# ---- design 1 ----
Design 1, routing congestion:
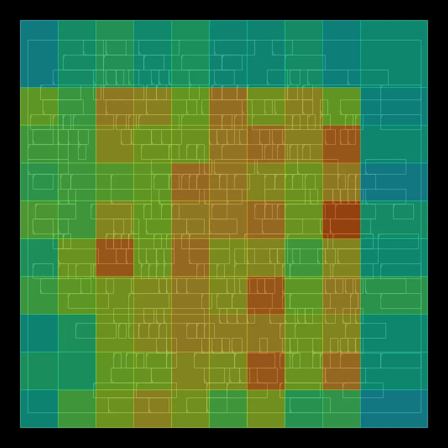

### config.mk
export PLATFORM = sky130hd
export DESIGN_NAME = systolic_input_skewer
export DESIGN_NICKNAME = d
export VERILOG_FILES = /design/src/rtl/systolic_input_skewer.sv
export SDC_FILE = /design/constraint.sdc
export NUM_CORES = 1
export LEC_CHECK = 0
export ABC_AREA = 1
export CORE_MARGIN = 1
export CORE_UTILIZATION = 40
export DETAILED_ROUTE_END_ITERATION = 7
export PLACE_DENSITY = 0.66
export SLEW_MARGIN = 20
export SYNTH_ARGS = -nofsm -noshare
export SYNTH_HDL_FRONTEND = slang
export SYNTH_SLANG_ARGS = --single-unit
### constraint.sdc
create_clock -name CLK -period 1.4 [get_ports CLK]
set_clock_uncertainty 0.2 [all_clocks]
set_input_delay 0.14 -clock CLK [delete_from_list [all_inputs] [get_ports CLK]]
set_output_delay 0.14 -clock CLK [all_outputs]
set_load 0.05 [all_outputs]
### src/rtl/systolic_input_skewer.sv
// Diagonal input skewer for the systolic matrix multiply array: lane r delays its
// element by r extra advances, and each tile is followed by LENGTH-1 zero flush advances.
module systolic_input_skewer #(
  parameter int WIDTH  = 8,
  parameter int LENGTH = 3
) (
  input  logic             CLK,
  input  logic             SYNC_RST,
  input  logic             In_Valid,
  output logic             In_Ready,
  input  logic [WIDTH-1:0] In_Vector  [0:LENGTH-1],
  output logic [WIDTH-1:0] Out_Inputs [0:LENGTH-1],
  output logic             Out_EN,
  output logic             Tile_Done
);

  localparam logic RUN   = 1'b0;
  localparam logic FLUSH = 1'b1;

  localparam int CW = (LENGTH > 1) ? $clog2(LENGTH) : 1;
  localparam logic [CW-1:0] COL_LAST   = CW'(LENGTH - 1);
  localparam logic [CW-1:0] FLUSH_LAST = CW'((LENGTH > 1) ? LENGTH - 2 : 0);
  localparam logic          SINGLE     = (LENGTH == 1);

  logic          state_reg, state_next;
  logic [CW-1:0] col_cnt_reg, col_cnt_next;
  logic [CW-1:0] flush_cnt_reg, flush_cnt_next;
  logic          accept, advance, done;
  logic          out_en_reg, tile_done_reg;

  assign In_Ready  = (state_reg == RUN);
  assign accept    = (state_reg == RUN) & In_Valid;
  assign advance   = accept | (state_reg == FLUSH);
  assign Out_EN    = out_en_reg;
  assign Tile_Done = tile_done_reg;

  always_comb begin
    state_next     = state_reg;
    col_cnt_next   = col_cnt_reg;
    flush_cnt_next = flush_cnt_reg;
    done           = 1'b0;
    case (state_reg)
      RUN: begin
        if (accept) begin
          if (col_cnt_reg == COL_LAST) begin
            col_cnt_next = '0;
            // A one-lane array needs no flush: the tile ends on its only accept.
            if (SINGLE) done = 1'b1;
            else        state_next = FLUSH;
          end else begin
            col_cnt_next = CW'(col_cnt_reg + 1'b1);
          end
        end
      end
      default: begin
        if (flush_cnt_reg == FLUSH_LAST) begin
          flush_cnt_next = '0;
          state_next     = RUN;
          done           = 1'b1;
        end else begin
          flush_cnt_next = CW'(flush_cnt_reg + 1'b1);
        end
      end
    endcase
  end

  always_ff @(posedge CLK) begin
    if (!SYNC_RST) begin
      state_reg     <= RUN;
      col_cnt_reg   <= '0;
      flush_cnt_reg <= '0;
      out_en_reg    <= 1'b0;
      tile_done_reg <= 1'b0;
    end else begin
      state_reg     <= state_next;
      col_cnt_reg   <= col_cnt_next;
      flush_cnt_reg <= flush_cnt_next;
      out_en_reg    <= advance;
      tile_done_reg <= done;
    end
  end

  // Lane gi: (gi+1) stages packed into one vector, stage 0 in the low slice.
  genvar gi;
  generate
    for (gi = 0; gi < LENGTH; gi++) begin : g_lane
      logic [(gi+1)*WIDTH-1:0] shift_reg;
      logic [WIDTH-1:0]        load_val;

      // Flush advances inject zeros so the tail of the tile drains cleanly.
      assign load_val       = accept ? In_Vector[gi] : '0;
      assign Out_Inputs[gi] = shift_reg[(gi+1)*WIDTH-1 -: WIDTH];

      if (gi == 0) begin : g_single
        always_ff @(posedge CLK) begin
          if (!SYNC_RST)    shift_reg <= '0;
          else if (advance) shift_reg <= load_val;
        end
      end else begin : g_multi
        always_ff @(posedge CLK) begin
          if (!SYNC_RST)    shift_reg <= '0;
          else if (advance) shift_reg <= {shift_reg[gi*WIDTH-1:0], load_val};
        end
      end
    end
  endgenerate

endmodule

# ---- design 2 ----
$ cat config.mk
export PLATFORM = sky130hd
export DESIGN_NAME = message_scheduler
export DESIGN_NICKNAME = d
export VERILOG_FILES = /design/src/rtl/message_scheduler.sv
export SDC_FILE = /design/constraint.sdc
export NUM_CORES = 1
export LEC_CHECK = 0
export ABC_CLOCK_PERIOD_IN_PS = 8620
export CAP_MARGIN = 20
export CORE_ASPECT_RATIO = 0.7
export CORE_UTILIZATION = 35
export CTS_CLUSTER_DIAMETER = 100
export DETAILED_ROUTE_END_ITERATION = 16
export SLEW_MARGIN = 0
export SYNTH_ARGS = -nofsm -noshare
export SYNTH_HDL_FRONTEND = slang
export SYNTH_SLANG_ARGS = --single-unit
export TNS_END_PERCENT = 1
$ cat constraint.sdc
create_clock -name clk -period 8.62 [get_ports clk]
set_input_delay 1.724 -clock clk [delete_from_list [all_inputs] [get_ports clk]]
set_output_delay 1.724 -clock clk [all_outputs]
set_load 0.005 [all_outputs]
$ cat src/rtl/message_scheduler.sv
`default_nettype none
// +--------------------------------------------------------------------------+
// | message_scheduler: expands one 512-bit block into W[0..63] (SHA-256)     |
// | Revision: 1.0                                                            |
// +--------------------------------------------------------------------------+
module message_scheduler #(
  parameter int DATA_WIDTH = 32
) (
  input  logic                  clk,
  input  logic                  rst_n,
  input  logic [DATA_WIDTH-1:0] data_in,
  input  logic                  MP_dv_in,
  output logic                  MS_ready_out,
  output logic [DATA_WIDTH-1:0] W_out,
  output logic [5:0]            W_idx_out,
  output logic                  W_valid_out,
  input  logic                  W_ready_in,
  output logic                  block_done_out,
  output logic                  overflow_out
);

  localparam int          C_WIN      = 16;
  localparam logic [3:0]  C_LAST_LD  = 4'd15;
  localparam logic [5:0]  C_LAST_T   = 6'd63;

  typedef enum logic [0:0] {
    S_LOAD = 1'b0,
    S_EMIT = 1'b1
  } state_t;

  state_t                state_q, state_d;
  logic [3:0]            lcnt_q, lcnt_d;
  logic [5:0]            t_q, t_d;
  logic [DATA_WIDTH-1:0] win_q [C_WIN];
  logic [DATA_WIDTH-1:0] win_d [C_WIN];
  logic                  block_done_q, block_done_d;
  logic                  overflow_q, overflow_d;
  logic [DATA_WIDTH-1:0] w_next;

  function automatic logic [31:0] sigma0(input logic [31:0] x);
    return {x[6:0], x[31:7]} ^ {x[17:0], x[31:18]} ^ (x >> 3);
  endfunction

  function automatic logic [31:0] sigma1(input logic [31:0] x);
    return {x[16:0], x[31:17]} ^ {x[18:0], x[31:19]} ^ (x >> 10);
  endfunction

  // Window holds W[t..t+15]; this is W[t+16], carries past bit 31 dropped.
  assign w_next = sigma1(win_q[14]) + win_q[9] + sigma0(win_q[1]) + win_q[0];

  always_comb begin
    state_d      = state_q;
    lcnt_d       = lcnt_q;
    t_d          = t_q;
    win_d        = win_q;
    block_done_d = 1'b0;
    overflow_d   = overflow_q;

    case (state_q)
      S_LOAD: begin
        if (MP_dv_in) begin
          for (int i = 0; i < C_WIN - 1; i++) begin
            win_d[i] = win_q[i+1];
          end
          win_d[C_WIN-1] = data_in;
          lcnt_d         = lcnt_q + 4'd1;
          if (lcnt_q == C_LAST_LD) begin
            state_d = S_EMIT;
            lcnt_d  = 4'd0;
            t_d     = 6'd0;
          end
        end
      end

      S_EMIT: begin
        // The packer cannot stall, so a word arriving now is lost for good.
        if (MP_dv_in) begin
          overflow_d = 1'b1;
        end
        if (W_ready_in) begin
          for (int i = 0; i < C_WIN - 1; i++) begin
            win_d[i] = win_q[i+1];
          end
          win_d[C_WIN-1] = w_next;
          if (t_q == C_LAST_T) begin
            state_d      = S_LOAD;
            t_d          = 6'd0;
            block_done_d = 1'b1;
          end else begin
            t_d = t_q + 6'd1;
          end
        end
      end

      default: begin
        state_d = S_LOAD;
      end
    endcase
  end

  always_ff @(posedge clk or negedge rst_n) begin
    if (!rst_n) begin
      state_q      <= S_LOAD;
      lcnt_q       <= 4'd0;
      t_q          <= 6'd0;
      block_done_q <= 1'b0;
      overflow_q   <= 1'b0;
      for (int i = 0; i < C_WIN; i++) begin
        win_q[i] <= '0;
      end
    end else begin
      state_q      <= state_d;
      lcnt_q       <= lcnt_d;
      t_q          <= t_d;
      block_done_q <= block_done_d;
      overflow_q   <= overflow_d;
      for (int i = 0; i < C_WIN; i++) begin
        win_q[i] <= win_d[i];
      end
    end
  end

  assign MS_ready_out   = (state_q == S_LOAD);
  assign W_valid_out    = (state_q == S_EMIT);
  assign W_out          = W_valid_out ? win_q[0] : '0;
  assign W_idx_out      = t_q;
  assign block_done_out = block_done_q;
  assign overflow_out   = overflow_q;

endmodule
`default_nettype wire

# ---- design 3 ----
### src/rtl/phaser_scan_pkg.sv
// Shared definitions for the phaser window scanner: state encodings, phaser handshake codes
// and phase bus width selection (VIRTEX6 selects the wide phaser bus).
package phaser_scan_pkg;

`ifdef VIRTEX6
    localparam int MXPHASE_DEF = 11;
`else
    localparam int MXPHASE_DEF = 6;
`endif

    // Phaser dps_sm_vec value that acknowledges a fire request
    localparam logic [2:0] PH_SM_UNFIRE = 3'h6;

    // Sticky readback code left after a handshake timeout
    localparam logic [3:0] SCAN_SM_TIMEOUT = 4'hF;

    typedef enum logic [3:0] {
        S_IDLE   = 4'd0,
        S_FIRE   = 4'd1,
        S_WACK   = 4'd2,
        S_UNFIRE = 4'd3,
        S_SETTLE = 4'd4,
        S_DWELL  = 4'd5,
        S_EVAL   = 4'd6,
        S_CALC   = 4'd7,
        S_DONE   = 4'd8,
        S_FAIL   = 4'd9
    } scan_state_t;

endpackage

### src/rtl/phaser_scan_window.sv
// Tracks contiguous runs of good phases and keeps the longest one; ties keep the earliest run.
module phaser_scan_window
    import phaser_scan_pkg::*;
#(
    parameter int MXPHASE = MXPHASE_DEF
) (
    input  logic               clock,
    input  logic               global_reset_n,
    input  logic               clear,
    input  logic               valid,
    input  logic               good,
    input  logic [MXPHASE-1:0] phase,
    output logic [MXPHASE-1:0] best_lo,
    output logic [MXPHASE:0]   best_len
);

    logic [MXPHASE-1:0] cur_lo_reg, cur_lo_next;
    logic [MXPHASE-1:0] best_lo_reg, best_lo_next;
    logic [MXPHASE:0]   cur_len_reg, cur_len_next;
    logic [MXPHASE:0]   best_len_reg, best_len_next;

    always_comb begin
        cur_lo_next   = cur_lo_reg;
        cur_len_next  = cur_len_reg;
        best_lo_next  = best_lo_reg;
        best_len_next = best_len_reg;
        if (clear) begin
            cur_lo_next   = '0;
            cur_len_next  = '0;
            best_lo_next  = '0;
            best_len_next = '0;
        end else if (valid) begin
            if (good) begin
                cur_lo_next  = (cur_len_reg == '0) ? phase : cur_lo_reg;
                cur_len_next = cur_len_reg + 1'b1;
                // Strict compare so an equal-length later run never displaces the first
                if (cur_len_next > best_len_reg) begin
                    best_len_next = cur_len_next;
                    best_lo_next  = cur_lo_next;
                end
            end else begin
                cur_len_next = '0;
            end
        end
    end

    always_ff @(posedge clock or negedge global_reset_n) begin
        if (!global_reset_n) begin
            cur_lo_reg   <= '0;
            cur_len_reg  <= '0;
            best_lo_reg  <= '0;
            best_len_reg <= '0;
        end else begin
            cur_lo_reg   <= cur_lo_next;
            cur_len_reg  <= cur_len_next;
            best_lo_reg  <= best_lo_next;
            best_len_reg <= best_len_next;
        end
    end

    assign best_lo  = best_lo_reg;
    assign best_len = best_len_reg;

endmodule

### src/rtl/phaser_scan.sv
// Phase-window scanner driving the DCM phaser: sweeps a phase range, finds the longest error-free
// window and parks the phaser at its centre. Define PHASER_SCAN_TIMEOUT_EN for a handshake timeout.
module phaser_scan
    import phaser_scan_pkg::*;
#(
    parameter int MXPHASE = MXPHASE_DEF,
    parameter int DWELL_W = 16,
    parameter int SETTLE  = 8
`ifdef PHASER_SCAN_TIMEOUT_EN
    ,
    parameter int TMO_W   = 20
`endif
) (
    input  logic               clock,
    input  logic               global_reset_n,
    input  logic               start,
    input  logic               abort,
    input  logic [MXPHASE-1:0] phase_min,
    input  logic [MXPHASE-1:0] phase_max,
    input  logic [DWELL_W-1:0] dwell,
    input  logic               err,
    input  logic               ph_busy,
    input  logic [2:0]         ph_sm_vec,
    output logic               ph_fire,
    output logic               ph_reset,
    output logic [MXPHASE-1:0] ph_phase,
    output logic               scan_busy,
    output logic               scan_done,
    output logic               scan_fail,
    output logic [MXPHASE-1:0] win_lo,
    output logic [MXPHASE:0]   win_len,
    output logic [MXPHASE-1:0] best_phase,
    output logic [3:0]         scan_sm_vec
);

    localparam logic [DWELL_W-1:0] SETTLE_LAST = DWELL_W'(SETTLE - 1);

    scan_state_t        state_reg, state_next;
    logic               start_q_reg;
    logic [MXPHASE-1:0] p_reg, p_next;
    logic [DWELL_W-1:0] cnt_reg, cnt_next;
    logic               bad_reg, bad_next;
    logic               centre_reg, centre_next;
    logic               ph_fire_reg, ph_fire_next;
    logic               ph_reset_reg, ph_reset_next;
    logic [MXPHASE-1:0] ph_phase_reg, ph_phase_next;
    logic               scan_busy_reg;
    logic               scan_done_reg, scan_done_next;
    logic               scan_fail_reg, scan_fail_next;
    logic [MXPHASE-1:0] win_lo_reg, win_lo_next;
    logic [MXPHASE:0]   win_len_reg, win_len_next;
    logic [MXPHASE-1:0] best_phase_reg, best_phase_next;
    logic [3:0]         sm_vec_reg;
    logic               tmo_flag_reg, tmo_flag_next;

    logic               start_rise;
    logic [DWELL_W-1:0] dwell_last;
    logic               win_clear, win_valid;
    logic [MXPHASE-1:0] best_lo;
    logic [MXPHASE:0]   best_len;
    logic [MXPHASE-1:0] centre_phase;

`ifdef PHASER_SCAN_TIMEOUT_EN
    logic [TMO_W-1:0]   tmo_reg, tmo_next;
`endif

    assign start_rise   = start & ~start_q_reg;
    // A zero dwell still samples one clock
    assign dwell_last   = (dwell == '0) ? '0 : dwell - 1'b1;
    assign centre_phase = MXPHASE'(best_lo + ((best_len - 1'b1) >> 1));

    phaser_scan_window #(.MXPHASE(MXPHASE)) u_window (
        .clock          (clock),
        .global_reset_n (global_reset_n),
        .clear          (win_clear),
        .valid          (win_valid),
        .good           (~bad_reg),
        .phase          (p_reg),
        .best_lo        (best_lo),
        .best_len       (best_len)
    );

    always_comb begin
        state_next      = state_reg;
        p_next          = p_reg;
        cnt_next        = cnt_reg;
        bad_next        = bad_reg;
        centre_next     = centre_reg;
        ph_fire_next    = ph_fire_reg;
        ph_reset_next   = 1'b0;
        ph_phase_next   = ph_phase_reg;
        scan_done_next  = scan_done_reg;
        scan_fail_next  = scan_fail_reg;
        win_lo_next     = win_lo_reg;
        win_len_next    = win_len_reg;
        best_phase_next = best_phase_reg;
        tmo_flag_next   = tmo_flag_reg;
        win_clear       = 1'b0;
        win_valid       = 1'b0;
`ifdef PHASER_SCAN_TIMEOUT_EN
        tmo_next        = tmo_reg;
`endif

        case (state_reg)
            S_IDLE: begin
                if (start_rise) begin
                    scan_done_next = 1'b0;
                    tmo_flag_next  = 1'b0;
                    if (phase_min <= phase_max) begin
                        scan_fail_next = 1'b0;
                        win_clear      = 1'b1;
                        ph_reset_next  = 1'b1;
                        p_next         = phase_min;
                        centre_next    = 1'b0;
                        state_next     = S_FIRE;
                    end else begin
                        scan_fail_next = 1'b1;
                    end
                end
            end
            S_FIRE: begin
                ph_phase_next = p_reg;
                ph_fire_next  = 1'b1;
                state_next    = S_WACK;
            end
            S_WACK: begin
                if (ph_sm_vec == PH_SM_UNFIRE) begin
                    ph_fire_next = 1'b0;
                    state_next   = S_UNFIRE;
                end
            end
            S_UNFIRE: begin
                if (!ph_busy) begin
                    cnt_next   = '0;
                    bad_next   = 1'b0;
                    state_next = centre_reg ? S_DONE : S_SETTLE;
                end
            end
            S_SETTLE: begin
                if (cnt_reg == SETTLE_LAST) begin
                    cnt_next   = '0;
                    state_next = S_DWELL;
                end else begin
                    cnt_next = cnt_reg + 1'b1;
                end
            end
            S_DWELL: begin
                bad_next = bad_reg | err;
                if (cnt_reg == dwell_last) begin
                    state_next = S_EVAL;
                end else begin
                    cnt_next = cnt_reg + 1'b1;
                end
            end
            S_EVAL: begin
                win_valid = 1'b1;
                if (p_reg == phase_max) begin
                    state_next = S_CALC;
                end else begin
                    p_next     = p_reg + 1'b1;
                    state_next = S_FIRE;
                end
            end
            S_CALC: begin
                win_lo_next  = best_lo;
                win_len_next = best_len;
                if (best_len == '0) begin
                    state_next = S_FAIL;
                end else begin
                    best_phase_next = centre_phase;
                    p_next          = centre_phase;
                    centre_next     = 1'b1;
                    state_next      = S_FIRE;
                end
            end
            S_DONE: begin
                scan_done_next = 1'b1;
                state_next     = S_IDLE;
            end
            S_FAIL: begin
                scan_fail_next = 1'b1;
                ph_fire_next   = 1'b0;
                state_next     = S_IDLE;
            end
            default: state_next = S_IDLE;
        endcase

`ifdef PHASER_SCAN_TIMEOUT_EN
        if (state_reg == S_FIRE) begin
            tmo_next = '0;
        end else if (state_reg == S_WACK || state_reg == S_UNFIRE) begin
            if (&tmo_reg) begin
                ph_fire_next  = 1'b0;
                tmo_flag_next = 1'b1;
                state_next    = S_FAIL;
            end else begin
                tmo_next = tmo_reg + 1'b1;
            end
        end
`endif

        // Abort wins over everything and leaves the previous results untouched
        if (abort && state_reg != S_IDLE) begin
            state_next      = S_IDLE;
            ph_fire_next    = 1'b0;
            scan_done_next  = 1'b0;
            scan_fail_next  = 1'b0;
            win_lo_next     = win_lo_reg;
            win_len_next    = win_len_reg;
            best_phase_next = best_phase_reg;
            tmo_flag_next   = tmo_flag_reg;
            win_valid       = 1'b0;
        end
    end

    always_ff @(posedge clock or negedge global_reset_n) begin
        if (!global_reset_n) begin
            state_reg      <= S_IDLE;
            start_q_reg    <= 1'b0;
            p_reg          <= '0;
            cnt_reg        <= '0;
            bad_reg        <= 1'b0;
            centre_reg     <= 1'b0;
            ph_fire_reg    <= 1'b0;
            ph_reset_reg   <= 1'b0;
            ph_phase_reg   <= '0;
            scan_busy_reg  <= 1'b0;
            scan_done_reg  <= 1'b0;
            scan_fail_reg  <= 1'b0;
            win_lo_reg     <= '0;
            win_len_reg    <= '0;
            best_phase_reg <= '0;
            sm_vec_reg     <= '0;
            tmo_flag_reg   <= 1'b0;
        end else begin
            state_reg      <= state_next;
            start_q_reg    <= start;
            p_reg          <= p_next;
            cnt_reg        <= cnt_next;
            bad_reg        <= bad_next;
            centre_reg     <= centre_next;
            ph_fire_reg    <= ph_fire_next;
            ph_reset_reg   <= ph_reset_next;
            ph_phase_reg   <= ph_phase_next;
            scan_busy_reg  <= (state_next != S_IDLE);
            scan_done_reg  <= scan_done_next;
            scan_fail_reg  <= scan_fail_next;
            win_lo_reg     <= win_lo_next;
            win_len_reg    <= win_len_next;
            best_phase_reg <= best_phase_next;
            sm_vec_reg     <= tmo_flag_next ? SCAN_SM_TIMEOUT : state_next;
            tmo_flag_reg   <= tmo_flag_next;
        end
    end

`ifdef PHASER_SCAN_TIMEOUT_EN
    always_ff @(posedge clock or negedge global_reset_n) begin
        if (!global_reset_n) begin
            tmo_reg <= '0;
        end else begin
            tmo_reg <= tmo_next;
        end
    end
`endif

    assign ph_fire     = ph_fire_reg;
    assign ph_reset    = ph_reset_reg;
    assign ph_phase    = ph_phase_reg;
    assign scan_busy   = scan_busy_reg;
    assign scan_done   = scan_done_reg;
    assign scan_fail   = scan_fail_reg;
    assign win_lo      = win_lo_reg;
    assign win_len     = win_len_reg;
    assign best_phase  = best_phase_reg;
    assign scan_sm_vec = sm_vec_reg;

endmodule
### config.mk
export PLATFORM = sky130hd
export DESIGN_NAME = phaser_scan
export DESIGN_NICKNAME = d
export VERILOG_FILES = /design/src/rtl/phaser_scan_pkg.sv /design/src/rtl/phaser_scan_window.sv /design/src/rtl/phaser_scan.sv
export SDC_FILE = /design/constraint.sdc
export NUM_CORES = 1
export LEC_CHECK = 0
export CORE_MARGIN = 3
export CORE_UTILIZATION = 35
export DETAILED_ROUTE_END_ITERATION = 7
export SETUP_SLACK_MARGIN = 0.15
export SLEW_MARGIN = 10
export SYNTH_ARGS = -nofsm -noshare
export SYNTH_HDL_FRONTEND = slang
export SYNTH_HIERARCHICAL = 1
export SYNTH_SLANG_ARGS = --single-unit
### constraint.sdc
create_clock -name clock -period 2.5 [get_ports clock]
set_input_delay 0.375 -clock clock [delete_from_list [all_inputs] [get_ports clock]]
set_output_delay 0.375 -clock clock [all_outputs]
set_load 0.005 [all_outputs]
Design 2, placement by cell class:
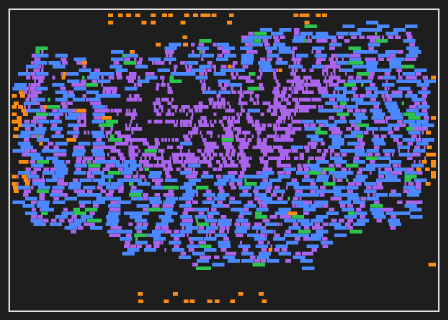
Green shows clock drivers and dummy loads, cells 87. Purple shows combinational and other logic, cells 1,235. Blue shows flops, cells 525. Orange shows other buffers and delay cells, cells 90.
post-route cell area: 27,700 um2
core area: 68,500 um2
register share of the cell area: 0.475
final core utilization: 0.404

==> impl_metrics.env, design 2 <==
# yosys + openroad results
export IMPL_cp_max_fo=5
export IMPL_wl_met1_um=28600
export IMPL_setup_tns_ns=0
export IMPL_cts_sinks=525
export IMPL_layout_worst_path_cycle_share=0.540
export IMPL_place_detailed_hpwl_um=41100
export IMPL_edf_count=0
export IMPL_diodes=1
export IMPL_final_nets=2031
export IMPL_vias=14000
export IMPL_top_cells_by_count="dfrtp_1, mux2_2, inv_1"
export IMPL_tritoncts="yes"
export IMPL_startpoint="win_q[52]"
export IMPL_max_cap_viol_count=0
export IMPL_top_level_ports=78
export IMPL_overflow=0
export IMPL_most_common_cell="dfrtp_1"
export IMPL_grt_use_met2=0.245
export IMPL_fp_nets=1977
export IMPL_status="finished, final reports clean"
export IMPL_hold_start="overflow_out"
export IMPL_area_leaders="dfrtp_1, mux2_2, fa_1, xnor2_1, inv_1"
export IMPL_clk_share=0.0593
export IMPL_mi_logic_area_um2=10300
export IMPL_tool_warnings=44
-- design 2: cells by family (layout without fill, tap and decap cells) --
| kind of cell | after synthesis | after routing | synth area share |
|---|---|---|---|
| compound gates | 204 | 204 | 0.0544 |
| xor+xnor | 144 | 144 | 0.0517 |
| fa+ha+maj | 95 | 95 | 0.0678 |
| buf+inv | 226 | 317 | 0.0396 |
| flops | 525 | 525 | 0.539 |
| mux | 462 | 462 | 0.213 |
| other cells | 0 | 1 | 0 |
| simple gates | 190 | 190 | 0.0348 |
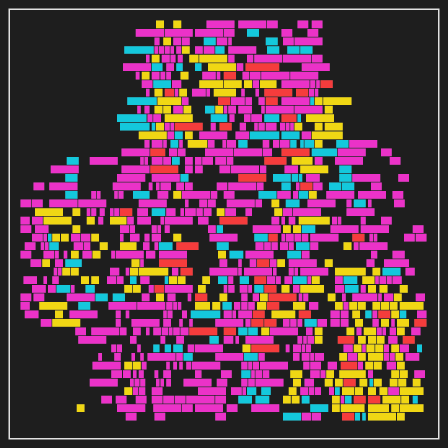
Design 3: cell sizes after repair
Red shows _6 and larger, cells 47. Cyan shows _2 cells, cells 103. Magenta shows _0 and _1 cells, cells 510. Yellow shows _3 and _4 cells, cells 168.
Layout Area Growth over Synthesis: 49.3%
final worst slack: -0.135 ns

==> impl_metrics.env, design 3 <==
# yosys + openroad results
export IMPL_status="complete, but fails checks"
export IMPL_violations="negative setup slack"
export IMPL_fin_ws_ns=-0.135
export IMPL_final_area_um2=8900
export IMPL_reg2reg_slack_ns=-0.04
export IMPL_crit_path_end_kind="flip-flop"
export IMPL_worstSkewPairLatency_ns=0.35
export IMPL_wl_met2_um=8690
export IMPL_clockBufferDepth=2
export IMPL_comb_share=0.449
export IMPL_cp_required_ns=2.72
export IMPL_area_leaders="dfrtp_1, ha_1, mux2_2, nand2b_1, mux2i_1"
export IMPL_grt_pass1_wl_um=28100
export IMPL_setup_viol=17
## design 3: routing by layer
| layer | GRT usage | vias to the layer above |
|---|---|---|
| li1 | - | 2646 |
| met1 | 0.242 | 2689 |
| met2 | 0.316 | 144 |
| met3 | 0.0261 | 32 |
| met4 | 0.0622 | 0 |
| met5 | 0 | - |
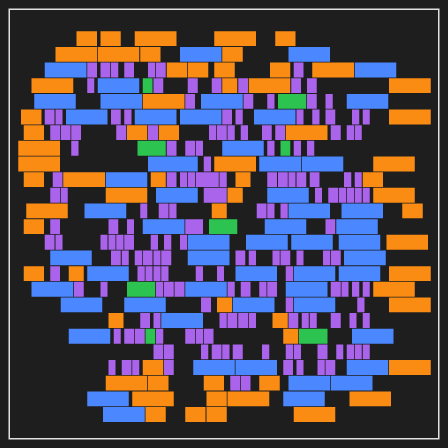
Design 1: placement by cell class
Green shows clock drivers and dummy loads, cells 8. Purple shows combinational and other logic, cells 174. Blue shows flops, cells 55. Orange shows other buffers and delay cells, cells 65.
post-route cell area: 2960 um2
core area: 4880 um2
final core utilization: 0.606

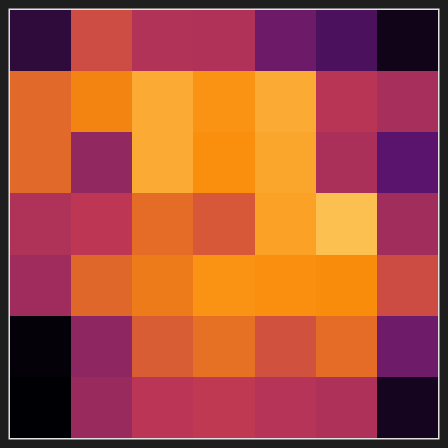
Design 1: cell density map
The die is cut into 7 by 7 equal tiles; black is low, pale yellow is high, 0 to 100% covered.
22% of the tiles are over 75% full. The densest ninth of the die: middle. 4.1% of the tiles are nearly empty. The emptiest ninth of the die: bottom left.
fp util: 0.429

Notes on 'routing congestion' of design 1 above:
met3 GRT Util: 0.0528
GRT met1 Usage: 0.197
grt met2 use: 0.297
most used routing layer: met2
routed length per placed instance: 11.4 um

==> impl_metrics.env, design 1 <==
# yosys + openroad results
export IMPL_drt_initial_drc_count=72
export IMPL_hold_viol_final=0
export IMPL_wl_um=4220
export IMPL_tritoncts="yes"
export IMPL_synth_cell_area_um2=2090
export IMPL_yosysTopAreaCell="dfxtp_1"
export IMPL_crit_buf_inv=2
export IMPL_wl_met1_um=1820
export IMPL_cts_made_buffers=5
export IMPL_cts_sinks=55
export IMPL_yosysUniqueCellTypes=15
export IMPL_vias=1706
export IMPL_num_rows=25
export IMPL_pre_cts_ws_ns=-0.189
export IMPL_status="finished, final reports clean"
export IMPL_place_area_um2=2870
export IMPL_layout_worst_path_cycle_share=0.953
export IMPL_ys_top_logic_family="simple AND/OR/NAND/NOR gates"
export IMPL_placed_cells=362
export IMPL_cts_max_level=2
export IMPL_reg2regPathDepth=4
export IMPL_worst_path_stages=2
export IMPL_ys_warn_count=0
export IMPL_hold_class="in2reg"
-- design 1: cell type report --
class / count / area [um2] / area share
clock inverter: 3 / 15.0 / 0.00507
sequential: 55 / 1100 / 0.373
clock buffer: 5 / 68.8 / 0.0233
inverter: 7 / 31.3 / 0.0106
timing repair buffer: 65 / 916 / 0.310
multi-input combinational: 167 / 739 / 0.250
tap: 67 / 83.8 / 0.0283
-- design 1: what timing repair did --
action                                 CTS  global route
setup endpoints to repair                1             1
resized                                  3             1
endpoints found under the hold margin    0             0

==> screenshots <==
Sequential cells grouped by signal name.
(a)
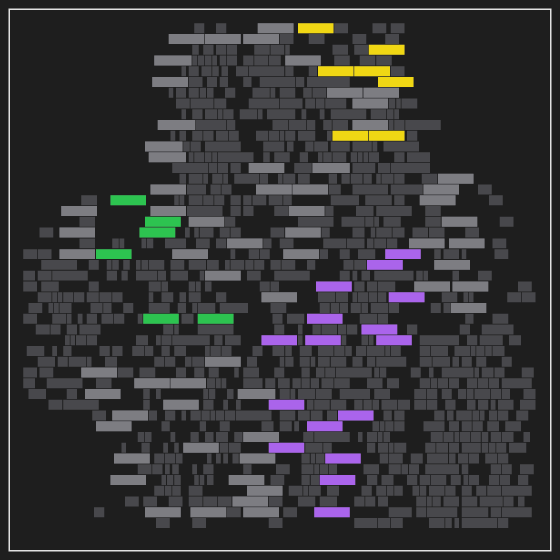
(b)
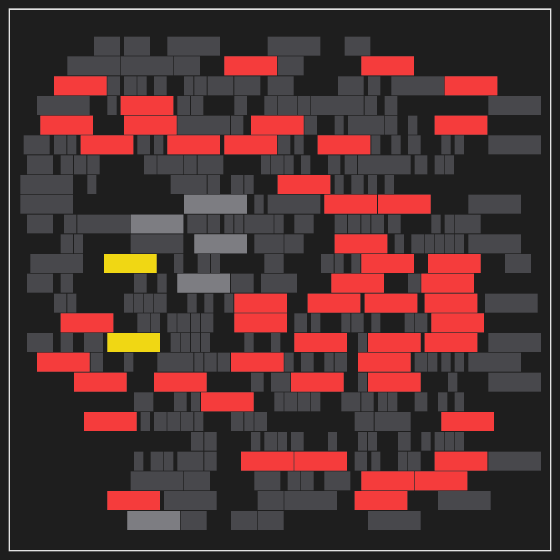
(c)
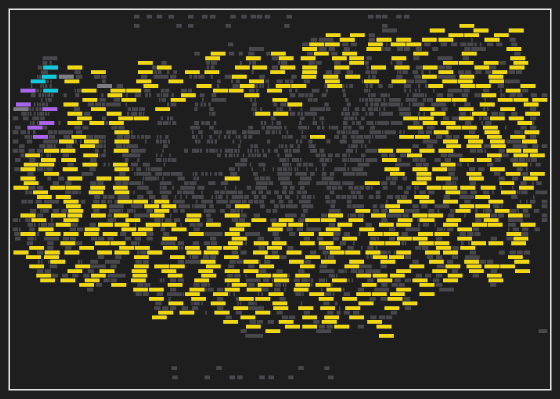
Of these, fewest sequential cells: (b)
design 3: (a)
design 1: (b)
design 2: (c)


# ---- design 4 ----
Design 4, cell density map:
The die is cut into 7 by 7 equal tiles; black is low, pale yellow is high, 0 to 100% covered.
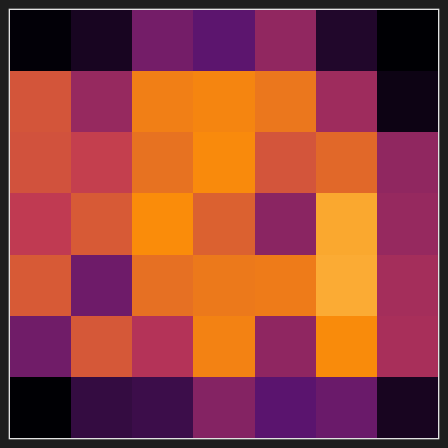

$ cat config.mk
export PLATFORM = sky130hd
export DESIGN_NAME = ram_access_sequencer
export DESIGN_NICKNAME = d
export VERILOG_FILES = /design/src/rtl/ram_access_sequencer.sv
export SDC_FILE = /design/constraint.sdc
export NUM_CORES = 1
export LEC_CHECK = 0
export ABC_CLOCK_PERIOD_IN_PS = 1700
export CAP_MARGIN = 20
export CORE_MARGIN = 2
export CORE_UTILIZATION = 30
export DETAILED_ROUTE_END_ITERATION = 6
export GPL_TIMING_DRIVEN = 1
export PLACE_DENSITY = 0.67
export REMOVE_ABC_BUFFERS = 1
export SLEW_MARGIN = 0
export SYNTH_ARGS = -nofsm -noshare
export SYNTH_HDL_FRONTEND = slang
export SYNTH_SLANG_ARGS = --single-unit
$ cat constraint.sdc
create_clock -name i_clk -period 1.7 [get_ports i_clk]
set_clock_uncertainty 0.15 [all_clocks]
set_input_delay 0.17 -clock i_clk [delete_from_list [all_inputs] [get_ports i_clk]]
set_output_delay 0.17 -clock i_clk [all_outputs]
set_load 0.02 [all_outputs]
$ cat src/rtl/ram_access_sequencer.sv
// Arbitrates instruction-fetch and data requests onto the shared 8-bit ROM/RAM block.
// Each access takes three cycles: IDLE (grant + address latch), ACCESS (strobe), DONE (ack).
module ram_access_sequencer #(
    parameter int MAX_DATA_STREAK = 3
) (
    input  logic       i_clk,
    input  logic       i_reset,
    input  logic       i_fetchReq,
    input  logic [7:0] i_fetchAddress,
    input  logic       i_fetchImmediate,
    output logic       o_fetchAck,
    input  logic       i_dataReq,
    input  logic [7:0] i_dataAddress,
    input  logic       i_dataWrite,
    input  logic [7:0] i_dataWriteData,
    output logic       o_dataAck,
    output logic [7:0] o_readData,
    output logic       o_busy,
    output logic [7:0] o_ramAddress,
    output logic       o_ramAddressEn,
    output logic [7:0] o_ramWriteData,
    output logic       o_ramWriteEn,
    output logic       o_ramReadDataSelect,
    output logic       o_ramImmediateSelect,
    output logic       o_ramOutEnable,
    input  logic [7:0] i_ramReadData
);

    typedef enum logic [1:0] {
        S_IDLE   = 2'd0,
        S_ACCESS = 2'd1,
        S_DONE   = 2'd2
    } state_t;

    localparam logic [3:0] LP_MAX_STREAK = 4'(MAX_DATA_STREAK);

    state_t     r_state;
    state_t     w_nextState;
    logic [3:0] r_streak;
    logic [3:0] w_nextStreak;
    logic       r_isData;
    logic       r_write;
    logic       r_imm;
    logic [7:0] r_writeData;
    logic [7:0] r_readData;

    logic       w_fetchWins;
    logic       w_grantFetch;
    logic       w_grantData;
    logic       w_grant;

    // Grants are suppressed while reset is held so every output reads zero during reset.
    always_comb begin
        w_fetchWins  = i_fetchReq && (!i_dataReq || (r_streak == LP_MAX_STREAK));
        w_grantFetch = (r_state == S_IDLE) && !i_reset && w_fetchWins;
        w_grantData  = (r_state == S_IDLE) && !i_reset && i_dataReq && !w_fetchWins;
        w_grant      = w_grantFetch || w_grantData;
    end

    always_comb begin
        w_nextStreak = r_streak;
        if (r_state == S_IDLE) begin
            if (w_grantFetch || !i_fetchReq) begin
                w_nextStreak = 4'd0;
            end else if (w_grantData && (r_streak != LP_MAX_STREAK)) begin
                w_nextStreak = r_streak + 4'd1;
            end
        end
    end

    always_comb begin
        w_nextState = S_IDLE;
        case (r_state)
            S_IDLE:   w_nextState = w_grant ? S_ACCESS : S_IDLE;
            S_ACCESS: w_nextState = S_DONE;
            S_DONE:   w_nextState = S_IDLE;
            default:  w_nextState = S_IDLE;
        endcase
    end

    always_ff @(posedge i_clk) begin
        if (i_reset) begin
            r_state     <= S_IDLE;
            r_streak    <= 4'd0;
            r_isData    <= 1'b0;
            r_write     <= 1'b0;
            r_imm       <= 1'b0;
            r_writeData <= 8'h00;
            r_readData  <= 8'h00;
        end else begin
            r_state  <= w_nextState;
            r_streak <= w_nextStreak;
            if (w_grant) begin
                r_isData    <= w_grantData;
                r_write     <= w_grantData && i_dataWrite;
                r_writeData <= i_dataWriteData;
            end
            // The bank select is only refreshed by fetches so it holds between them.
            if (w_grantFetch) begin
                r_imm <= i_fetchImmediate;
            end
            if ((r_state == S_ACCESS) && !r_write) begin
                r_readData <= i_ramReadData;
            end
        end
    end

    always_comb begin
        o_ramAddressEn      = w_grant;
        o_ramAddress        = 8'h00;
        o_ramWriteEn        = 1'b0;
        o_ramWriteData      = 8'h00;
        o_ramOutEnable      = 1'b0;
        o_ramReadDataSelect = 1'b0;
        o_fetchAck          = 1'b0;
        o_dataAck           = 1'b0;
        if (w_grantData) begin
            o_ramAddress = i_dataAddress;
        end else if (w_grantFetch) begin
            o_ramAddress = i_fetchAddress;
        end
        if (r_state == S_ACCESS) begin
            if (r_write) begin
                o_ramWriteEn   = 1'b1;
                o_ramWriteData = r_writeData;
            end else begin
                o_ramOutEnable      = 1'b1;
                o_ramReadDataSelect = !r_isData;
            end
        end
        if (r_state == S_DONE) begin
            o_fetchAck = !r_isData;
            o_dataAck  = r_isData;
        end
    end

    assign o_busy               = (r_state != S_IDLE);
    assign o_ramImmediateSelect = r_imm;
    assign o_readData           = r_readData;

endmodule

# ---- design 5 ----
File: src/rtl/mips_pkg.sv
// Shared branch-unit definitions: branch type codes, FSM states, defaults, helpers.
package mips_pkg;

    localparam int unsigned CNT_W_DEFAULT = 16;
    localparam int unsigned XLEN          = 32;

    typedef enum logic [2:0] {
        BR_BEQ  = 3'd0,
        BR_BNE  = 3'd1,
        BR_BGEZ = 3'd2,
        BR_BLEZ = 3'd3,
        BR_BGTZ = 3'd4,
        BR_BLTZ = 3'd5,
        BR_RSV6 = 3'd6,
        BR_RSV7 = 3'd7
    } br_type_e;

    typedef enum logic [1:0] {
        IDLE    = 2'd0,
        WAIT    = 2'd1,
        RESOLVE = 2'd2
    } br_state_e;

    // True when every operand the branch type depends on is valid; reserved types need none.
    function automatic logic ops_ready(input logic [2:0] t, input logic rs_rdy, input logic rt_rdy);
        logic r;
        case (t)
            BR_BEQ, BR_BNE:                     r = rs_rdy & rt_rdy;
            BR_BGEZ, BR_BLEZ, BR_BGTZ, BR_BLTZ: r = rs_rdy;
            default:                            r = 1'b1;
        endcase
        return r;
    endfunction

    // pc + 4 + sign-extended word offset, wrapping mod 2^32.
    function automatic logic [XLEN-1:0] br_target(input logic [XLEN-1:0] pc, input logic [15:0] imm);
        return pc + 32'd4 + {{14{imm[15]}}, imm, 2'b00};
    endfunction

endpackage

File: src/rtl/br_cmp.sv
// Branch condition evaluator; purely combinational, signed zero tests on rs.
module br_cmp
    import mips_pkg::*;
(
    input  logic [31:0] rs,
    input  logic [31:0] rt,
    input  logic [2:0]  br_type,
    output logic        taken
);

    // Decode branch type into a taken decision; reserved types never take.
    always_comb begin
        taken = 1'b0;
        case (br_type)
            BR_BEQ:  taken = (rs == rt);
            BR_BNE:  taken = (rs != rt);
            BR_BGEZ: taken = ($signed(rs) >= 32'sd0);
            BR_BLEZ: taken = ($signed(rs) <= 32'sd0);
            BR_BGTZ: taken = ($signed(rs) >  32'sd0);
            BR_BLTZ: taken = ($signed(rs) <  32'sd0);
            default: taken = 1'b0;
        endcase
    end

endmodule

File: src/rtl/branch_ctrl.sv
// ID-stage branch resolution controller with operand wait, flush and saturating statistics.
module branch_ctrl
    import mips_pkg::*;
#(
    parameter int unsigned CNT_W = CNT_W_DEFAULT
)(
    input  logic             clk,
    input  logic             reset_n,
    input  logic             flush,
    input  logic             br_valid,
    input  logic [2:0]       br_type,
    input  logic [31:0]      pc_id,
    input  logic [15:0]      imm16,
    input  logic [31:0]      rs_val,
    input  logic [31:0]      rt_val,
    input  logic             rs_rdy,
    input  logic             rt_rdy,
    output logic             stall,
    output logic             br_ack,
    output logic             redirect,
    output logic [31:0]      target,
    output logic [CNT_W-1:0] br_cnt,
    output logic [CNT_W-1:0] taken_cnt
);

    br_state_e        state, state_nx;
    logic [2:0]       type_q, type_nx;
    logic [31:0]      pc_q, pc_nx;
    logic [15:0]      imm_q, imm_nx;
    logic             ack_nx, redir_nx;
    logic [31:0]      tgt_nx;
    logic [CNT_W-1:0] br_cnt_nx, taken_cnt_nx;
    logic             resolve;

    logic             in_idle;
    logic [2:0]       cmp_type;
    logic [31:0]      cmp_pc;
    logic [15:0]      cmp_imm;
    logic             cmp_taken;
    logic             ready;

    // In IDLE the branch is evaluated straight from the ID inputs; later from the latched copy.
    assign in_idle  = (state == IDLE);
    assign cmp_type = in_idle ? br_type : type_q;
    assign cmp_pc   = in_idle ? pc_id   : pc_q;
    assign cmp_imm  = in_idle ? imm16   : imm_q;
    assign ready    = ops_ready(cmp_type, rs_rdy, rt_rdy);

    // Freeze IF/ID for every cycle a branch is present except the acknowledge cycle.
    assign stall = br_valid & (state != RESOLVE);

    br_cmp u_cmp (
        .rs      (rs_val),
        .rt      (rt_val),
        .br_type (cmp_type),
        .taken   (cmp_taken)
    );

    // Next state, latched branch fields, registered result and counter updates.
    always_comb begin
        state_nx     = state;
        type_nx      = type_q;
        pc_nx        = pc_q;
        imm_nx       = imm_q;
        ack_nx       = 1'b0;
        redir_nx     = 1'b0;
        tgt_nx       = '0;
        br_cnt_nx    = br_cnt;
        taken_cnt_nx = taken_cnt;
        resolve      = 1'b0;

        case (state)
            IDLE: begin
                if (br_valid) begin
                    type_nx = br_type;
                    pc_nx   = pc_id;
                    imm_nx  = imm16;
                    if (ready) resolve = 1'b1;
                    else       state_nx = WAIT;
                end
            end
            WAIT: begin
                if (ready) resolve = 1'b1;
            end
            RESOLVE: state_nx = IDLE;
            default: state_nx = IDLE;
        endcase

        if (resolve) begin
            state_nx = RESOLVE;
            ack_nx   = 1'b1;
            redir_nx = cmp_taken;
            tgt_nx   = cmp_taken ? br_target(cmp_pc, cmp_imm) : 32'd0;
            if (br_cnt != {CNT_W{1'b1}}) br_cnt_nx = br_cnt + CNT_W'(1);
            if (cmp_taken && (taken_cnt != {CNT_W{1'b1}})) taken_cnt_nx = taken_cnt + CNT_W'(1);
        end

        // Flush abandons the branch and cancels anything it would launch this edge.
        if (flush) begin
            state_nx     = IDLE;
            ack_nx       = 1'b0;
            redir_nx     = 1'b0;
            tgt_nx       = '0;
            br_cnt_nx    = br_cnt;
            taken_cnt_nx = taken_cnt;
        end
    end

    // State and output registers with synchronous active-low reset.
    always_ff @(posedge clk) begin
        if (!reset_n) begin
            state     <= IDLE;
            type_q    <= '0;
            pc_q      <= '0;
            imm_q     <= '0;
            br_ack    <= 1'b0;
            redirect  <= 1'b0;
            target    <= '0;
            br_cnt    <= '0;
            taken_cnt <= '0;
        end else begin
            state     <= state_nx;
            type_q    <= type_nx;
            pc_q      <= pc_nx;
            imm_q     <= imm_nx;
            br_ack    <= ack_nx;
            redirect  <= redir_nx;
            target    <= tgt_nx;
            br_cnt    <= br_cnt_nx;
            taken_cnt <= taken_cnt_nx;
        end
    end

endmodule

File: config.mk
export PLATFORM = sky130hd
export DESIGN_NAME = branch_ctrl
export DESIGN_NICKNAME = d
export VERILOG_FILES = /design/src/rtl/mips_pkg.sv /design/src/rtl/br_cmp.sv /design/src/rtl/branch_ctrl.sv
export SDC_FILE = /design/constraint.sdc
export NUM_CORES = 1
export LEC_CHECK = 0
export CORE_ASPECT_RATIO = 1.1
export CORE_UTILIZATION = 35
export CTS_CLUSTER_SIZE = 14
export DETAILED_ROUTE_END_ITERATION = 10
export PLACE_DENSITY = 0.69
export SLEW_MARGIN = 20
export SYNTH_ARGS = -nofsm -noshare
export SYNTH_HDL_FRONTEND = slang
export SYNTH_SLANG_ARGS = --single-unit
File: constraint.sdc
create_clock -name clk -period 11.8 [get_ports clk]
set_clock_uncertainty 0.05 [all_clocks]
set_input_delay 3.54 -clock clk [delete_from_list [all_inputs] [get_ports clk]]
set_output_delay 3.54 -clock clk [all_outputs]
set_load 0.03 [all_outputs]
# ---- design 6 ----
$ cat config.mk
export PLATFORM = sky130hd
export DESIGN_NAME = ov7670_config_ctrl
export DESIGN_NICKNAME = d
export VERILOG_FILES = /design/src/rtl/ov7670_cfg_pkg.sv /design/src/rtl/ov7670_config_ctrl_delay.sv /design/src/rtl/ov7670_config_ctrl.sv
export SDC_FILE = /design/constraint.sdc
export NUM_CORES = 1
export LEC_CHECK = 0
export CORE_MARGIN = 1
export CORE_UTILIZATION = 40
export CTS_BUF_LIST = sky130_fd_sc_hd__clkbuf_8
export DETAILED_ROUTE_END_ITERATION = 8
export GPL_TIMING_DRIVEN = 0
export PLACE_DENSITY = 0.72
export RECOVER_POWER = 50
export SYNTH_ARGS = -nofsm -noshare
export SYNTH_HDL_FRONTEND = slang
export SYNTH_SLANG_ARGS = --single-unit
$ cat constraint.sdc
create_clock -name clk -period 4.25 [get_ports clk]
set_input_delay 0.425 -clock clk [delete_from_list [all_inputs] [get_ports clk]]
set_output_delay 0.425 -clock clk [all_outputs]
set_load 0.005 [all_outputs]
$ cat src/rtl/ov7670_cfg_pkg.sv
// Shared types and constants for the OV7670 configuration sequencer.
package ov7670_cfg_pkg;

    typedef enum logic [2:0] {
        IDLE,
        LAT,
        CHECK,
        ISSUE,
        WAITACK,
        SETTLE,
        DONE
    } cfg_state_e;

    localparam logic [7:0]  COM7_ADDR   = 8'h12;
    localparam int unsigned LUT_LATENCY = 2;
    localparam logic [15:0] END_MARKER  = 16'hFFFF;

    function automatic int unsigned max3(input int unsigned a,
                                         input int unsigned b,
                                         input int unsigned c);
        int unsigned m;
        m = (a > b) ? a : b;
        return (m > c) ? m : c;
    endfunction

    // COM7 with bit7 set is a sensor soft reset and needs a long settle.
    function automatic logic is_soft_reset(input logic [7:0] addr,
                                           input logic [7:0] data);
        return (addr == COM7_ADDR) && data[7];
    endfunction

endpackage

$ cat src/rtl/ov7670_config_ctrl_delay.sv
// Loadable down-counter with a zero flag; shared by the latency wait,
// the inter-write settle and the ACK timeout.
module cfg_delay_counter #(
    parameter int unsigned WIDTH = 16
) (
    input  logic             clk,
    input  logic             reset,
    input  logic             load_i,
    input  logic [WIDTH-1:0] load_val_i,
    output logic             zero_o
);

    logic [WIDTH-1:0] count_q;

    always_ff @(posedge clk) begin
        if (reset) begin
            count_q <= '0;
        end else if (load_i) begin
            count_q <= load_val_i;
        end else if (count_q != '0) begin
            count_q <= count_q - 1'b1;
        end
    end

    assign zero_o = (count_q == '0);

endmodule

$ cat src/rtl/ov7670_config_ctrl.sv
// Walks the OV7670 register LUT and hands each {reg,value} pair to the
// SCCB write engine, with LUT latency, soft-reset settle and ACK timeout.
module ov7670_config_ctrl
    import ov7670_cfg_pkg::*;
#(
    parameter int unsigned CLK_HZ      = 25000000,
    parameter int unsigned RESET_WAIT  = 25000,
    parameter int unsigned GAP_CYCLES  = 16,
    parameter int unsigned ACK_TIMEOUT = 65535,
    parameter logic [7:0]  SCCB_ID     = 8'h42
) (
    input  logic        clk,
    input  logic        reset,
    input  logic        start,
    input  logic [15:0] lut_command,
    input  logic        lut_finished,
    output logic        lut_resend,
    output logic        lut_advance,
    input  logic        sccb_ready,
    output logic        sccb_start,
    output logic [7:0]  sccb_id,
    output logic [7:0]  sccb_addr,
    output logic [7:0]  sccb_data,
    input  logic        sccb_done,
    output logic        busy,
    output logic        config_done,
    output logic        error
);

    localparam int unsigned CNT_MAX = max3(RESET_WAIT, GAP_CYCLES, ACK_TIMEOUT);
    localparam int unsigned CNT_W   = (CNT_MAX < 2) ? 1 : $clog2(CNT_MAX + 1);

    // LAT is entered with the strobe already on the LUT, so loading
    // LATENCY-1 keeps the state for exactly LUT_LATENCY cycles.
    localparam logic [CNT_W-1:0] LAT_LOAD = CNT_W'(LUT_LATENCY - 1);
    localparam logic [CNT_W-1:0] RST_LOAD = CNT_W'(RESET_WAIT);
    localparam logic [CNT_W-1:0] GAP_LOAD = CNT_W'(GAP_CYCLES);
    localparam logic [CNT_W-1:0] ACK_LOAD = CNT_W'(ACK_TIMEOUT);

    if (CLK_HZ == 0) begin : g_bad_clk_hz
        $error("CLK_HZ must be non-zero");
    end

    cfg_state_e  state_q;
    logic        resend_q;
    logic        advance_q;
    logic        sccb_start_q;
    logic [7:0]  addr_q;
    logic [7:0]  data_q;
    logic        busy_q;
    logic        done_q;
    logic        error_q;

    logic             cnt_load_d;
    logic [CNT_W-1:0] cnt_val_d;
    logic             cnt_zero;
    logic             lut_end;

    assign lut_end = lut_finished || (lut_command == END_MARKER);

    cfg_delay_counter #(
        .WIDTH (CNT_W)
    ) u_delay (
        .clk        (clk),
        .reset      (reset),
        .load_i     (cnt_load_d),
        .load_val_i (cnt_val_d),
        .zero_o     (cnt_zero)
    );

    // Counter loads must land on the same edge as the state change.
    always_comb begin
        cnt_load_d = 1'b0;
        cnt_val_d  = '0;
        if (start) begin
            cnt_load_d = 1'b1;
            cnt_val_d  = LAT_LOAD;
        end else begin
            unique case (state_q)
                ISSUE: begin
                    if (sccb_ready) begin
                        cnt_load_d = 1'b1;
                        cnt_val_d  = ACK_LOAD;
                    end
                end
                WAITACK: begin
                    if (sccb_done) begin
                        cnt_load_d = 1'b1;
                        cnt_val_d  = is_soft_reset(addr_q, data_q) ? RST_LOAD : GAP_LOAD;
                    end
                end
                SETTLE: begin
                    if (cnt_zero) begin
                        cnt_load_d = 1'b1;
                        cnt_val_d  = LAT_LOAD;
                    end
                end
                default: ;
            endcase
        end
    end

    always_ff @(posedge clk) begin
        if (reset) begin
            state_q      <= IDLE;
            resend_q     <= 1'b1;
            advance_q    <= 1'b0;
            sccb_start_q <= 1'b0;
            addr_q       <= '0;
            data_q       <= '0;
            busy_q       <= 1'b0;
            done_q       <= 1'b0;
            error_q      <= 1'b0;
        end else begin
            resend_q     <= 1'b0;
            advance_q    <= 1'b0;
            sccb_start_q <= 1'b0;
            // start from any state rewinds the LUT; an in-flight write is abandoned
            if (start) begin
                state_q  <= LAT;
                resend_q <= 1'b1;
                busy_q   <= 1'b1;
                done_q   <= 1'b0;
                error_q  <= 1'b0;
            end else begin
                unique case (state_q)
                    IDLE: begin
                        resend_q <= 1'b1;
                    end
                    LAT: begin
                        if (cnt_zero) begin
                            state_q <= CHECK;
                        end
                    end
                    CHECK: begin
                        if (lut_end) begin
                            state_q <= DONE;
                            done_q  <= 1'b1;
                            busy_q  <= 1'b0;
                        end else begin
                            addr_q  <= lut_command[15:8];
                            data_q  <= lut_command[7:0];
                            state_q <= ISSUE;
                        end
                    end
                    ISSUE: begin
                        if (sccb_ready) begin
                            sccb_start_q <= 1'b1;
                            state_q      <= WAITACK;
                        end
                    end
                    WAITACK: begin
                        if (sccb_done) begin
                            state_q <= SETTLE;
                        end else if (cnt_zero) begin
                            error_q  <= 1'b1;
                            busy_q   <= 1'b0;
                            resend_q <= 1'b1;
                            state_q  <= IDLE;
                        end
                    end
                    SETTLE: begin
                        if (cnt_zero) begin
                            advance_q <= 1'b1;
                            state_q   <= LAT;
                        end
                    end
                    DONE: ;
                    default: begin
                        resend_q <= 1'b1;
                        state_q  <= IDLE;
                    end
                endcase
            end
        end
    end

    assign lut_resend  = resend_q;
    assign lut_advance = advance_q;
    assign sccb_start  = sccb_start_q;
    assign sccb_id     = SCCB_ID;
    assign sccb_addr   = addr_q;
    assign sccb_data   = data_q;
    assign busy        = busy_q;
    assign config_done = done_q;
    assign error       = error_q;

endmodule
# ---- design 7 ----
==> config.mk <==
export PLATFORM = sky130hd
export DESIGN_NAME = inner_product
export DESIGN_NICKNAME = d
export VERILOG_FILES = /design/src/rtl/inner_product.sv
export SDC_FILE = /design/constraint.sdc
export NUM_CORES = 2
export LEC_CHECK = 0
export CAP_MARGIN = 10
export CELL_PAD_IN_SITES_DETAIL_PLACEMENT = 1
export CELL_PAD_IN_SITES_GLOBAL_PLACEMENT = 1
export CORE_UTILIZATION = 54
export CTS_CLUSTER_DIAMETER = 40
export CTS_CLUSTER_SIZE = 16
export DETAILED_ROUTE_END_ITERATION = 7
export HOLD_SLACK_MARGIN = 0.02
export PLACE_DENSITY_LB_ADDON = 0.1
export SLEW_MARGIN = 20
export SYNTH_ARGS = -nofsm -noshare
export SYNTH_HDL_FRONTEND = slang
export SYNTH_SLANG_ARGS = --single-unit
==> constraint.sdc <==
create_clock -name clock -period 23.4 [get_ports clock]
set_input_delay 7.02 -clock clock [delete_from_list [all_inputs] [get_ports clock]]
set_output_delay 7.02 -clock clock [all_outputs]
set_load 0.01 [all_outputs]
==> src/rtl/inner_product.sv <==
// inner_product: fixed-point inner product of N unsigned arguments with N
// trainable signed weights plus a bias, L multipliers per beat (B = N/L beats).
// With train set at the result handshake it takes an error term, emits
// per-input back-propagated errors and updates weights and bias.
// All arithmetic saturates to the destination width; nothing wraps.
//
// Ports:
//   clock, reset        clock; synchronous active-high reset
//   train               sampled at the result handshake, selects the training path
//   argument_*          N x W unsigned arguments in (ready only in IDLE)
//   result_*            saturated signed 2W inner product out
//   error_*             signed 2W delta in (ready only in DEL)
//   propagate_*         N x 2W signed back-propagated errors out
module inner_product #(
   parameter int unsigned N = 2,
   parameter int unsigned L = 1,
   parameter int unsigned W = 8,
   parameter int unsigned F = W,
   parameter int unsigned S = 2
) (
   input  logic                 clock,
   input  logic                 reset,
   input  logic                 train,
   input  logic                 argument_valid,
   input  logic [N*W-1:0]       argument_data,
   output logic                 argument_ready,
   output logic                 result_valid,
   output logic [2*W-1:0]       result_data,
   input  logic                 result_ready,
   input  logic                 error_valid,
   input  logic [2*W-1:0]       error_data,
   output logic                 error_ready,
   output logic                 propagate_valid,
   output logic [N*2*W-1:0]     propagate_data,
   input  logic                 propagate_ready
);

   localparam int unsigned B  = N / L;
   localparam int unsigned WW = 2 * W;
   localparam int unsigned AW = 2 * W + $clog2(N) + 2;
   // Wide enough for weight*delta (4W) plus any accumulator sum without wrap.
   localparam int unsigned XW = 4 * W + $clog2(N) + 4;
   localparam int unsigned CW = (B > 1) ? $clog2(B) : 1;
   localparam int unsigned NW = (N > 1) ? $clog2(N) : 1;

   localparam logic signed [XW-1:0] WW_MAX = {{(XW-WW+1){1'b0}}, {(WW-1){1'b1}}};
   localparam logic signed [XW-1:0] WW_MIN = {{(XW-WW+1){1'b1}}, {(WW-1){1'b0}}};
   localparam logic signed [XW-1:0] AW_MAX = {{(XW-AW+1){1'b0}}, {(AW-1){1'b1}}};
   localparam logic signed [XW-1:0] AW_MIN = {{(XW-AW+1){1'b1}}, {(AW-1){1'b0}}};

   typedef enum logic [2:0] {
      IDLE, MAC, ACC, RES, DEL, ERR, PRP, UPD
   } state_t;

   // Clamp a wide signed value to the signed 2W range.
   function automatic logic signed [WW-1:0] sat_ww(input logic signed [XW-1:0] x);
      if (x > WW_MAX) return WW_MAX[WW-1:0];
      if (x < WW_MIN) return WW_MIN[WW-1:0];
      return x[WW-1:0];
   endfunction

   // Clamp a wide signed value to the accumulator range.
   function automatic logic signed [AW-1:0] sat_aw(input logic signed [XW-1:0] x);
      if (x > AW_MAX) return AW_MAX[AW-1:0];
      if (x < AW_MIN) return AW_MIN[AW-1:0];
      return x[AW-1:0];
   endfunction

   // Input index handled by a given lane during a given beat.
   function automatic logic [NW-1:0] lane_idx(input logic [CW-1:0] beat, input int unsigned lane);
      return NW'(32'(beat) * L + lane);
   endfunction

   state_t                  state;
   state_t                  state_next;
   logic [CW-1:0]           cnt;
   logic                    last_beat;

   logic signed [W:0]       arg    [N];
   logic signed [WW-1:0]    weight [N];
   logic signed [WW-1:0]    err    [N];
   logic signed [WW-1:0]    bias;
   logic signed [WW-1:0]    delta;
   logic signed [AW-1:0]    acc;
   logic signed [AW-1:0]    psum;

   logic signed [XW-1:0]    lane_sum;
   logic signed [WW-1:0]    lane_err [L];
   logic signed [WW-1:0]    lane_wt  [L];

   assign last_beat = (cnt == CW'(B - 1));

   // State register.
   always_ff @(posedge clock) begin
      if (reset) state <= IDLE;
      else       state <= state_next;
   end

   // Next state and combinational readies.
   always_comb begin
      state_next     = state;
      argument_ready = 1'b0;
      error_ready    = 1'b0;
      case (state)
         IDLE: begin
            argument_ready = 1'b1;
            if (argument_valid) state_next = MAC;
         end
         MAC: if (last_beat) state_next = ACC;
         ACC: state_next = RES;
         RES: if (result_valid && result_ready) state_next = train ? DEL : IDLE;
         DEL: begin
            error_ready = 1'b1;
            if (error_valid) state_next = ERR;
         end
         ERR: if (last_beat) state_next = PRP;
         PRP: if (propagate_valid && propagate_ready) state_next = UPD;
         UPD: if (last_beat) state_next = IDLE;
         default: state_next = IDLE;
      endcase
   end

   // Per-beat lane arithmetic: partial product sum, weighted errors, weight updates.
   always_comb begin
      lane_sum = '0;
      lane_err = '{default: '0};
      lane_wt  = '{default: '0};
      for (int unsigned l = 0; l < L; l++) begin
         lane_sum = lane_sum
                  + ((XW'(weight[lane_idx(cnt, l)]) * XW'(arg[lane_idx(cnt, l)])) >>> F);
         lane_err[l] = sat_ww((XW'(weight[lane_idx(cnt, l)]) * XW'(delta)) >>> F);
         lane_wt[l]  = sat_ww(XW'(weight[lane_idx(cnt, l)])
                            + ((XW'(delta) * XW'(arg[lane_idx(cnt, l)])) >>> (S + F)));
      end
   end

   // Datapath registers, beat counter and registered valids.
   always_ff @(posedge clock) begin
      if (reset) begin
         cnt             <= '0;
         bias            <= '0;
         delta           <= '0;
         acc             <= '0;
         psum            <= '0;
         result_valid    <= 1'b0;
         result_data     <= '0;
         propagate_valid <= 1'b0;
         for (int unsigned n = 0; n < N; n++) begin
            arg[n]    <= '0;
            weight[n] <= '0;
            err[n]    <= '0;
         end
      end else begin
         // Valids rise one edge after entering the output state and drop on handshake.
         result_valid    <= (state == RES) && !(result_valid && result_ready);
         propagate_valid <= (state == PRP) && !(propagate_valid && propagate_ready);

         if ((state == MAC) || (state == ERR) || (state == UPD))
            cnt <= last_beat ? '0 : cnt + 1'b1;

         case (state)
            IDLE: begin
               if (argument_valid) begin
                  for (int unsigned n = 0; n < N; n++)
                     arg[n] <= {1'b0, argument_data[n*W +: W]};
               end
            end
            MAC: begin
               psum <= sat_aw(lane_sum);
               // Beat 0 seeds the accumulator with the bias; later beats add the previous partial.
               acc  <= (cnt == '0) ? AW'(bias) : sat_aw(XW'(acc) + XW'(psum));
            end
            ACC: acc <= sat_aw(XW'(acc) + XW'(psum));
            RES: begin
               if (!result_valid) result_data <= sat_ww(XW'(acc));
            end
            DEL: begin
               if (error_valid) begin
                  delta <= $signed(error_data);
                  bias  <= sat_ww(XW'(bias) + (XW'($signed(error_data)) >>> S));
               end
            end
            ERR: begin
               for (int unsigned l = 0; l < L; l++)
                  err[lane_idx(cnt, l)] <= lane_err[l];
            end
            UPD: begin
               for (int unsigned l = 0; l < L; l++)
                  weight[lane_idx(cnt, l)] <= lane_wt[l];
            end
            default: ;
         endcase
      end
   end

   // Pack the registered per-input errors onto the output bus.
   for (genvar n = 0; n < N; n++) begin : g_pack
      assign propagate_data[n*WW +: WW] = err[n];
   end

endmodule


==> notes/layouts.md <==
Pictures saved along the way, in no particular order.

Placement by cell class.
image #1
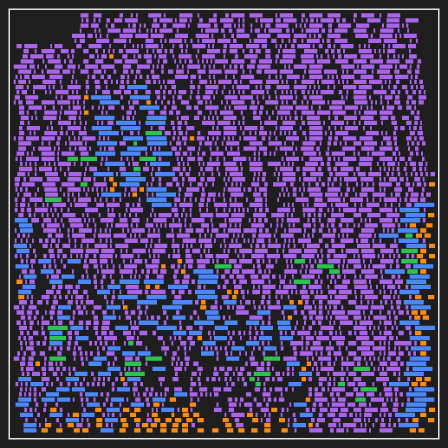
image #2
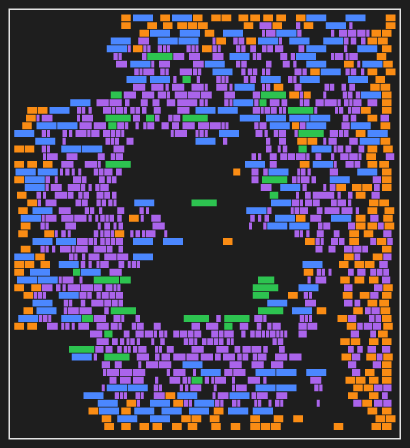
image #3
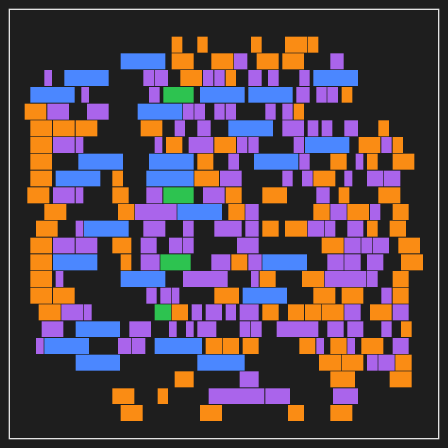
image #4
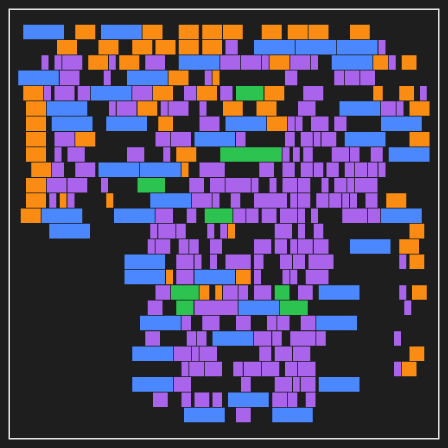
Of these, fewest sequential cells: image #3
Of these, fewest cells: image #3
| from | picture |
|---|---|
| design 5 | image #2 |
| design 6 | image #4 |
| design 7 | image #1 |
| design 4 | image #3 |

Design 6, sequential cells grouped by signal name:
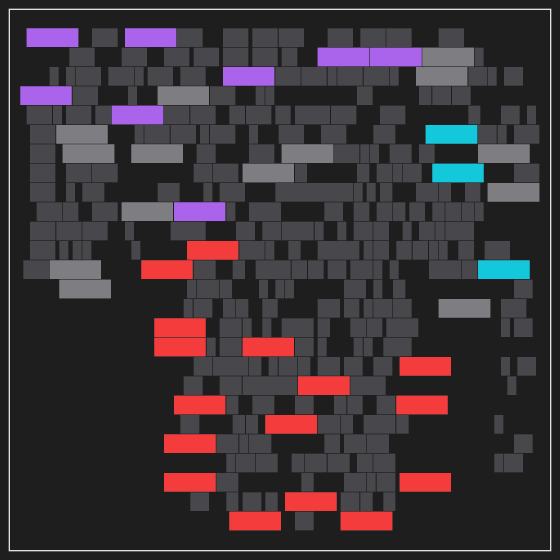
Cyan shows state_q, flops 3. Purple shows sccb_data, flops 8. Red shows u_delay.count_q, flops 16.
final core utilization: 0.542
register share of the cell area: 0.293

==> impl_metrics.env, design 6 <==
# yosys + openroad results
export IMPL_highest_layer="met4"
export IMPL_grt_max_degree=15
export IMPL_aoi_share=0.138
export IMPL_tap_cells=70
export IMPL_status="complete, but fails checks"
export IMPL_coreArea_um2=5170
export IMPL_violations="max-capacitance violations, max-slew violations"
export IMPL_dieArea_um2=5770
export IMPL_nonClockBufferCount=60
export IMPL_grt_pass1_wl_um=8540
export IMPL_final_max_slew_viol_count=8
export IMPL_comb_share=0.438
export IMPL_max_cap_viol_count=1
export IMPL_hold_viol_final=0
export IMPL_powerSeq_mw=0.513
export IMPL_crit_path_end_kind="flip-flop"
==> design 6: cell usage after synthesis, types with 3 or more instances <==
master	instances	share of area
inv_1	6	0.010
buf_4	11	0.038
and2_1	3	0.0086
a21oi_1	3	0.0069
nand3_1	4	0.0091
nand4_1	12	0.034
nor2_1	26	0.045
nand2_1	12	0.021
xor2_1	11	0.044
dfxtp_1	41	0.38
a31oi_1	4	0.011
nand3b_1	3	0.010
o21a_1	14	0.048
nand4b_1	4	0.016
nor4b_1	3	0.012
mux2i_1	16	0.073
clkbuf_1	6	0.010
nor3_1	19	0.043
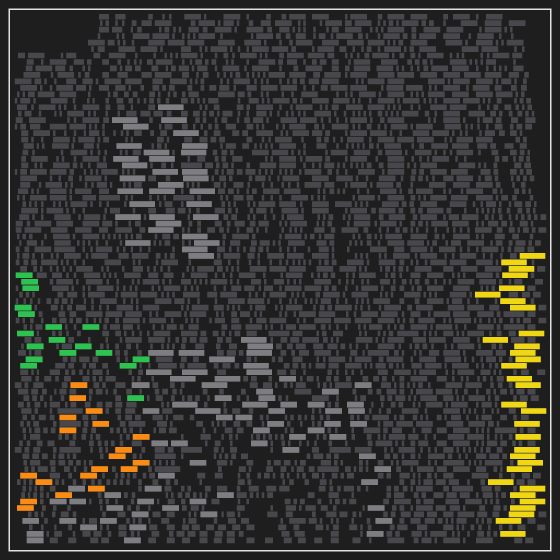
Design 7: sequential cells grouped by signal name
Green shows psum, flops 18. Yellow shows err, flops 32. Orange shows acc, flops 19, where bottom left.
Another 103 sequential cells are not coloured.
final core utilization: 0.590
P_seq: 0.381 mW
register share of the cell area: 0.144
Reg area: 4250 um2

==> impl_metrics.env, design 7 <==
# yosys + openroad results
export IMPL_rsz0062_at_grt="false"
export IMPL_max_cap_viol_count=0
export IMPL_postCtsSetupBuffers=0
export IMPL_final_max_slew_viol_count=0
export IMPL_largestPowerGroup="combinational cells"
export IMPL_synthAdderAreaFrac=0.445
export IMPL_synthCells=3122
export IMPL_die_size_y_um=227
export IMPL_edf_count=80
export IMPL_path_delay_family="AND-OR/OR-AND gates"
export IMPL_min_to="result_data[11]"
export IMPL_fin_ws_ns=13.27
export IMPL_status="finished, final reports clean"
export IMPL_final_area_um2=29600
export IMPL_clock_skew_ns=0.0148
export IMPL_hold_start="result_data[11]"
export IMPL_slowest_delay_ns=0.67
export IMPL_drc=0
design 7: sequential cells by signal (all words and copies together), names as in the netlist, named ones only:
name,cells
err,32
weight,32
acc,19
psum,18
arg,16
bias,16
delta,16
result_data,16
state,3
cnt,1
propagate_valid,1
result_valid,1
design 7: cell type report:
class / count / area, um2 / area share
clock buffer: 17 / 425 / 0.0144
inverter: 646 / 2420 / 0.0820
multi-input combinational: 2178 / 20300 / 0.686
antenna: 2 / 5.00 / 0.000169
timing repair buffer: 121 / 1130 / 0.0382
sequential: 172 / 4250 / 0.144
clock inverter: 15 / 219 / 0.00741
tap: 672 / 841 / 0.0284
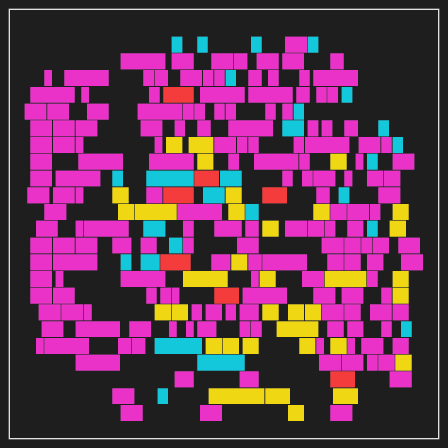
Design 4: cell sizes after repair
Cyan shows _2 cells, cells 26. Red shows _6 and larger, cells 7. Yellow shows _3 and _4 cells, cells 35. Magenta shows _0 and _1 cells, cells 173.
post-route cell area: 2240 um2
final worst slack: -0.245 ns

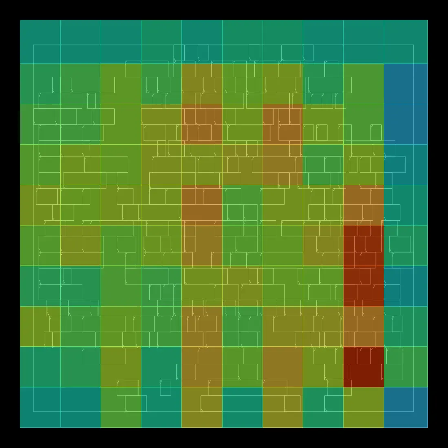
Design 4: routing congestion
total global-route track usage: 0.162
GRT met1 Usage: 0.208
final core utilization: 0.552
routed length per placed instance: 13.8 um
grt met2 use: 0.261

## Picture notes: 'cell density map' of design 4
The densest ninth of the die: middle. 6.1% of the tiles are nearly empty. The emptiest ninth of the die: top right. The fullest tile reaches 82%.
core area: 4060 um2
fp util: 0.318

==> impl_metrics.env, design 4 <==
# yosys + openroad results
export IMPL_setup_viol=10
export IMPL_top_cells_by_count="dfxtp_1, a21oi_1, o211ai_1"
export IMPL_rr_startpoint="r_streak[1]"
export IMPL_path_class="reg2out"
export IMPL_nonClockBufferCount=94
export IMPL_power_frac_seq=0.457
export IMPL_reg2reg_slack_ns=-0.17
export IMPL_fin_ws_ns=-0.245
export IMPL_place_area_um2=2150
export IMPL_post_route_min_period_ns=1.95
export IMPL_layout_nonclk_buf_frac=0.356
export IMPL_violations="negative setup slack"
export IMPL_seq_area_frac_synth=0.388
export IMPL_status="complete, but fails checks"
export IMPL_synthAdderAreaFrac=0.00971
export IMPL_gp_congestion=0.777
export IMPL_place_detailed_hpwl_um=2740
export IMPL_total_power_mw=1.40
export IMPL_setup_tns_ns=-2.03
export IMPL_worstHoldPathCells=3
## design 4: critical path, delay by kind of cell (launching register included)
kind / cells / cell delay (ns)
flops: 1 / 0.36
fa+ha+maj: 1 / 0.14
simple gates: 1 / 0.42
compound gates: 2 / 0.28
buf+inv: 1 / 0.16
## design 4: layer usage
metal | GRT usage | vias up
li1 | - | 736
met1 | 0.208 | 670
met2 | 0.261 | 54
met3 | 0.0509 | 6
met4 | 0.0458 | 0
met5 | 0 | -
## design 4: sequential cells by signal, summed over array words and instances (netlist names)
name and cells:
r_write 1, r_streak 4, r_state 2, o_readData 8
r_isData 1, r_writeData 8, o_ramImmediateSelect 1
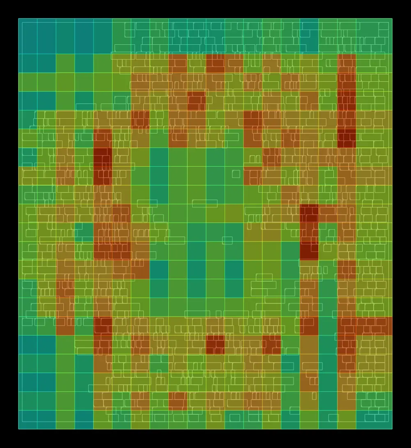
Design 5: routing congestion
grt met2 use: 0.338
routed length per placed instance: 15.3 um
final core utilization: 0.491
total global-route track usage: 0.188

==> impl_metrics.env, design 5 <==
# yosys + openroad results
export IMPL_status="finished, final reports clean"
export IMPL_fmax_mhz=116
export IMPL_tap_cells=252
export IMPL_post_route_min_period_ns=8.62
export IMPL_wl_met2_um=9590
export IMPL_netSwitchingPower_mw=0.407
export IMPL_synth_cell_area_um2=7070
export IMPL_worstSkewPairLatency_ns=0.43
export IMPL_hold_start="pc_q[25]"
export IMPL_die_size_y_um=151
export IMPL_clkPwrFrac=0.404
export IMPL_peakVddDrop_uv=98.9
export IMPL_min_to="pc_q[25]"
export IMPL_ys_ff=119
export IMPL_clkbuf_count=17
export IMPL_startpoint="br_valid"
export IMPL_pre_cts_ws_ns=3.25
export IMPL_io_buffers=187
export IMPL_postCtsSetupBuffers=0
export IMPL_drt_initial_drc_count=288
export IMPL_hold_slack_ns=0.400
export IMPL_fp_util=0.357
export IMPL_regArea_um2=2380
export IMPL_crit_buf_inv=2
export IMPL_inv_count=16
export IMPL_grt_pass1_wl_um=30200
export IMPL_grt_busiest_layer="met2"
export IMPL_wl_met3_um=1390
[design 5: per-stage QoR]
stage / utilization / total power [mW] / cell area (um2) / instances
2_1_floorplan: - / 0.656 / 7070 / 846
3_3_place_gp: 0.462 / 0.753 / 9140 / 1252
3_5_place_dp: 0.462 / 0.757 / 9140 / 1252
4_1_cts: 0.491 / 1.27 / 9720 / 1284
5_1_grt: 0.491 / 1.33 / 9730 / 1284
6_report: 0.491 / 1.26 / 9730 / 1284


==> gallery <==
Routing congestion.
Plate I
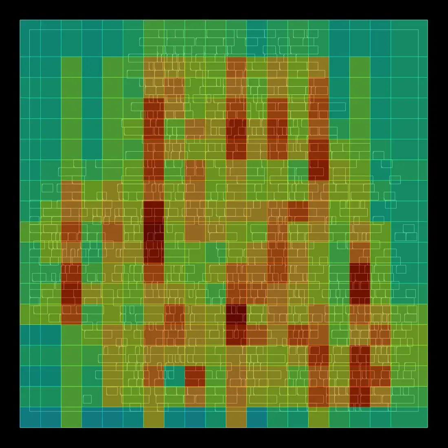
Plate II
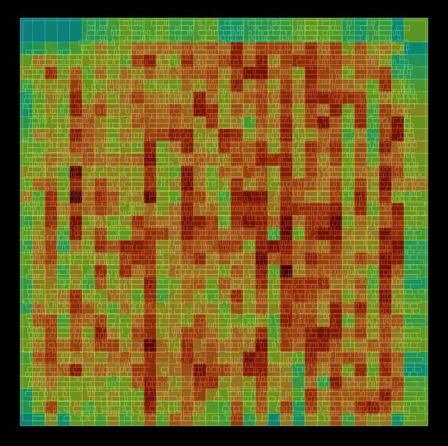
Plate III
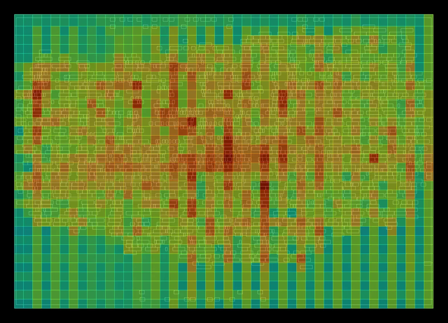
Plate IV
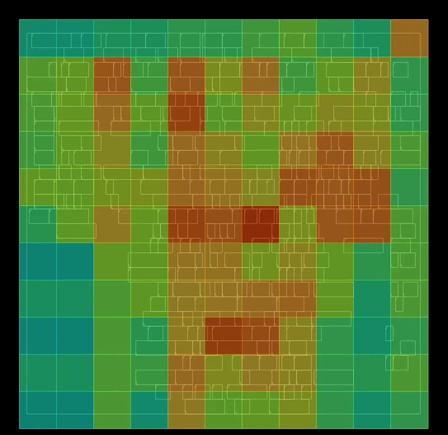
- lowest utilization: Plate III
- highest track usage: Plate II
- design 2 = Plate III
- design 7 = Plate II
- design 6 = Plate IV
- design 3 = Plate I


==> layout pictures side by side <==
Cell sizes after repair.
shot_01.png
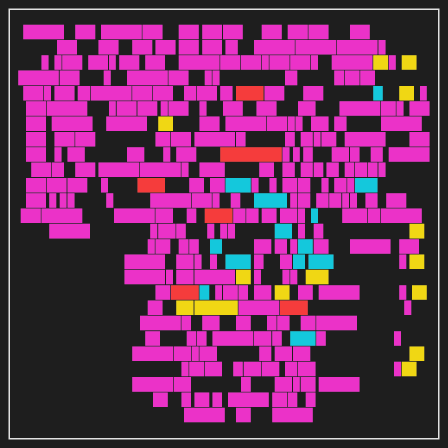
shot_02.png
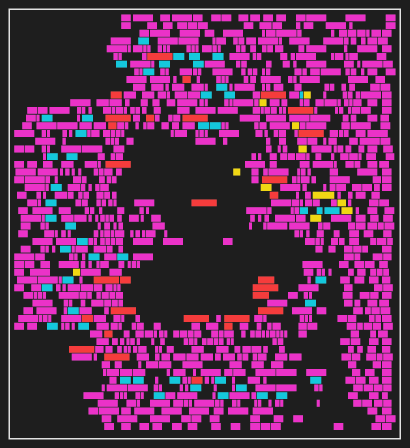
shot_03.png
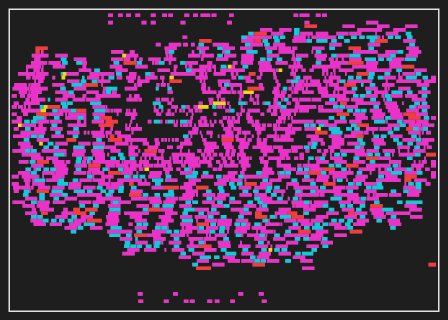
shot_04.png
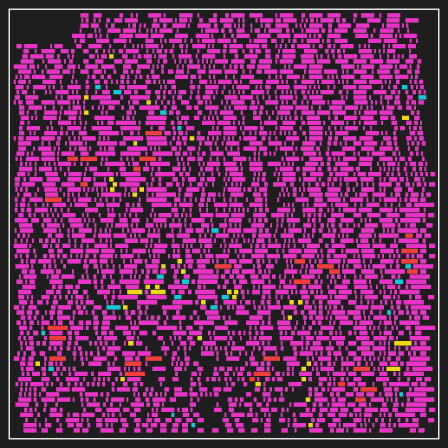
For design 6, see shot_01.png.
For design 2, see shot_03.png.
For design 7, see shot_04.png.
For design 5, see shot_02.png.
- most cells: shot_04.png
- fewest cells: shot_01.png

Key to shot_03.png:
Red shows _6 and larger, cells 73. Yellow shows _3 and _4 cells, cells 16. Magenta shows _0 and _1 cells, cells 1,370. Cyan shows _2 cells, cells 478.

Power is estimated from default activity; no workload was simulated.
